==================== design 1
Fig. 1: design 1, cell classes on the final placement
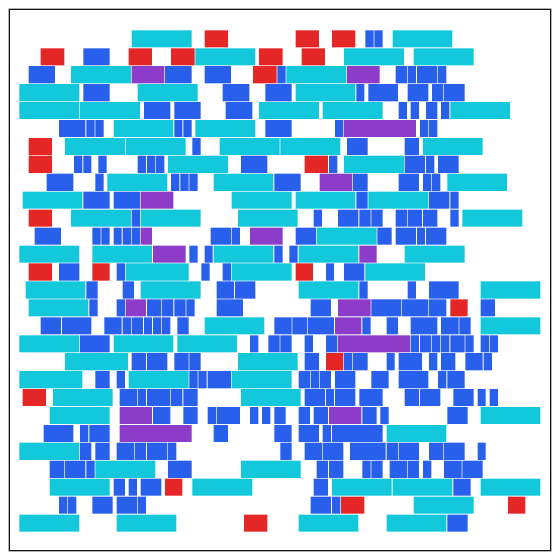

**src/rtl/serial_reg_loader_if.sv**
```systemverilog
// Host-side serial line plus the APU register-write port of serial_reg_loader.
// Combinational bundle only; no latency.
// No backpressure: wr_en is a fire-and-forget strobe.
interface serial_reg_loader_if;
  logic       rx;
  logic       wr_en;
  logic [4:0] wr_addr;
  logic [7:0] wr_data;
  logic       link;
  logic       frame_err;

  // master drives the serial line (host side); slave is the loader itself
  modport master (output rx, input wr_en, wr_addr, wr_data, link, frame_err);
  modport slave  (input rx, output wr_en, wr_addr, wr_data, link, frame_err);
endinterface

```
**src/rtl/serial_reg_loader.sv**
```systemverilog
// UART receiver turning (address, data) byte pairs into APU register-write strobes; 8N1, or 8E1 when PARITY_EN is defined.
// Latency: wr_en / frame_err assert 1 cycle after the stop-bit mid-sample.
// Backpressure: none; the serial line cannot be stalled, so writes are single-cycle strobes.
module serial_reg_loader #(
  parameter int CLKRATE   = 2_000_000,
  parameter int BAUDRATE  = 9600,
  parameter int IDLE_BITS = 20,
  parameter int LINK_HOLD = 100_000
) (
  input  logic               clk,
  input  logic               rst_n,
  serial_reg_loader_if.slave bus
);

  localparam int DIV  = (CLKRATE + BAUDRATE / 2) / BAUDRATE;
  localparam int HALF = DIV / 2;
  localparam int CW   = $clog2(DIV);
  localparam int GAP  = IDLE_BITS * DIV;
  localparam int GW   = $clog2(GAP + 1);
  localparam int LW   = $clog2(LINK_HOLD + 1);

  localparam logic [CW-1:0] DIV_LAST  = CW'(DIV - 1);
  localparam logic [CW-1:0] HALF_LAST = CW'(HALF - 1);
  localparam logic [GW-1:0] GAP_LAST  = GW'(GAP - 1);
  localparam logic [LW-1:0] LINK_LOAD = LW'(LINK_HOLD);

  // RX_TAIL finishes the stop bit after a framing error so a held-low line
  // (break) restarts exactly one frame time later instead of waiting for an edge.
  typedef enum logic [2:0] {
    RX_IDLE,
    RX_START,
    RX_DATA,
    RX_PARITY,
    RX_STOP,
    RX_TAIL
  } rx_state_t;

  typedef enum logic {
    PAIR_WAIT_ADDR,
    PAIR_WAIT_DATA
  } pair_state_t;

  // synchroniser and edge detect
  logic rx_meta_q, rx_sync_q, rx_prev_q;

  // receiver
  rx_state_t         rx_state_q, rx_state_d;
  logic [CW-1:0]     cnt_q, cnt_d;
  logic [2:0]        bit_q, bit_d;
  logic [7:0]        shift_q, shift_d;
  logic              stop_ok;
  logic              byte_vld;
  logic              byte_err;
`ifdef PARITY_EN
  logic              par_err_q, par_err_d;
`endif

  // pair decoder
  pair_state_t       pair_q, pair_d;
  logic [4:0]        addr_q, addr_d;
  logic [GW-1:0]     gap_q, gap_d;
  logic              wr_fire;

  // outputs
  logic              wr_en_q;
  logic [4:0]        wr_addr_q;
  logic [7:0]        wr_data_q;
  logic              frame_err_q;
  logic [LW-1:0]     link_cnt_q, link_cnt_d;
  logic              link_q;

  // two-flop synchroniser on the asynchronous rx pin, plus one delayed copy for edge detection
  always_ff @(posedge clk or negedge rst_n) begin
    if (!rst_n) begin
      rx_meta_q <= 1'b1;
      rx_sync_q <= 1'b1;
      rx_prev_q <= 1'b1;
    end else begin
      rx_meta_q <= bus.rx;
      rx_sync_q <= rx_meta_q;
      rx_prev_q <= rx_sync_q;
    end
  end

  // receiver next state: start qualification, mid-bit sampling, stop/parity verdict
  always_comb begin
    rx_state_d = rx_state_q;
    cnt_d      = cnt_q;
    bit_d      = bit_q;
    shift_d    = shift_q;
    stop_ok    = 1'b0;
    byte_vld   = 1'b0;
    byte_err   = 1'b0;
`ifdef PARITY_EN
    par_err_d  = par_err_q;
`endif
    case (rx_state_q)
      RX_IDLE: begin
        cnt_d = '0;
        if (rx_prev_q && !rx_sync_q) begin
          rx_state_d = RX_START;
        end
      end
      RX_START: begin
        if (cnt_q == HALF_LAST) begin
          cnt_d      = '0;
          bit_d      = '0;
          // a start bit that is high again at mid-bit was a glitch
          rx_state_d = rx_sync_q ? RX_IDLE : RX_DATA;
        end else begin
          cnt_d = cnt_q + CW'(1);
        end
      end
      RX_DATA: begin
        if (cnt_q == DIV_LAST) begin
          cnt_d   = '0;
          shift_d = {rx_sync_q, shift_q[7:1]};
          bit_d   = bit_q + 3'd1;
          if (bit_q == 3'd7) begin
`ifdef PARITY_EN
            rx_state_d = RX_PARITY;
`else
            rx_state_d = RX_STOP;
`endif
          end
        end else begin
          cnt_d = cnt_q + CW'(1);
        end
      end
`ifdef PARITY_EN
      RX_PARITY: begin
        if (cnt_q == DIV_LAST) begin
          cnt_d      = '0;
          par_err_d  = rx_sync_q ^ (^shift_q);
          rx_state_d = RX_STOP;
        end else begin
          cnt_d = cnt_q + CW'(1);
        end
      end
`endif
      RX_STOP: begin
        if (cnt_q == DIV_LAST) begin
          cnt_d = '0;
`ifdef PARITY_EN
          stop_ok = rx_sync_q && !par_err_q;
`else
          stop_ok = rx_sync_q;
`endif
          byte_vld   = stop_ok;
          byte_err   = !stop_ok;
          rx_state_d = rx_sync_q ? RX_IDLE : RX_TAIL;
        end else begin
          cnt_d = cnt_q + CW'(1);
        end
      end
      RX_TAIL: begin
        if (cnt_q == HALF_LAST) begin
          cnt_d      = '0;
          // line still low at the frame boundary: treat it as the next start bit
          rx_state_d = rx_sync_q ? RX_IDLE : RX_START;
        end else begin
          cnt_d = cnt_q + CW'(1);
        end
      end
      default: begin
        rx_state_d = RX_IDLE;
        cnt_d      = '0;
      end
    endcase
  end

  // receiver state and datapath registers
  always_ff @(posedge clk or negedge rst_n) begin
    if (!rst_n) begin
      rx_state_q <= RX_IDLE;
      cnt_q      <= '0;
      bit_q      <= '0;
      shift_q    <= '0;
`ifdef PARITY_EN
      par_err_q  <= 1'b0;
`endif
    end else begin
      rx_state_q <= rx_state_d;
      cnt_q      <= cnt_d;
      bit_q      <= bit_d;
      shift_q    <= shift_d;
`ifdef PARITY_EN
      par_err_q  <= par_err_d;
`endif
    end
  end

  // pair decoder: address byte then data byte; errors and long idle gaps resynchronise
  always_comb begin
    pair_d  = pair_q;
    addr_d  = addr_q;
    gap_d   = '0;
    wr_fire = 1'b0;
    case (pair_q)
      PAIR_WAIT_ADDR: begin
        if (byte_vld && (shift_q[7:5] == 3'b010)) begin
          addr_d = shift_q[4:0];
          pair_d = PAIR_WAIT_DATA;
        end
      end
      PAIR_WAIT_DATA: begin
        if (byte_err) begin
          pair_d = PAIR_WAIT_ADDR;
        end else if (byte_vld) begin
          wr_fire = 1'b1;
          pair_d  = PAIR_WAIT_ADDR;
        end else if (rx_state_q == RX_IDLE) begin
          if (gap_q == GAP_LAST) begin
            pair_d = PAIR_WAIT_ADDR;
          end else begin
            gap_d = gap_q + GW'(1);
          end
        end
      end
      default: pair_d = PAIR_WAIT_ADDR;
    endcase
  end

  // pair decoder registers
  always_ff @(posedge clk or negedge rst_n) begin
    if (!rst_n) begin
      pair_q <= PAIR_WAIT_ADDR;
      addr_q <= '0;
      gap_q  <= '0;
    end else begin
      pair_q <= pair_d;
      addr_q <= addr_d;
      gap_q  <= gap_d;
    end
  end

  // link hold counter: reload on every valid byte, count down to zero and stay there
  always_comb begin
    link_cnt_d = link_cnt_q;
    if (byte_vld) begin
      link_cnt_d = LINK_LOAD;
    end else if (link_cnt_q != '0) begin
      link_cnt_d = link_cnt_q - LW'(1);
    end
  end

  // registered outputs; write address/data hold until the next write
  always_ff @(posedge clk or negedge rst_n) begin
    if (!rst_n) begin
      wr_en_q     <= 1'b0;
      wr_addr_q   <= '0;
      wr_data_q   <= '0;
      frame_err_q <= 1'b0;
      link_cnt_q  <= '0;
      link_q      <= 1'b0;
    end else begin
      wr_en_q     <= wr_fire;
      frame_err_q <= byte_err;
      link_cnt_q  <= link_cnt_d;
      link_q      <= (link_cnt_d != '0);
      if (wr_fire) begin
        wr_addr_q <= addr_q;
        wr_data_q <= shift_q;
      end
    end
  end

  assign bus.wr_en     = wr_en_q;
  assign bus.wr_addr   = wr_addr_q;
  assign bus.wr_data   = wr_data_q;
  assign bus.frame_err = frame_err_q;
  assign bus.link      = link_q;

endmodule
```
**src/flat_wrapper.sv**
```systemverilog
// flat-port wrapper written by rule: the top's interface ports become plain ports
module serial_reg_loader_flat 
#(
  parameter int CLKRATE   = 2_000_000,
  parameter int BAUDRATE  = 9600,
  parameter int IDLE_BITS = 20,
  parameter int LINK_HOLD = 100_000
)
  (clk, rst_n, bus_rx, bus_wr_en, bus_wr_addr, bus_wr_data, bus_link, bus_frame_err);
  serial_reg_loader_if bus_i ();
  input  logic clk;
  input  logic rst_n;
  input wire logic [$bits(bus_i.rx)-1:0] bus_rx;
  output wire logic [$bits(bus_i.wr_en)-1:0] bus_wr_en;
  output wire logic [$bits(bus_i.wr_addr)-1:0] bus_wr_addr;
  output wire logic [$bits(bus_i.wr_data)-1:0] bus_wr_data;
  output wire logic [$bits(bus_i.link)-1:0] bus_link;
  output wire logic [$bits(bus_i.frame_err)-1:0] bus_frame_err;
  assign bus_i.rx = bus_rx;
  assign bus_wr_en = bus_i.wr_en;
  assign bus_wr_addr = bus_i.wr_addr;
  assign bus_wr_data = bus_i.wr_data;
  assign bus_link = bus_i.link;
  assign bus_frame_err = bus_i.frame_err;
  serial_reg_loader #(.CLKRATE(CLKRATE), .BAUDRATE(BAUDRATE), .IDLE_BITS(IDLE_BITS), .LINK_HOLD(LINK_HOLD)) u_core (.clk(clk), .rst_n(rst_n), .bus(bus_i));
endmodule
```
**config.mk**
```make
export PLATFORM = sky130hd
export DESIGN_NAME = serial_reg_loader_flat
export DESIGN_NICKNAME = d
export VERILOG_FILES = /design/src/rtl/serial_reg_loader_if.sv /design/src/rtl/serial_reg_loader.sv /design/src/flat_wrapper.sv
export SDC_FILE = /design/constraint.sdc
export NUM_CORES = 1
export LEC_CHECK = 0
export CORE_UTILIZATION = 56
export DETAILED_ROUTE_END_ITERATION = 10
export PLACE_DENSITY_LB_ADDON = 0.1
export SLEW_MARGIN = 20
export SYNTH_ARGS = -nofsm -noshare
export SYNTH_HDL_FRONTEND = slang
export SYNTH_SLANG_ARGS = --single-unit
```
**constraint.sdc**
```tcl
create_clock -name clk -period 3 [get_ports clk]
set_input_delay 0.3 -clock clk [delete_from_list [all_inputs] [get_ports clk]]
set_output_delay 0.3 -clock clk [all_outputs]
set_load 0.05 [all_outputs]
```
==================== design 2
==> src/rtl/power_domain_scheduler.sv <==
// Vote-driven power sequencer in front of power_gating_controller: on/off request handshake, idle hysteresis, ack watchdog.
// Optional PWR_SCHED_STATS_EN adds saturating on_count / timeout_count outputs.
module power_domain_scheduler #(
  parameter int N_REQ       = 4,
  parameter int IDLE_CYCLES = 16,
  parameter int ACK_TIMEOUT = 255
) (
  input  logic             clk,
  input  logic             rst_n,
  input  logic [N_REQ-1:0] vote,
  input  logic             force_off,
  input  logic             clear_err,
  input  logic             power_on_ack,
  input  logic             power_off_ack,
  output logic             power_on_req,
  output logic             power_off_req,
  output logic             domain_ready,
  output logic             busy,
  output logic             err,
  output logic [2:0]       state
`ifdef PWR_SCHED_STATS_EN
  ,
  output logic [15:0]      on_count,
  output logic [7:0]       timeout_count
`endif
);

  localparam int CNT_MAX = (IDLE_CYCLES > ACK_TIMEOUT) ? IDLE_CYCLES : ACK_TIMEOUT;
  localparam int CW      = $clog2(CNT_MAX + 1);
  localparam logic [CW-1:0] IDLE_LAST = CW'((IDLE_CYCLES >= 2) ? IDLE_CYCLES - 2 : 0);
  localparam logic [CW-1:0] ACK_LAST  = CW'(ACK_TIMEOUT - 1);
  localparam logic          IDLE_ONE  = (IDLE_CYCLES == 1);

  typedef enum logic [2:0] {
    S_OFF       = 3'd0,
    S_ON_REQ    = 3'd1,
    S_ON        = 3'd2,
    S_IDLE_WAIT = 3'd3,
    S_OFF_REQ   = 3'd4,
    S_ERR       = 3'd5
  } state_t;

  state_t        cur;
  logic [CW-1:0] cnt;
  logic          any_vote;
  logic          on_done;
  logic          off_done;
  logic          timeout;

  function automatic logic [CW-1:0] sat_inc(input logic [CW-1:0] v);
    return (v == {CW{1'b1}}) ? v : v + CW'(1);
  endfunction

  assign any_vote = (|vote) & ~force_off;
  assign on_done  = (cur == S_ON_REQ)  && power_on_ack;
  assign off_done = (cur == S_OFF_REQ) && power_off_ack;
  // An ack landing on the timeout cycle wins over the watchdog.
  assign timeout  = (cnt == ACK_LAST) &&
                    (((cur == S_ON_REQ) && !power_on_ack) || ((cur == S_OFF_REQ) && !power_off_ack));
  assign state    = cur;

  always_ff @(posedge clk or negedge rst_n) begin
    if (!rst_n) begin
      cur           <= S_OFF;
      cnt           <= '0;
      power_on_req  <= 1'b0;
      power_off_req <= 1'b0;
      domain_ready  <= 1'b0;
      busy          <= 1'b0;
      err           <= 1'b0;
    end else begin
      case (cur)
        S_OFF: begin
          if (any_vote) begin
            cur          <= S_ON_REQ;
            cnt          <= '0;
            power_on_req <= 1'b1;
            busy         <= 1'b1;
          end
        end
        S_ON_REQ: begin
          if (on_done) begin
            cur          <= S_ON;
            cnt          <= '0;
            power_on_req <= 1'b0;
            busy         <= 1'b0;
            domain_ready <= 1'b1;
          end else if (timeout) begin
            cur          <= S_ERR;
            power_on_req <= 1'b0;
            busy         <= 1'b0;
            err          <= 1'b1;
          end else begin
            cnt <= sat_inc(cnt);
          end
        end
        S_ON: begin
          if (force_off || (!any_vote && IDLE_ONE)) begin
            cur           <= S_OFF_REQ;
            cnt           <= '0;
            power_off_req <= 1'b1;
            busy          <= 1'b1;
            domain_ready  <= 1'b0;
          end else if (!any_vote) begin
            cur <= S_IDLE_WAIT;
            cnt <= '0;
          end
        end
        // cnt trails the idle-cycle count by one: the ON->IDLE_WAIT edge is the first idle cycle.
        S_IDLE_WAIT: begin
          if (force_off || (!any_vote && cnt == IDLE_LAST)) begin
            cur           <= S_OFF_REQ;
            cnt           <= '0;
            power_off_req <= 1'b1;
            busy          <= 1'b1;
            domain_ready  <= 1'b0;
          end else if (any_vote) begin
            cur <= S_ON;
            cnt <= '0;
          end else begin
            cnt <= sat_inc(cnt);
          end
        end
        S_OFF_REQ: begin
          if (off_done) begin
            cur           <= S_OFF;
            cnt           <= '0;
            power_off_req <= 1'b0;
            busy          <= 1'b0;
          end else if (timeout) begin
            cur           <= S_ERR;
            power_off_req <= 1'b0;
            busy          <= 1'b0;
            err           <= 1'b1;
          end else begin
            cnt <= sat_inc(cnt);
          end
        end
        S_ERR: begin
          if (clear_err) begin
            cur <= S_OFF;
            cnt <= '0;
            err <= 1'b0;
          end
        end
        default: begin
          cur           <= S_OFF;
          cnt           <= '0;
          power_on_req  <= 1'b0;
          power_off_req <= 1'b0;
          domain_ready  <= 1'b0;
          busy          <= 1'b0;
          err           <= 1'b0;
        end
      endcase
    end
  end

`ifdef PWR_SCHED_STATS_EN
  function automatic logic [15:0] sat_inc16(input logic [15:0] v);
    return (v == 16'hFFFF) ? v : v + 16'd1;
  endfunction

  function automatic logic [7:0] sat_inc8(input logic [7:0] v);
    return (v == 8'hFF) ? v : v + 8'd1;
  endfunction

  always_ff @(posedge clk or negedge rst_n) begin
    if (!rst_n) begin
      on_count      <= '0;
      timeout_count <= '0;
    end else begin
      if (on_done) on_count <= sat_inc16(on_count);
      if (timeout) timeout_count <= sat_inc8(timeout_count);
    end
  end
`endif

endmodule
==> config.mk <==
export PLATFORM = sky130hd
export DESIGN_NAME = power_domain_scheduler
export DESIGN_NICKNAME = d
export VERILOG_FILES = /design/src/rtl/power_domain_scheduler.sv
export SDC_FILE = /design/constraint.sdc
export NUM_CORES = 1
export LEC_CHECK = 0
export CAP_MARGIN = 10
export CORE_UTILIZATION = 51
export CTS_CLUSTER_SIZE = 40
export DETAILED_ROUTE_END_ITERATION = 12
export HOLD_SLACK_MARGIN = 0.1
export PLACE_DENSITY = 0.76
export SETUP_SLACK_MARGIN = 0.15
export SLEW_MARGIN = 20
export SYNTH_ARGS = -nofsm -noshare
export SYNTH_HDL_FRONTEND = slang
export SYNTH_SLANG_ARGS = --single-unit
==> constraint.sdc <==
create_clock -name clk -period 2.8 [get_ports clk]
set_input_delay 0.56 -clock clk [delete_from_list [all_inputs] [get_ports clk]]
set_output_delay 0.56 -clock clk [all_outputs]
set_load 0.005 [all_outputs]
Fig. 2: design 2, the clock network
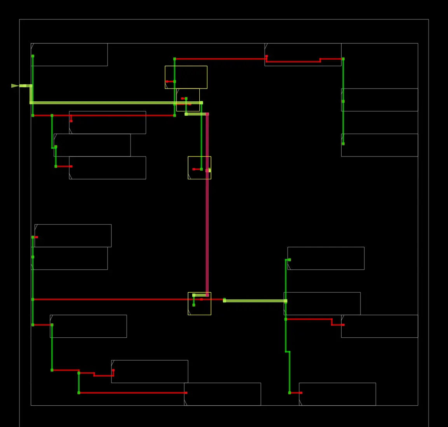
Flops: 16
Worst Skew: 0.00379 ns

==> metrics.cfg, design 2 <==
[yosys]
area_leaders = dfrtp_1, o21ai_0, nand3_1
async_reset_ff_share_pct = 100
ys_area_mm2 = 0.00113
synth-xor-area-share_pct = 0.773
top_area_share_pct = 35.4
ys_ff = 16
ys.flop_type = dfrtp_1
yosysUniqueCellTypes = 48
top_cells_by_count = dfrtp_1, o21ai_0, nor2_1

[clock_tree]
worstSkewPairLatency_ns = 0.29
clock-sinks = 16
h-tree-depth = 1
postCtsSetupBuffers = 0

[outcome]
run_status = finished, final reports clean

[routing]
vias_per_cell = 6.12
drt-initial-drc-count = 25
antenna_left = 0
vias = 1034
dr.pass1.iters = 5

[worst_hold_path]
min_path_cells = 2
hold_end = busy
hp-class = register to register

[final_timing]
setup_viol = 0
final.min_clock_period_ns = 2.22
tightest_slew_ns = 0.721
setup_tns_ns = 0
final_max_slew_viol_count = 0
worst_slack_ns = 0.584

[floorplan]
rows = 16
fp.dieW_um = 49.1
dieHeight_um = 49.1
core_mm2 = 0.00202

[global_routing]
grt_max_degree = 21
grt_pass1_vias = 952
antenna_found_initial = 0
grt_overflow_total = 0
grt_pass1_wl_um = 4310

[finish]
clkbuf_count = 4
layout-drive-gt1-share_pct = 11.3
comb_area_um2 = 669
largest_register_ffs = 8

[setup_path]
critPathBufInv = 1
slowest_delay_ns = 0.50
setup.worst_path.end = cnt[7]
worst_r2r_endpoint = cnt[6]

design 2: layer usage:
metal  part of all wire [%]  vias up  GRT usage (%)
met5                      0        -              0
met1                     51      480           33.1
li1                       -      518              -
met4                   0.85        0           7.35
met3                    5.8        3           5.30
met2                     43       33           33.1
design 2: report_power, final:
| part | switching [W] | internal, W |
|---|---|---|
| Clock | 0.0000810 | 0.0000793 |
| Sequential | 0.000108 | 0.000291 |
| Combinational | 0.000258 | 0.000296 |
design 2: cell usage in the layout, fill, tap and decap left out, drive strengths merged, types with 2 or more instances in the layout:
cell | netlist | layout
and3 | 2 | 2
a21o | 3 | 3
ha | 2 | 2
a21oi | 4 | 4
clkdlybuf4s50 | 0 | 17
o31ai | 2 | 2
o21ai | 14 | 14
nor2 | 9 | 9
nand2 | 4 | 4
dfrtp | 16 | 16
nand3 | 7 | 7
o21a | 5 | 5
nor3b | 2 | 2
nand2b | 2 | 2
o2bb2ai | 2 | 2
a31oi | 5 | 5
o32ai | 3 | 3
inv | 5 | 5
clkbuf | 4 | 4
nor2b | 2 | 2
nor4 | 2 | 2
o22a | 3 | 3
or2 | 2 | 2
a22o | 3 | 3
nor3 | 5 | 5
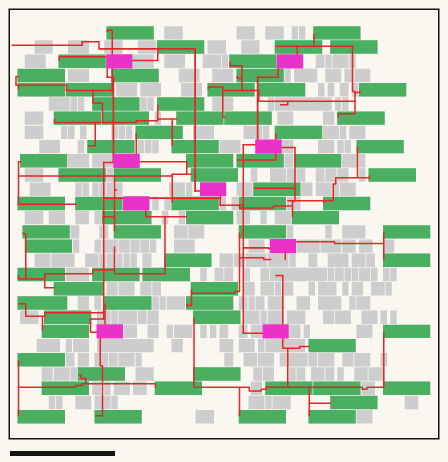
Fig. 3. Clock distribution (design 1).
The bar under the picture is 20 µm long.
clock wires: in red, length 904 µm. clock drivers: in magenta, count 9. flip-flops: in green, count 77.
Position of the flops: widely spread. There are 10 routed clock nets.

About Fig. 1:
combinational and other logic: in blue, cells 247, share of their area 40%. other buffers and delay cells: in red, cells 23, share of their area 5.4%. clock drivers and dummy loads: in purple, cells 16, share of their area 6.2%. flops: in cyan, cells 77, share of their area 49%.

==> metrics.cfg, design 1 <==
[clock_tree]
cts_hold_buf = 0
ctsResizeCount = 0

[floorplan]
tap_cells = 75
dieArea_mm2 = 0.00671

[final_timing]
skew_ns = 0.00819
max_freq_ghz = 0.355

[finish]
buffer_area_share_pct = 5.30
syn_to_final_growth_pct = 13.7
layout_top_cells = dfrtp_1, nand2_1, nor2_1
num-nonclk-inverters = 7
fillers = 480

[yosys]
fp_nets = 346
yosysUniqueCellTypes = 49
ys_sh_simple_pct = 23.5
ys_sh_adder_pct = 2.10
mux_area_share_pct = 5.99

[setup_path]
regToRegSetupSlack_ns = 0.19
arrival_ns = 3.04
worst_r2r_endpoint = u_core.bus.link
crit_path_top_delay_cell = or3b_2
cp_cell_sequence = inv_1 > ha_1 > or3b_2 > nor2_1 > nand4_1 > xor2_1 > nand4_1 > or4_1
reg2reg_depth = 8

[global_routing]
grt_util_met2_pct = 35.6
grt_overflow_total = 0

[power]
p_comb_w = 0.0000405
comb_power_share_pct = 2.0

[placement]
port_buffers = 18
dp.cells = 422
pre_cts_slack_ns = 0.218

[outcome]
run_status = finished, final reports clean

[routing]
vias_per_cell = 5.73
antenna_left = 0
totalWireLength_um = 6650

[design 1: sequential cells by signal (all words and copies together), names as in the netlist]
signal,flops
u_core.bit_q,3
u_core.link_cnt_q,17
u_core.bus.wr_en,1
u_core.gap_q,13
u_core.shift_q,8
u_core.cnt_q,8
u_core.rx_meta_q,1
u_core.bus.frame_err,1
u_core.bus.wr_addr,5
u_core.addr_q,5
u_core.rx_sync_q,1
u_core.rx_prev_q,1
u_core.rx_state_q,3
u_core.pair_q,1
u_core.bus.wr_data,8
u_core.bus.link,1
[design 1: synthesized netlist by cell type, types with 2 or more instances]
cell,instances
a21o_1,2
a21oi_1,5
a22o_1,2
and2_1,3
and3_1,6
buf_2,3
buf_6,2
clkbuf_1,7
dfrtp_1,74
dfstp_2,3
ha_1,6
inv_1,7
mux2_2,19
nand2_1,46
nand2b_1,2
nand3_1,15
nand4_1,4
nor2_1,44
nor2b_1,4
nor3_1,9
nor4_1,5
nor4b_1,3
nor4bb_1,2
o2111ai_1,2
o21ai_0,3
o31ai_1,3
or3_1,2
or4_1,7
or4_4,2
xnor2_1,9
xor2_1,18

==> layout pictures side by side <==
Wiring by layer.
shot_01.png
The bar under the picture is 10 µm long. Only two layers are drawn.
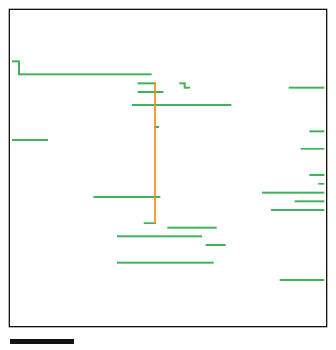
shot_02.png
The bar under the picture is 20 µm long. Only two layers are drawn.
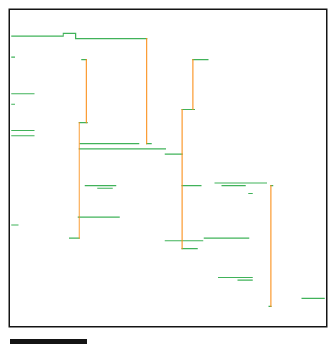
shot_02.png: design 1
shot_01.png: design 2
- most wire: shot_02.png
- largest die: shot_02.png

Key to shot_01.png:
metal 4: in orange, wire length 21.8 µm. metal 3: in green, wire length 144 µm.


==================== design 3
Fig. 4: design 3, wiring by layer
The bar under the picture is 20 µm long. Only two layers are drawn.
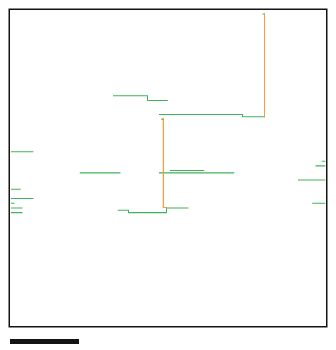

==> src/rtl/key_conditioner.sv <==
// Push-button conditioner: per-key 2-flop synchronizer, debounce FSM, and
// registered level / press / release / toggle outputs.
module key_conditioner #(
  parameter int unsigned NUM_KEYS        = 2,
  parameter int unsigned DEBOUNCE_CYCLES = 500000,
  parameter bit          KEY_ACTIVE_LOW  = 1'b1
) (
  input  logic                clk,
  input  logic                reset,
  input  logic [NUM_KEYS-1:0] key_raw,
  output logic [NUM_KEYS-1:0] key_level,
  output logic [NUM_KEYS-1:0] key_press,
  output logic [NUM_KEYS-1:0] key_release,
  output logic [NUM_KEYS-1:0] key_toggle
);

  localparam int unsigned CNT_W = (DEBOUNCE_CYCLES < 1) ? 1 : $clog2(DEBOUNCE_CYCLES + 1);
  // The accepting edge itself is the final stable sample, so the wait
  // state hands over one count early.
  localparam logic [CNT_W-1:0] CNT_LAST = CNT_W'(DEBOUNCE_CYCLES - 1);
  localparam logic [NUM_KEYS-1:0] RELEASED = KEY_ACTIVE_LOW ? {NUM_KEYS{1'b1}} : {NUM_KEYS{1'b0}};

  typedef enum logic [1:0] {
    IDLE         = 2'd0,
    PRESS_WAIT   = 2'd1,
    PRESSED      = 2'd2,
    RELEASE_WAIT = 2'd3
  } state_t;

  logic [NUM_KEYS-1:0] sync0;
  logic [NUM_KEYS-1:0] sync1;
  logic [NUM_KEYS-1:0] pressed_c;
  state_t              state [NUM_KEYS];
  logic [CNT_W-1:0]    cnt   [NUM_KEYS];

  assign pressed_c = KEY_ACTIVE_LOW ? ~sync1 : sync1;

  always_ff @(posedge clk) begin
    if (reset) begin
      sync0       <= RELEASED;
      sync1       <= RELEASED;
      key_level   <= '0;
      key_press   <= '0;
      key_release <= '0;
      key_toggle  <= '0;
      for (int k = 0; k < NUM_KEYS; k++) begin
        state[k] <= IDLE;
        cnt[k]   <= '0;
      end
    end else begin
      sync0       <= key_raw;
      sync1       <= sync0;
      key_press   <= '0;
      key_release <= '0;
      for (int k = 0; k < NUM_KEYS; k++) begin
        case (state[k])
          IDLE: begin
            if (pressed_c[k]) begin
              state[k] <= PRESS_WAIT;
              cnt[k]   <= CNT_W'(1);
            end else begin
              cnt[k]   <= '0;
            end
          end
          PRESS_WAIT: begin
            if (!pressed_c[k]) begin
              state[k] <= IDLE;
              cnt[k]   <= '0;
            end else if (cnt[k] >= CNT_LAST) begin
              state[k]      <= PRESSED;
              cnt[k]        <= '0;
              key_level[k]  <= 1'b1;
              key_press[k]  <= 1'b1;
              key_toggle[k] <= ~key_toggle[k];
            end else begin
              cnt[k]   <= cnt[k] + CNT_W'(1);
            end
          end
          PRESSED: begin
            if (!pressed_c[k]) begin
              state[k] <= RELEASE_WAIT;
              cnt[k]   <= CNT_W'(1);
            end else begin
              cnt[k]   <= '0;
            end
          end
          RELEASE_WAIT: begin
            if (pressed_c[k]) begin
              state[k] <= PRESSED;
              cnt[k]   <= '0;
            end else if (cnt[k] >= CNT_LAST) begin
              state[k]       <= IDLE;
              cnt[k]         <= '0;
              key_level[k]   <= 1'b0;
              key_release[k] <= 1'b1;
            end else begin
              cnt[k]   <= cnt[k] + CNT_W'(1);
            end
          end
          default: begin
            state[k] <= IDLE;
            cnt[k]   <= '0;
          end
        endcase
      end
    end
  end

endmodule

==> config.mk <==
export PLATFORM = sky130hd
export DESIGN_NAME = key_conditioner
export DESIGN_NICKNAME = d
export VERILOG_FILES = /design/src/rtl/key_conditioner.sv
export SDC_FILE = /design/constraint.sdc
export NUM_CORES = 1
export LEC_CHECK = 0
export CORE_UTILIZATION = 35
export DETAILED_ROUTE_END_ITERATION = 12
export PLACE_DENSITY_LB_ADDON = 0.3
export RECOVER_POWER = 100
export SLEW_MARGIN = 40
export SYNTH_ARGS = -nofsm -noshare
export SYNTH_HDL_FRONTEND = slang
export SYNTH_SLANG_ARGS = --single-unit
==> constraint.sdc <==
create_clock -name clk -period 5.2 [get_ports clk]
set_input_delay 1.56 -clock clk [delete_from_list [all_inputs] [get_ports clk]]
set_output_delay 1.56 -clock clk [all_outputs]
set_load 0.005 [all_outputs]
==================== design 4
## src/rtl/div_unit_pkg.sv

```systemverilog
// Shared definitions for the iterative divider: default width and the
// ALU control codes from which the execute stage derives start/is_signed.
package div_unit_pkg;

  localparam int DIV_WIDTH = 32;

  // ALU control codes that route an instruction to the divider.
  localparam logic [3:0] DIV_CONTROL  = 4'b1010;
  localparam logic [3:0] DIVU_CONTROL = 4'b1011;

endpackage

```

## src/rtl/div_unit_if.sv

```systemverilog
// Handshake/operand bundle between the execute stage and the divider.
interface div_unit_if #(parameter int WIDTH = 32);

  logic             start;
  logic             is_signed;
  logic [WIDTH-1:0] a;
  logic [WIDTH-1:0] b;
  logic             flush;
  logic             busy;
  logic             done;
  logic [WIDTH-1:0] quo;
  logic [WIDTH-1:0] rem;

  modport master (
    output start, is_signed, a, b, flush,
    input  busy, done, quo, rem
  );

  modport slave (
    input  start, is_signed, a, b, flush,
    output busy, done, quo, rem
  );

endinterface

```

## src/rtl/div_unit_step.sv

```systemverilog
// One restoring-division iteration: shift the remainder/quotient register
// left, trial-subtract the divisor from the upper field, keep or restore.
module div_step
  import div_unit_pkg::*;
#(
  parameter int WIDTH = DIV_WIDTH
) (
  input  logic [2*WIDTH:0] rq_in,
  input  logic [WIDTH-1:0] divisor,
  output logic [2*WIDTH:0] rq_out
);

  // The trial keeps one extra top bit so the bit shifted out of the
  // register still takes part in the comparison; its MSB is the sign.
  logic [WIDTH+1:0] trial;

  // Shift, subtract, and pick the quotient bit in a single combinational pass.
  always_comb begin
    trial = {rq_in[2*WIDTH:WIDTH], rq_in[WIDTH-1]} - {2'b00, divisor};
    if (!trial[WIDTH+1]) begin
      rq_out = {trial[WIDTH:0], rq_in[WIDTH-2:0], 1'b1};
    end else begin
      rq_out = {rq_in[2*WIDTH-1:0], 1'b0};
    end
  end

endmodule

```

## src/rtl/div_unit.sv

```systemverilog
// Iterative radix-2 restoring divider (DIV/DIVU) with busy/done handshake.
// Magnitudes are divided unsigned; signs and divide-by-zero are applied in FIX.
module div_unit
  import div_unit_pkg::*;
#(
  parameter int WIDTH = DIV_WIDTH
) (
  input logic       clk,
  input logic       resetn,
  div_unit_if.slave bus
);

  typedef enum logic [1:0] {
    S_IDLE = 2'd0,
    S_RUN  = 2'd1,
    S_FIX  = 2'd2,
    S_DONE = 2'd3
  } state_e;

  localparam int CNT_W = (WIDTH > 1) ? $clog2(WIDTH) : 1;
  localparam logic [CNT_W-1:0] CNT_LAST = CNT_W'(WIDTH - 1);

  state_e           state_q, state_d;
  logic [CNT_W-1:0] cnt_q, cnt_d;
  logic [2*WIDTH:0] rq_q, rq_d;
  logic [WIDTH-1:0] dvs_q, dvs_d;
  logic [WIDTH-1:0] a_raw_q, a_raw_d;
  logic             sign_quo_q, sign_quo_d;
  logic             sign_rem_q, sign_rem_d;
  logic             bzero_q, bzero_d;
  logic             busy_q, busy_d;
  logic             done_q, done_d;
  logic [WIDTH-1:0] quo_q, quo_d;
  logic [WIDTH-1:0] rem_q, rem_d;

  logic [2*WIDTH:0] rq_step;
  logic             a_neg, b_neg;
  logic [WIDTH-1:0] a_mag, b_mag;
  logic [WIDTH-1:0] q_mag, r_mag;

  div_step #(.WIDTH(WIDTH)) u_step (
    .rq_in   (rq_q),
    .divisor (dvs_q),
    .rq_out  (rq_step)
  );

  // Next-state, operand capture, iteration and result fix-up.
  always_comb begin
    a_neg = bus.is_signed & bus.a[WIDTH-1];
    b_neg = bus.is_signed & bus.b[WIDTH-1];
    a_mag = a_neg ? -bus.a : bus.a;
    b_mag = b_neg ? -bus.b : bus.b;
    q_mag = rq_q[WIDTH-1:0];
    r_mag = rq_q[2*WIDTH-1:WIDTH];

    state_d    = state_q;
    cnt_d      = cnt_q;
    rq_d       = rq_q;
    dvs_d      = dvs_q;
    a_raw_d    = a_raw_q;
    sign_quo_d = sign_quo_q;
    sign_rem_d = sign_rem_q;
    bzero_d    = bzero_q;
    busy_d     = 1'b0;
    done_d     = 1'b0;
    quo_d      = quo_q;
    rem_d      = rem_q;

    case (state_q)
      S_IDLE, S_DONE: begin
        if (bus.start) begin
          state_d    = S_RUN;
          cnt_d      = '0;
          rq_d       = {{(WIDTH+1){1'b0}}, a_mag};
          dvs_d      = b_mag;
          a_raw_d    = bus.a;
          sign_quo_d = bus.is_signed & (bus.a[WIDTH-1] ^ bus.b[WIDTH-1]);
          sign_rem_d = a_neg;
          bzero_d    = (bus.b == '0);
          busy_d     = 1'b1;
        end else begin
          state_d = S_IDLE;
        end
      end
      S_RUN: begin
        rq_d   = rq_step;
        cnt_d  = cnt_q + 1'b1;
        busy_d = 1'b1;
        if (cnt_q == CNT_LAST) begin
          state_d = S_FIX;
          cnt_d   = '0;
        end
      end
      S_FIX: begin
        state_d = S_DONE;
        done_d  = 1'b1;
        if (bzero_q) begin
          quo_d = '1;
          rem_d = a_raw_q;
        end else begin
          quo_d = sign_quo_q ? -q_mag : q_mag;
          rem_d = sign_rem_q ? -r_mag : r_mag;
        end
      end
      default: state_d = S_IDLE;
    endcase

    // A flush cancels everything in flight, including a same-cycle start.
    if (bus.flush) begin
      state_d = S_IDLE;
      cnt_d   = '0;
      busy_d  = 1'b0;
      done_d  = 1'b0;
      quo_d   = quo_q;
      rem_d   = rem_q;
    end
  end

  // State and datapath registers with asynchronous active-low reset.
  always_ff @(posedge clk or negedge resetn) begin
    if (!resetn) begin
      state_q    <= S_IDLE;
      cnt_q      <= '0;
      rq_q       <= '0;
      dvs_q      <= '0;
      a_raw_q    <= '0;
      sign_quo_q <= 1'b0;
      sign_rem_q <= 1'b0;
      bzero_q    <= 1'b0;
      busy_q     <= 1'b0;
      done_q     <= 1'b0;
      quo_q      <= '0;
      rem_q      <= '0;
    end else begin
      state_q    <= state_d;
      cnt_q      <= cnt_d;
      rq_q       <= rq_d;
      dvs_q      <= dvs_d;
      a_raw_q    <= a_raw_d;
      sign_quo_q <= sign_quo_d;
      sign_rem_q <= sign_rem_d;
      bzero_q    <= bzero_d;
      busy_q     <= busy_d;
      done_q     <= done_d;
      quo_q      <= quo_d;
      rem_q      <= rem_d;
    end
  end

  assign bus.busy = busy_q;
  assign bus.done = done_q;
  assign bus.quo  = quo_q;
  assign bus.rem  = rem_q;

endmodule

```

## src/flat_wrapper.sv

```systemverilog
// flat-port wrapper written by rule: the top's interface ports become plain ports
module div_unit_flat import div_unit_pkg::*;
#(
  parameter int WIDTH = DIV_WIDTH
)
  (clk, resetn, bus_start, bus_is_signed, bus_a, bus_b, bus_flush, bus_busy, bus_done, bus_quo, bus_rem);
  div_unit_if #(.WIDTH(WIDTH)) bus_i ();
  input logic clk;
  input logic resetn;
  input wire logic [$bits(bus_i.start)-1:0] bus_start;
  input wire logic [$bits(bus_i.is_signed)-1:0] bus_is_signed;
  input wire logic [$bits(bus_i.a)-1:0] bus_a;
  input wire logic [$bits(bus_i.b)-1:0] bus_b;
  input wire logic [$bits(bus_i.flush)-1:0] bus_flush;
  output wire logic [$bits(bus_i.busy)-1:0] bus_busy;
  output wire logic [$bits(bus_i.done)-1:0] bus_done;
  output wire logic [$bits(bus_i.quo)-1:0] bus_quo;
  output wire logic [$bits(bus_i.rem)-1:0] bus_rem;
  assign bus_i.start = bus_start;
  assign bus_i.is_signed = bus_is_signed;
  assign bus_i.a = bus_a;
  assign bus_i.b = bus_b;
  assign bus_i.flush = bus_flush;
  assign bus_busy = bus_i.busy;
  assign bus_done = bus_i.done;
  assign bus_quo = bus_i.quo;
  assign bus_rem = bus_i.rem;
  div_unit #(.WIDTH(WIDTH)) u_core (.clk(clk), .resetn(resetn), .bus(bus_i));
endmodule
```

## config.mk

```make
export PLATFORM = sky130hd
export DESIGN_NAME = div_unit_flat
export DESIGN_NICKNAME = d
export VERILOG_FILES = /design/src/rtl/div_unit_pkg.sv /design/src/rtl/div_unit_if.sv /design/src/rtl/div_unit_step.sv /design/src/rtl/div_unit.sv /design/src/flat_wrapper.sv
export SDC_FILE = /design/constraint.sdc
export NUM_CORES = 1
export LEC_CHECK = 0
export CAP_MARGIN = 0
export CORE_ASPECT_RATIO = 1.75
export CORE_MARGIN = 2
export CORE_UTILIZATION = 49
export DETAILED_ROUTE_END_ITERATION = 10
export GPL_ROUTABILITY_DRIVEN = 0
export PLACE_DENSITY = 0.71
export SKIP_CTS_REPAIR_TIMING = 1
export SLEW_MARGIN = 20
export SYNTH_ARGS = -nofsm -noshare
export SYNTH_HDL_FRONTEND = slang
export SYNTH_SLANG_ARGS = --single-unit
```

## constraint.sdc

```tcl
create_clock -name clk -period 3.4 [get_ports clk]
set_input_delay 0.51 -clock clk [delete_from_list [all_inputs] [get_ports clk]]
set_output_delay 0.51 -clock clk [all_outputs]
set_load 0.05 [all_outputs]
```

==================== design 5
--- src/rtl/bf_loop_ctrl_if.sv ---
// Decode/stack-side bundle for the BF loop controller.
// The master is the fetch/decode stage plus the external loop stack; the slave is the controller.
interface bf_loop_ctrl_if #(
  parameter int PC_WIDTH = 8,
  parameter int STACK_AW = 5
);
  logic                op_valid;
  logic                op_ready;
  logic                op_open;
  logic                op_close;
  logic [PC_WIDTH-1:0] pc;
  logic                cell_zero;
  logic [PC_WIDTH-1:0] stk_top;
  logic [PC_WIDTH-1:0] stk_pushd;
  logic                stk_push;
  logic                stk_pop;
  logic                jump;
  logic [PC_WIDTH-1:0] jump_addr;
  logic                skipping;
  logic [STACK_AW:0]   depth;
  logic                err;

  modport master (
    output op_valid, op_open, op_close, pc, cell_zero, stk_top,
    input  op_ready, stk_pushd, stk_push, stk_pop, jump, jump_addr,
           skipping, depth, err
  );

  modport slave (
    input  op_valid, op_open, op_close, pc, cell_zero, stk_top,
    output op_ready, stk_pushd, stk_push, stk_pop, jump, jump_addr,
           skipping, depth, err
  );
endinterface

--- src/rtl/bf_loop_ctrl.sv ---
// Loop controller for the BF core: handles `[` / `]`, drives the external loop stack,
// skips forward over zero-cell loops and latches a sticky error on stack/nest overflow or underflow.
module bf_loop_ctrl #(
  parameter int PC_WIDTH = 8,
  parameter int STACK_AW = 5,
  parameter int SKIP_W   = 8
) (
  input logic            clk,
  input logic            rst,
  bf_loop_ctrl_if.slave  bus
);
  localparam int DW = STACK_AW + 1;
  localparam logic [STACK_AW:0] DEPTH_FULL = {1'b1, {STACK_AW{1'b0}}};

  typedef enum logic [1:0] {RUN, SKIP, ERR} state_t;

  state_t              state_q, state_d;
  logic [STACK_AW:0]   depth_q, depth_d;
  logic [SKIP_W-1:0]   nest_q, nest_d;
  logic                jump_q, jump_d;
  logic [PC_WIDTH-1:0] jump_addr_q, jump_addr_d;
  logic                do_push, do_pop;
  logic                accept, is_open, is_close;

  always_ff @(posedge clk) begin
    if (rst) begin
      state_q     <= RUN;
      depth_q     <= '0;
      nest_q      <= '0;
      jump_q      <= 1'b0;
      jump_addr_q <= '0;
    end else begin
      state_q     <= state_d;
      depth_q     <= depth_d;
      nest_q      <= nest_d;
      jump_q      <= jump_d;
      jump_addr_q <= jump_addr_d;
    end
  end

  // Both opcode bits high decodes as a no-op, so only exclusive opens/closes act.
  always_comb begin
    accept      = bus.op_valid & bus.op_ready;
    is_open     = accept & bus.op_open & ~bus.op_close;
    is_close    = accept & bus.op_close & ~bus.op_open;
    state_d     = state_q;
    depth_d     = depth_q;
    nest_d      = nest_q;
    jump_d      = 1'b0;
    jump_addr_d = jump_addr_q;
    do_push     = 1'b0;
    do_pop      = 1'b0;
    unique case (state_q)
      RUN: begin
        if (is_open) begin
          if (bus.cell_zero) begin
            nest_d  = '0;
            state_d = SKIP;
          end else if (depth_q == DEPTH_FULL) begin
            state_d = ERR;
          end else begin
            do_push = 1'b1;
            depth_d = depth_q + DW'(1);
          end
        end else if (is_close) begin
          if (depth_q == '0) begin
            state_d = ERR;
          end else if (!bus.cell_zero) begin
            jump_d      = 1'b1;
            jump_addr_d = bus.stk_top;
          end else begin
            do_pop  = 1'b1;
            depth_d = depth_q - DW'(1);
          end
        end
      end
      SKIP: begin
        if (is_open) begin
          if (&nest_q) state_d = ERR;
          else         nest_d  = nest_q + SKIP_W'(1);
        end else if (is_close) begin
          if (nest_q != '0) nest_d  = nest_q - SKIP_W'(1);
          else              state_d = RUN;
        end
      end
      default: ;
    endcase
  end

  // Stack strobes are gated by rst so a reset cycle never disturbs the stack.
  always_comb begin
    bus.op_ready  = (state_q != ERR);
    bus.skipping  = (state_q == SKIP);
    bus.err       = (state_q == ERR);
    bus.depth     = depth_q;
    bus.jump      = jump_q;
    bus.jump_addr = jump_addr_q;
    bus.stk_pushd = bus.pc + PC_WIDTH'(1);
    bus.stk_push  = do_push & ~rst;
    bus.stk_pop   = do_pop & ~rst;
  end
endmodule

--- src/flat_wrapper.sv ---
// flat-port wrapper written by rule: the top's interface ports become plain ports
module bf_loop_ctrl_flat 
#(
  parameter int PC_WIDTH = 8,
  parameter int STACK_AW = 5,
  parameter int SKIP_W   = 8
)
  (clk, rst, bus_op_valid, bus_op_open, bus_op_close, bus_pc, bus_cell_zero, bus_stk_top, bus_op_ready, bus_stk_pushd, bus_stk_push, bus_stk_pop, bus_jump, bus_jump_addr, bus_skipping, bus_depth, bus_err);
  bf_loop_ctrl_if #(.PC_WIDTH(PC_WIDTH), .STACK_AW(STACK_AW)) bus_i ();
  input logic clk;
  input logic rst;
  input wire logic [$bits(bus_i.op_valid)-1:0] bus_op_valid;
  input wire logic [$bits(bus_i.op_open)-1:0] bus_op_open;
  input wire logic [$bits(bus_i.op_close)-1:0] bus_op_close;
  input wire logic [$bits(bus_i.pc)-1:0] bus_pc;
  input wire logic [$bits(bus_i.cell_zero)-1:0] bus_cell_zero;
  input wire logic [$bits(bus_i.stk_top)-1:0] bus_stk_top;
  output wire logic [$bits(bus_i.op_ready)-1:0] bus_op_ready;
  output wire logic [$bits(bus_i.stk_pushd)-1:0] bus_stk_pushd;
  output wire logic [$bits(bus_i.stk_push)-1:0] bus_stk_push;
  output wire logic [$bits(bus_i.stk_pop)-1:0] bus_stk_pop;
  output wire logic [$bits(bus_i.jump)-1:0] bus_jump;
  output wire logic [$bits(bus_i.jump_addr)-1:0] bus_jump_addr;
  output wire logic [$bits(bus_i.skipping)-1:0] bus_skipping;
  output wire logic [$bits(bus_i.depth)-1:0] bus_depth;
  output wire logic [$bits(bus_i.err)-1:0] bus_err;
  assign bus_i.op_valid = bus_op_valid;
  assign bus_i.op_open = bus_op_open;
  assign bus_i.op_close = bus_op_close;
  assign bus_i.pc = bus_pc;
  assign bus_i.cell_zero = bus_cell_zero;
  assign bus_i.stk_top = bus_stk_top;
  assign bus_op_ready = bus_i.op_ready;
  assign bus_stk_pushd = bus_i.stk_pushd;
  assign bus_stk_push = bus_i.stk_push;
  assign bus_stk_pop = bus_i.stk_pop;
  assign bus_jump = bus_i.jump;
  assign bus_jump_addr = bus_i.jump_addr;
  assign bus_skipping = bus_i.skipping;
  assign bus_depth = bus_i.depth;
  assign bus_err = bus_i.err;
  bf_loop_ctrl #(.PC_WIDTH(PC_WIDTH), .STACK_AW(STACK_AW), .SKIP_W(SKIP_W)) u_core (.clk(clk), .rst(rst), .bus(bus_i));
endmodule
--- config.mk ---
export PLATFORM = sky130hd
export DESIGN_NAME = bf_loop_ctrl_flat
export DESIGN_NICKNAME = d
export VERILOG_FILES = /design/src/rtl/bf_loop_ctrl_if.sv /design/src/rtl/bf_loop_ctrl.sv /design/src/flat_wrapper.sv
export SDC_FILE = /design/constraint.sdc
export NUM_CORES = 1
export LEC_CHECK = 0
export CAP_MARGIN = 15
export CELL_PAD_IN_SITES_DETAIL_PLACEMENT = 0
export CELL_PAD_IN_SITES_GLOBAL_PLACEMENT = 1
export CORE_MARGIN = 1.5
export CORE_UTILIZATION = 35
export CTS_CLUSTER_SIZE = 12
export DETAILED_ROUTE_END_ITERATION = 8
export GPL_ROUTABILITY_DRIVEN = 0
export PLACE_DENSITY_LB_ADDON = 0.12
export RECOVER_POWER = 25
export SYNTH_ARGS = -nofsm -noshare
export SYNTH_HDL_FRONTEND = slang
export SYNTH_SLANG_ARGS = --single-unit
--- constraint.sdc ---
create_clock -name clk -period 3.5 [get_ports clk]
set_input_delay 0.525 -clock clk [delete_from_list [all_inputs] [get_ports clk]]
set_output_delay 0.525 -clock clk [all_outputs]
set_load 0.02 [all_outputs]
==================== design 6
<file path="config.mk">
export PLATFORM = sky130hd
export DESIGN_NAME = astar_resp_unpacker
export DESIGN_NICKNAME = d
export VERILOG_FILES = /design/src/rtl/astar_resp_unpacker_pkg.sv /design/src/rtl/astar_desc_fifo.sv /design/src/rtl/astar_resp_unpacker.sv
export SDC_FILE = /design/constraint.sdc
export NUM_CORES = 1
export LEC_CHECK = 0
export CAP_MARGIN = 40
export CORE_ASPECT_RATIO = 1.25
export CORE_UTILIZATION = 43
export DETAILED_ROUTE_END_ITERATION = 12
export SETUP_SLACK_MARGIN = 0.5
export SYNTH_ARGS = -nofsm -noshare
export SYNTH_HDL_FRONTEND = slang
export SYNTH_SLANG_ARGS = --single-unit
export TNS_END_PERCENT = 30
</file>
<file path="constraint.sdc">
create_clock -name clk -period 7.1 [get_ports clk]
set_input_delay 1.42 -clock clk [delete_from_list [all_inputs] [get_ports clk]]
set_output_delay 1.42 -clock clk [all_outputs]
set_load 0.01 [all_outputs]
</file>
<file path="src/rtl/astar_resp_unpacker_pkg.sv">
// Shared types for the A* read-response unpacker: task fields and the
// per-burst read descriptor held while its beats stream back.
`timescale 1ns/1ps
package astar_resp_unpacker_pkg;

    typedef logic [31:0] task_t;
    typedef logic [3:0]  subtype_t;
    typedef logic [5:0]  cq_slice_slot_t;
    typedef logic [63:0] data_t;
    typedef logic [7:0]  byte_t;

    // arsize code for 32-bit elements; every other code passes the beat through whole
    localparam logic [2:0] ArSize32 = 3'd2;

    typedef struct packed {
        task_t          tsk;
        subtype_t       subtype;
        cq_slice_slot_t cq_slot;
        logic [7:0]     arlen;
        logic [2:0]     arsize;
        logic           mark_last;
    } astar_rd_desc_t;

    // Narrow a raw beat to the element width named by arsize
    function automatic data_t size_data(input logic [2:0] arsize, input data_t raw);
        if (arsize == ArSize32) begin
            return {32'b0, raw[31:0]};
        end
        return raw;
    endfunction

endpackage

</file>
<file path="src/rtl/astar_desc_fifo.sv">
// First-word fall-through FIFO holding outstanding read descriptors.
// Push while full and pop while empty are ignored.
`timescale 1ns/1ps
module astar_desc_fifo #(
    parameter int unsigned WIDTH     = 8,
    parameter int unsigned LOG_DEPTH = 4
) (
    input  logic                 clk,
    input  logic                 rst,
    input  logic                 push,
    input  logic [WIDTH-1:0]     wdata,
    input  logic                 pop,
    output logic [WIDTH-1:0]     rdata,
    output logic                 full,
    output logic                 empty,
    output logic [LOG_DEPTH:0]   size
);

    localparam int unsigned Depth = 2 ** LOG_DEPTH;

    logic [WIDTH-1:0]     mem [Depth];
    logic [LOG_DEPTH-1:0] wr_ptr;
    logic [LOG_DEPTH-1:0] rd_ptr;
    logic                 push_ok;
    logic                 pop_ok;

    assign full    = (size == (LOG_DEPTH + 1)'(Depth));
    assign empty   = (size == '0);
    assign push_ok = push & ~full;
    assign pop_ok  = pop & ~empty;
    assign rdata   = mem[rd_ptr];

    // Storage array; no reset needed since empty masks stale entries
    always_ff @(posedge clk) begin
        if (push_ok) begin
            mem[wr_ptr] <= wdata;
        end
    end

    // Pointers and fill level
    always_ff @(posedge clk or posedge rst) begin
        if (rst) begin
            wr_ptr <= '0;
            rd_ptr <= '0;
            size   <= '0;
        end else begin
            if (push_ok) begin
                wr_ptr <= wr_ptr + LOG_DEPTH'(1);
            end
            if (pop_ok) begin
                rd_ptr <= rd_ptr + LOG_DEPTH'(1);
            end
            case ({push_ok, pop_ok})
                2'b10:   size <= size + (LOG_DEPTH + 1)'(1);
                2'b01:   size <= size - (LOG_DEPTH + 1)'(1);
                default: size <= size;
            endcase
        end
    end

endmodule

</file>
<file path="src/rtl/astar_resp_unpacker.sv">
// Turns in-order read-response beats into one task per beat, tagging each
// with its beat index and flagging the final beat of bursts that asked for it.
`timescale 1ns/1ps
module astar_resp_unpacker
    import astar_resp_unpacker_pkg::*;
#(
    parameter int          TILE_ID   = 0,
    parameter int unsigned LOG_DEPTH = 4
) (
    input  logic                 clk,
    input  logic                 rst,
    input  logic                 req_valid,
    output logic                 req_ready,
    input  task_t                req_task,
    input  subtype_t             req_subtype,
    input  cq_slice_slot_t       req_cq_slot,
    input  logic [7:0]           req_arlen,
    input  logic [2:0]           req_arsize,
    input  logic                 req_mark_last,
    input  logic                 rvalid,
    output logic                 rready,
    input  logic [63:0]          rdata,
    input  logic                 rlast,
    output logic                 out_valid,
    input  logic                 out_ready,
    output task_t                out_task,
    output subtype_t             out_subtype,
    output data_t                out_data,
    output byte_t                out_word_id,
    output cq_slice_slot_t       out_cq_slot,
    output logic                 out_last,
    output logic                 err_rlast,
    output logic [LOG_DEPTH:0]   occupancy
);

    // The tile index only labels instances; reject nonsense at elaboration
    if (TILE_ID < 0) begin : g_bad_tile_id
        $error("astar_resp_unpacker: TILE_ID must be non-negative");
    end

    astar_rd_desc_t req_desc;
    astar_rd_desc_t head;
    logic           full;
    logic           empty;
    logic           push;
    logic           accept;
    logic           last_beat;
    logic           pop;
    logic [7:0]     beat_idx;

    assign req_desc = '{
        tsk:       req_task,
        subtype:   req_subtype,
        cq_slot:   req_cq_slot,
        arlen:     req_arlen,
        arsize:    req_arsize,
        mark_last: req_mark_last
    };

    // Ready depends only on the registered fill level, so a same-cycle pop
    // cannot unblock a full FIFO.
    assign req_ready = ~full;
    assign push      = req_valid & req_ready;

    // Beats need a descriptor already at the head; one pushed this cycle is not visible yet
    assign rready    = ~empty & (~out_valid | out_ready);
    assign accept    = rvalid & rready;
    assign last_beat = (beat_idx == head.arlen);
    assign pop       = accept & last_beat;

    astar_desc_fifo #(
        .WIDTH     ($bits(astar_rd_desc_t)),
        .LOG_DEPTH (LOG_DEPTH)
    ) u_desc_fifo (
        .clk   (clk),
        .rst   (rst),
        .push  (push),
        .wdata (req_desc),
        .pop   (pop),
        .rdata (head),
        .full  (full),
        .empty (empty),
        .size  (occupancy)
    );

    // Beat counter for the head burst; arlen decides the end, rlast is only checked
    always_ff @(posedge clk or posedge rst) begin
        if (rst) begin
            beat_idx <= '0;
        end else if (accept) begin
            beat_idx <= last_beat ? 8'd0 : beat_idx + 8'd1;
        end
    end

    // Sticky flag when memory's rlast disagrees with the counted burst length
    always_ff @(posedge clk or posedge rst) begin
        if (rst) begin
            err_rlast <= 1'b0;
        end else if (accept && (rlast != last_beat)) begin
            err_rlast <= 1'b1;
        end
    end

    // Single-entry output register; a new beat replaces a draining one without a bubble
    always_ff @(posedge clk or posedge rst) begin
        if (rst) begin
            out_valid   <= 1'b0;
            out_task    <= '0;
            out_subtype <= '0;
            out_data    <= '0;
            out_word_id <= '0;
            out_cq_slot <= '0;
            out_last    <= 1'b0;
        end else if (accept) begin
            out_valid   <= 1'b1;
            out_task    <= head.tsk;
            out_subtype <= head.subtype;
            out_data    <= size_data(head.arsize, rdata);
            out_word_id <= beat_idx;
            out_cq_slot <= head.cq_slot;
            out_last    <= head.mark_last & last_beat;
        end else if (out_ready) begin
            out_valid   <= 1'b0;
        end
    end

endmodule

</file>
Fig. 5: design 5, wiring by layer
The bar under the picture is 20 µm long. Only two layers are drawn.
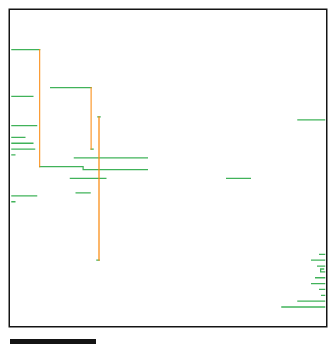
metal 4: in orange, wire length 74.8 µm. metal 3: in green, wire length 144 µm.

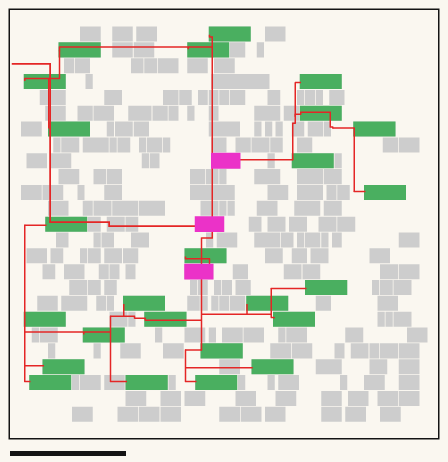
Fig. 6. Clock distribution (design 5).
The bar under the picture is 20 µm long.
clock wires: in red, length 356 µm. clock drivers: in magenta, count 3. flip-flops: in green, count 25.
Position of the flops: widely spread. There are 4 routed clock nets.

==> metrics.cfg, design 5 <==
[setup_path]
critPathRequiredTime_ns = 2.97
critPathBufInv = 2
slowest_delay_ns = 0.68
critical_path_class = input pin to primary output
arrival_ns = 2.53
crit_path_top_delay_cell = clkdlybuf4s50_1

[final_timing]
tightest_slew_ns = 0.620
rsz0062_at_grt = false
setup_viol = 0
worst_slack_ns = 0.445

[clock_tree]
cts_inserted_buffers = 3

[yosys]
ys_sh_simple_pct = 24.5
top_area_cell = dfxtp_1

[floorplan]
dieHeight_um = 73.5

[finish]
comb_area_mm2 = 0.00116
fillers = 486
layout_top_cell = clkdlybuf4s50_1
sh_seq_area_pct = 21.2
layout_top_cells = clkdlybuf4s50_1, nor2_1, dfxtp_1

[power]
leakage_nw = 0.956
power.total_w = 0.000674
power_density_mw_per_mm2 = 285

[outcome]
run_status = finished, final reports clean

[routing]
antenna_left = 0

## design 5: path summary, 6_finish.rpt
check,from,to,slack [ns],cells past startpoint
worst max-delay path,bus_op_open,bus_stk_push,0.44,6
worst min-delay path,u_core.bus.jump_addr[4],u_core.bus.jump_addr[4],0.50,2
worst max register to register,u_core.state_q[0],u_core.nest_q[7],0.93,9
worst min register to register,u_core.bus.jump_addr[4],u_core.bus.jump_addr[4],0.50,2
## design 5: cell families (layout without fill, tap and decap cells)
group | count (synthesis) | after routing
multiplexers | 12 | 12
buffers and inverters | 14 | 66
flip-flops | 25 | 25
adder cells (fa/ha/maj) | 10 | 10
XOR/XNOR | 15 | 15
AND/OR/NAND/NOR | 82 | 82
AND-OR/OR-AND | 43 | 43
## design 5: flip-flops by register name (all words and copies together) (netlist names)
name,cells
u_core.nest_q,8
u_core.bus.jump,1
u_core.bus.jump_addr,8
u_core.bus.depth,6
u_core.state_q,2
## design 5: power breakdown
group,switching [W],internal (W),total [W]
clock network,0.0000955,0.0000806,0.000176
logic,0.0000987,0.0000975,0.000196
registers,0.0000100,0.000292,0.000302
total,0.000204,0.000470,0.000674
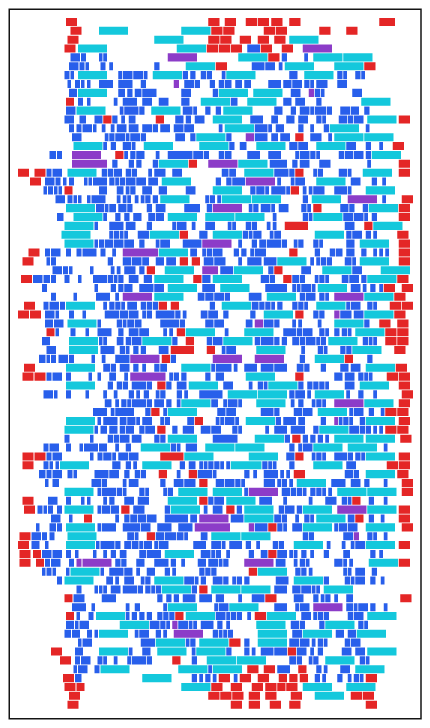
Fig. 7. Cell classes on the final placement (design 4).
clock drivers and dummy loads: in purple, cells 36, share of their area 4.7%. combinational and other logic: in blue, cells 1204, share of their area 49%. other buffers and delay cells: in red, cells 199, share of their area 12%. flops: in cyan, cells 205, share of their area 34%.

==> metrics.cfg, design 4 <==
[global_routing]
grt_pass1_wl_um = 55200
track_usage_pct = 24.5
grt_overflow_total = 0
grt_pass1_vias = 11168
antenna_found_initial = 0

[setup_path]
reg2reg_depth = 10
r2r-start = u_core.rq_q[46]
worstSetupEndpointType = register
slowest_delay_ns = 0.73
worst_r2r_endpoint = u_core.rq_q[64]
crit_path_top_delay_cell = a2111oi_0
setup.worst_path.end = u_core.rq_q[64]

[finish]
final_core_util_pct = 60.1
comb_area_mm2 = 0.00715
dominant_cells = multi-input combinational cells
clockNetworkAreaShare_pct = 4.61
flop-count = 205
num_antenna_cells = 0
finalNonFillerCells = 1964
regMostFlops = u_core.rq_q
syn_to_final_growth_pct = 21.7
layout-drive-gt1-share_pct = 9.98
layout_top_cells = dfrtp_1, nand2_1, o21ai_0

[final_timing]
final.min_clock_period_ns = 3.24
slew_headroom_pct = 30.6
skew_ns = 0.0135

[worst_hold_path]
hp-class = input pin to asynchronous set/reset pin

[outcome]
run_status = finished, final reports clean

[yosys]
async_reset_ff_share_pct = 100
top_area_share_pct = 40.3
fp_nets = 1597
ys.flop_type = dfrtp_1
yosysUniqueCellTypes = 67

[power]
p_comb_w = 0.0108
power_density_mw_per_mm2 = 1150
switching_share_pct = 47.9

[placement]
pre_cts_slack_ns = -0.0743
dp.cells = 1926

[floorplan]
io_pins = 135
rows = 78
fp.dieW_um = 126

[routing]
route.detailed.drc = 0
dr.pass1.iters = 5

[design 4: stage by stage]
stage               area, µm²  setup TNS (ns)
global placement        14700         -0.0962
floorplan               12700               0
detailed placement      14700          -0.134
finish                  15500               0
global route            15500        -0.00269
CTS                     15400               0
[design 4: worst register-to-register path: stages, from the launching register on]
cell	delay (ns)
dfrtp_1	0.47
ha_1	0.39
a21oi_1	0.28
o21ai_0	0.13
a2111oi_0	0.73
o31ai_1	0.30
o21ai_1	0.26
o21bai_1	0.15
a22o_1	0.20
a31oi_1	0.13
nand3b_1	0.09
[design 4: metal layers]
metal	vias to the layer above	share of wire [%]	wire (µm)	track usage, %
li1	5527	-	-	-
met1	5395	38	12700	27.0
met2	270	55	18500	47.1
met3	80	3.2	1070	1.94
met4	0	4.2	1420	11.6
met5	-	0	0	0
[design 4: cell families (layout without fill, tap and decap cells)]
group / after synthesis / after routing / synth area share, %
DFF: 205 / 205 / 40.3
muxes: 46 / 46 / 3.91
buffers and inverters: 136 / 294 / 4.03
and+or+nand+nor: 490 / 490 / 18.1
adders and majority gates: 42 / 42 / 4.19
xor gates and xnor gates: 143 / 143 / 9.90
AOI/OAI and AO/OA: 424 / 424 / 19.5
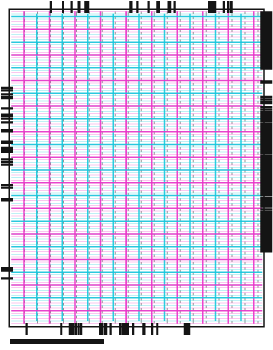
Fig. 8. Floorplan with the power grid (design 6).
The bar under the picture is 100 µm long. Pins as bars on the die edge. Tap cells in grey.
VDD: in cyan. VSS: in magenta.
19 straps on met4. 248 signal pins sit on the boundary. 24 straps on met5. The core has 122 rows. 123 met1 rails follow the rows.

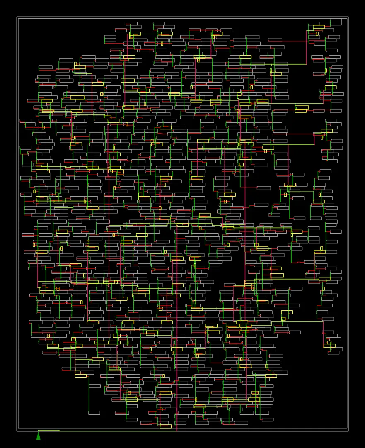
Fig. 9. The clock network (design 6).
CTS buffer count: 99
Worst Skew: 0.0255 ns
# clk buffers: 112
Flops: 1002

==> metrics.cfg, design 6 <==
[setup_path]
setup.worst_path.end = u_desc_fifo.size[4]
worst_r2r_endpoint = u_desc_fifo.size[4]
reg2reg_depth = 15
critPathBufInv = 2

[yosys]
yosysUniqueCellTypes = 68

[routing]
drt-initial-drc-count = 1822

[placement]
port_buffers = 247
gp_congestion = 0.831

[power]
switchingPower_w = 0.00419

[clock_tree]
cts_hold_buf = 0
postCtsSetupBuffers = 0

[outcome]
run_status = finished, final reports clean

[floorplan]
io_pins = 248

[job]
maxCapViolations = 0
warning_count = 30

[final_timing]
final_max_slew_viol_count = 0
hold-worst-slack_ns = 0.471

[finish]
syn_to_final_growth_pct = 19.6
comb_area_share_pct = 18.8
layout-drive-gt1-share_pct = 20.9
clockNetworkAreaShare_pct = 7.05
sh_seq_area_pct = 64.1

[global_routing]
antenna_found_initial = 6

## design 6: sequential cells by signal, summed over array words and instances (netlist names)
| register | flops |
|---|---|
| u_desc_fifo.mem | 864 |
| u_desc_fifo.size | 5 |
| u_desc_fifo.wr_ptr | 4 |
| u_desc_fifo.rd_ptr | 4 |
| out_last | 1 |
| err_rlast | 1 |
| out_cq_slot | 6 |
| out_task | 32 |
| out_valid | 1 |
| beat_idx | 8 |
| out_word_id | 8 |
| out_data | 64 |
| out_subtype | 4 |
## design 6: cells by family (layout without fill, tap and decap cells)
group | after synthesis | count (layout) | share of synthesized area (%)
mux | 278 | 278 | 15.0
flops | 1002 | 1002 | 76.6
compound gates | 104 | 104 | 2.13
simple gates | 366 | 366 | 4.23
other cells | 0 | 1 | 0
fa+ha+maj | 11 | 11 | 0.378
buf+inv | 115 | 499 | 1.29
xor+xnor | 17 | 17 | 0.388
## design 6: through the flow
stage / util, % / worst slack (ns)
final: 51.8 / 2.16
after global placement: 47.8 / 1.86
after floorplan: - / 0.924
after CTS: 51.8 / 2.15
after global routing: 51.8 / 1.79
after detailed placement: 48.2 / 1.82
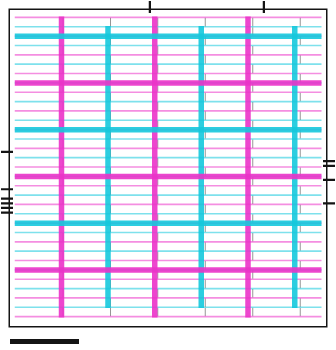
Fig. 10. Floorplan with the power grid (design 3).
The bar under the picture is 20 µm long. Pins as bars on the die edge. Tap cells in grey.
VDD: in cyan. VSS: in magenta.
6 straps on met5. 6 straps on met4. 33 met1 rails follow the rows.

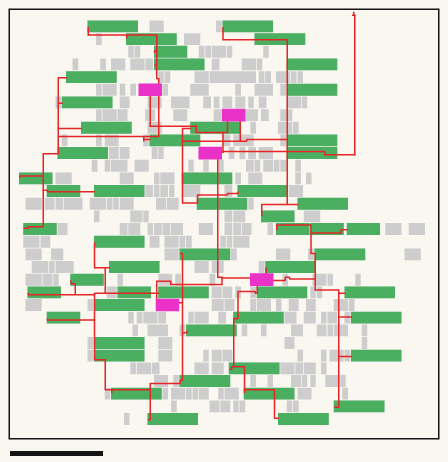
Fig. 11. Clock distribution (design 3).
The bar under the picture is 20 µm long.
flip-flops: in green, count 54. clock drivers: in magenta, count 5. clock wires: in red, length 678 µm.
There are 6 routed clock nets.

About Fig. 4:
metal 4: in orange, wire length 56.7 µm. metal 3: in green, wire length 150 µm.

==> metrics.cfg, design 3 <==
[routing]
antenna_left = 0
drt-initial-drc-count = 86

[floorplan]
core_mm2 = 0.00777

[clock_tree]
worstSkewPairLatency_ns = 0.30
path_clk_slew_ns = 0.09
postCtsSetupBuffers = 0

[final_timing]
finalClockPeriodUsage_pct = 71.9
slew_headroom_pct = 6.30
final_max_slew_viol_count = 0

[yosys]
syn-instance-count = 268
top_area_share_pct = 44.6

[global_routing]
grt_overflow_total = 0
grtUsageMet3_pct = 2.49

[power]
switchingPower_w = 0.000269
p_clk_share_pct = 23.8
leakage_nw = 1.17
comb_power_share_pct = 15.8

[setup_path]
path_depth = 4
setup.worst_path.end = cnt[0][0]
critPathRequiredTime_ns = 5.26
startpoint_type = input pin

[job]
maxCapViolations = 0

[finish]
top_regs = cnt x38, state x4
fillers = 788

[outcome]
run_status = finished, final reports clean

## design 3: metrics by stage
step | power, W | util [%] | std cells | setup slack, ns | hold WS [ns]
6_report | 0.000943 | 41.6 | 419 | 1.46 | 0.421
5_1_grt | 0.000997 | 41.6 | 419 | 1.20 | 0.423
4_1_cts | 0.000961 | 41.8 | 419 | 1.73 | 0.423
3_5_place_dp | 0.000732 | 40.8 | 411 | 1.39 | 0.411
3_3_place_gp | 0.000728 | 40.8 | 411 | 1.45 | 0.394
2_1_floorplan | 0.000702 | - | 305 | 2.53 | 0.389
## design 3: cells by family after synthesis
kind of cell,share of synthesized area (%)
AND-OR/OR-AND,9.86
multiplexers,0.884
buffers and inverters,2.96
AND/OR/NAND/NOR,20.8
adder cells (fa/ha/maj),0.884
other,0.132
flip-flops,53.1
XOR/XNOR,11.5
## design 3: cell type report
| cell class | instances | area, µm² | area share (%) |
|---|---|---|---|
| flip-flops and latches | 54 | 1500 | 46.4 |
| multi-input cells | 232 | 1370 | 42.3 |
| well taps | 102 | 128 | 3.95 |
| repair buffers | 11 | 110 | 3.41 |
| clock buffers | 6 | 72.6 | 2.24 |
| inverters | 12 | 45.0 | 1.39 |
| clock inverters | 2 | 8.76 | 0.271 |


==> notes/layouts.md <==
Pictures saved along the way, in no particular order.

Cell classes on the final placement.
(a)
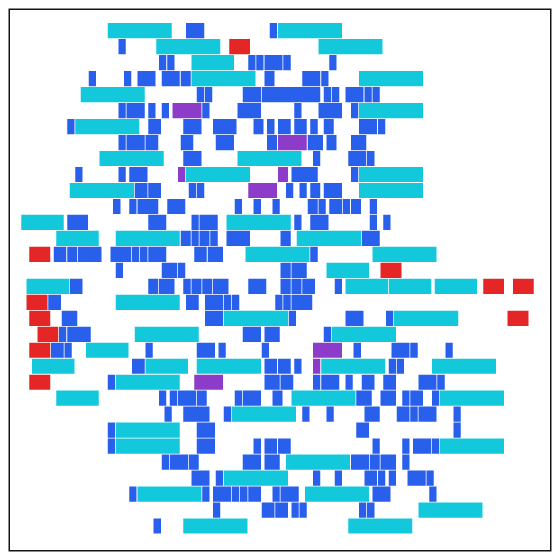
(b)
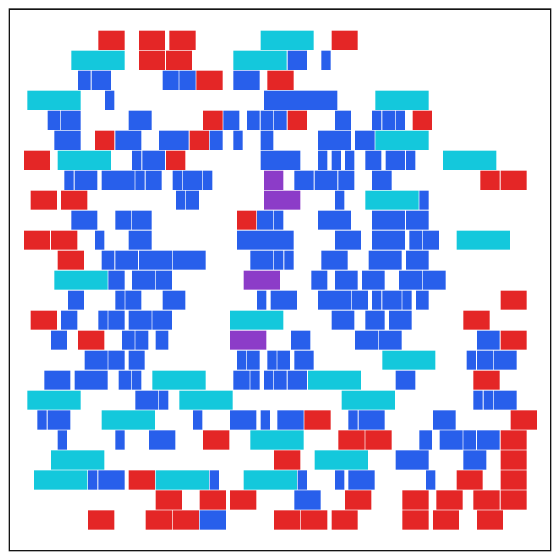
(c)
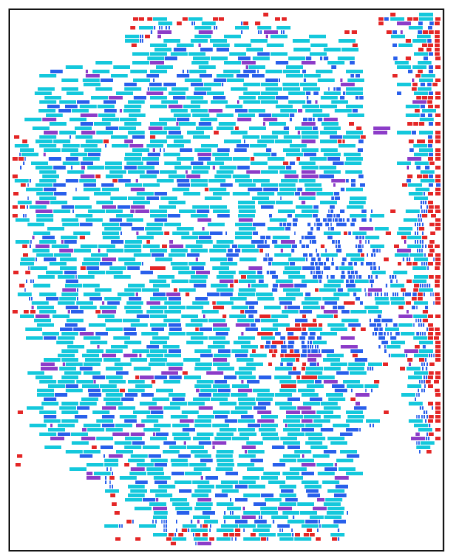
(d)
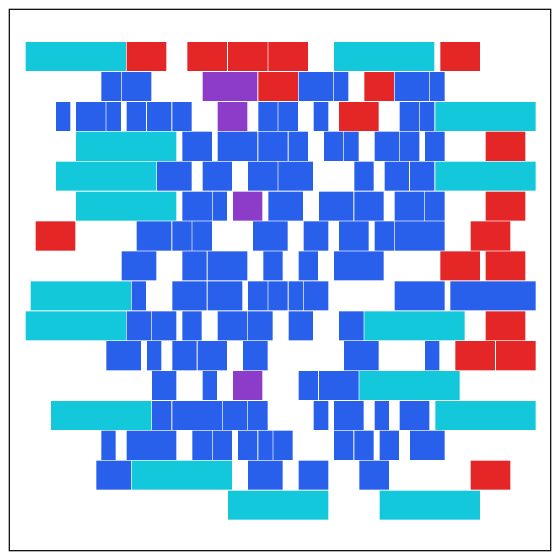
The one with the fewest cells is (d).
The one with the fewest sequential cells is (d).
(a) -> design 3
(b) -> design 5
(c) -> design 6
(d) -> design 2


==> gallery <==
Clock distribution.
picture 1
The bar under the picture is 100 µm long.
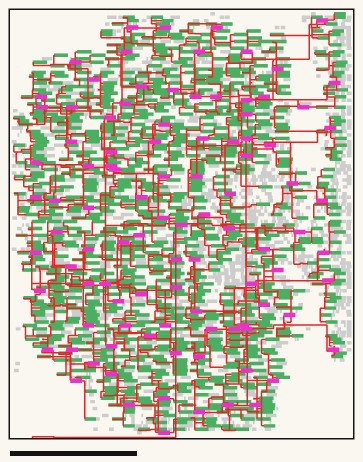
picture 2
The bar under the picture is 10 µm long.
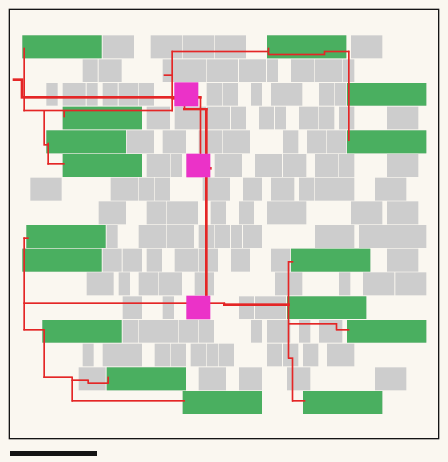
picture 3
The bar under the picture is 50 µm long.
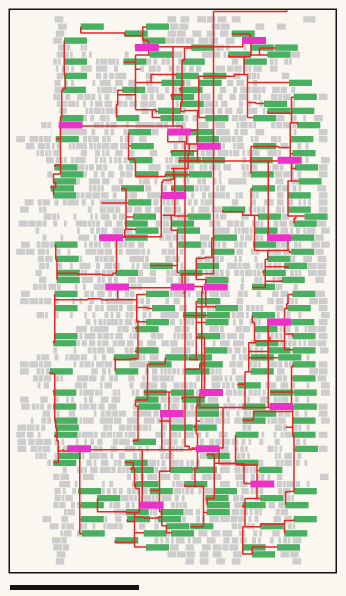
Of these, largest die: picture 1
| from | picture |
|---|---|
| design 6 | picture 1 |
| design 2 | picture 2 |
| design 4 | picture 3 |

No activity file was given, so power comes from the tool's default toggle rates.
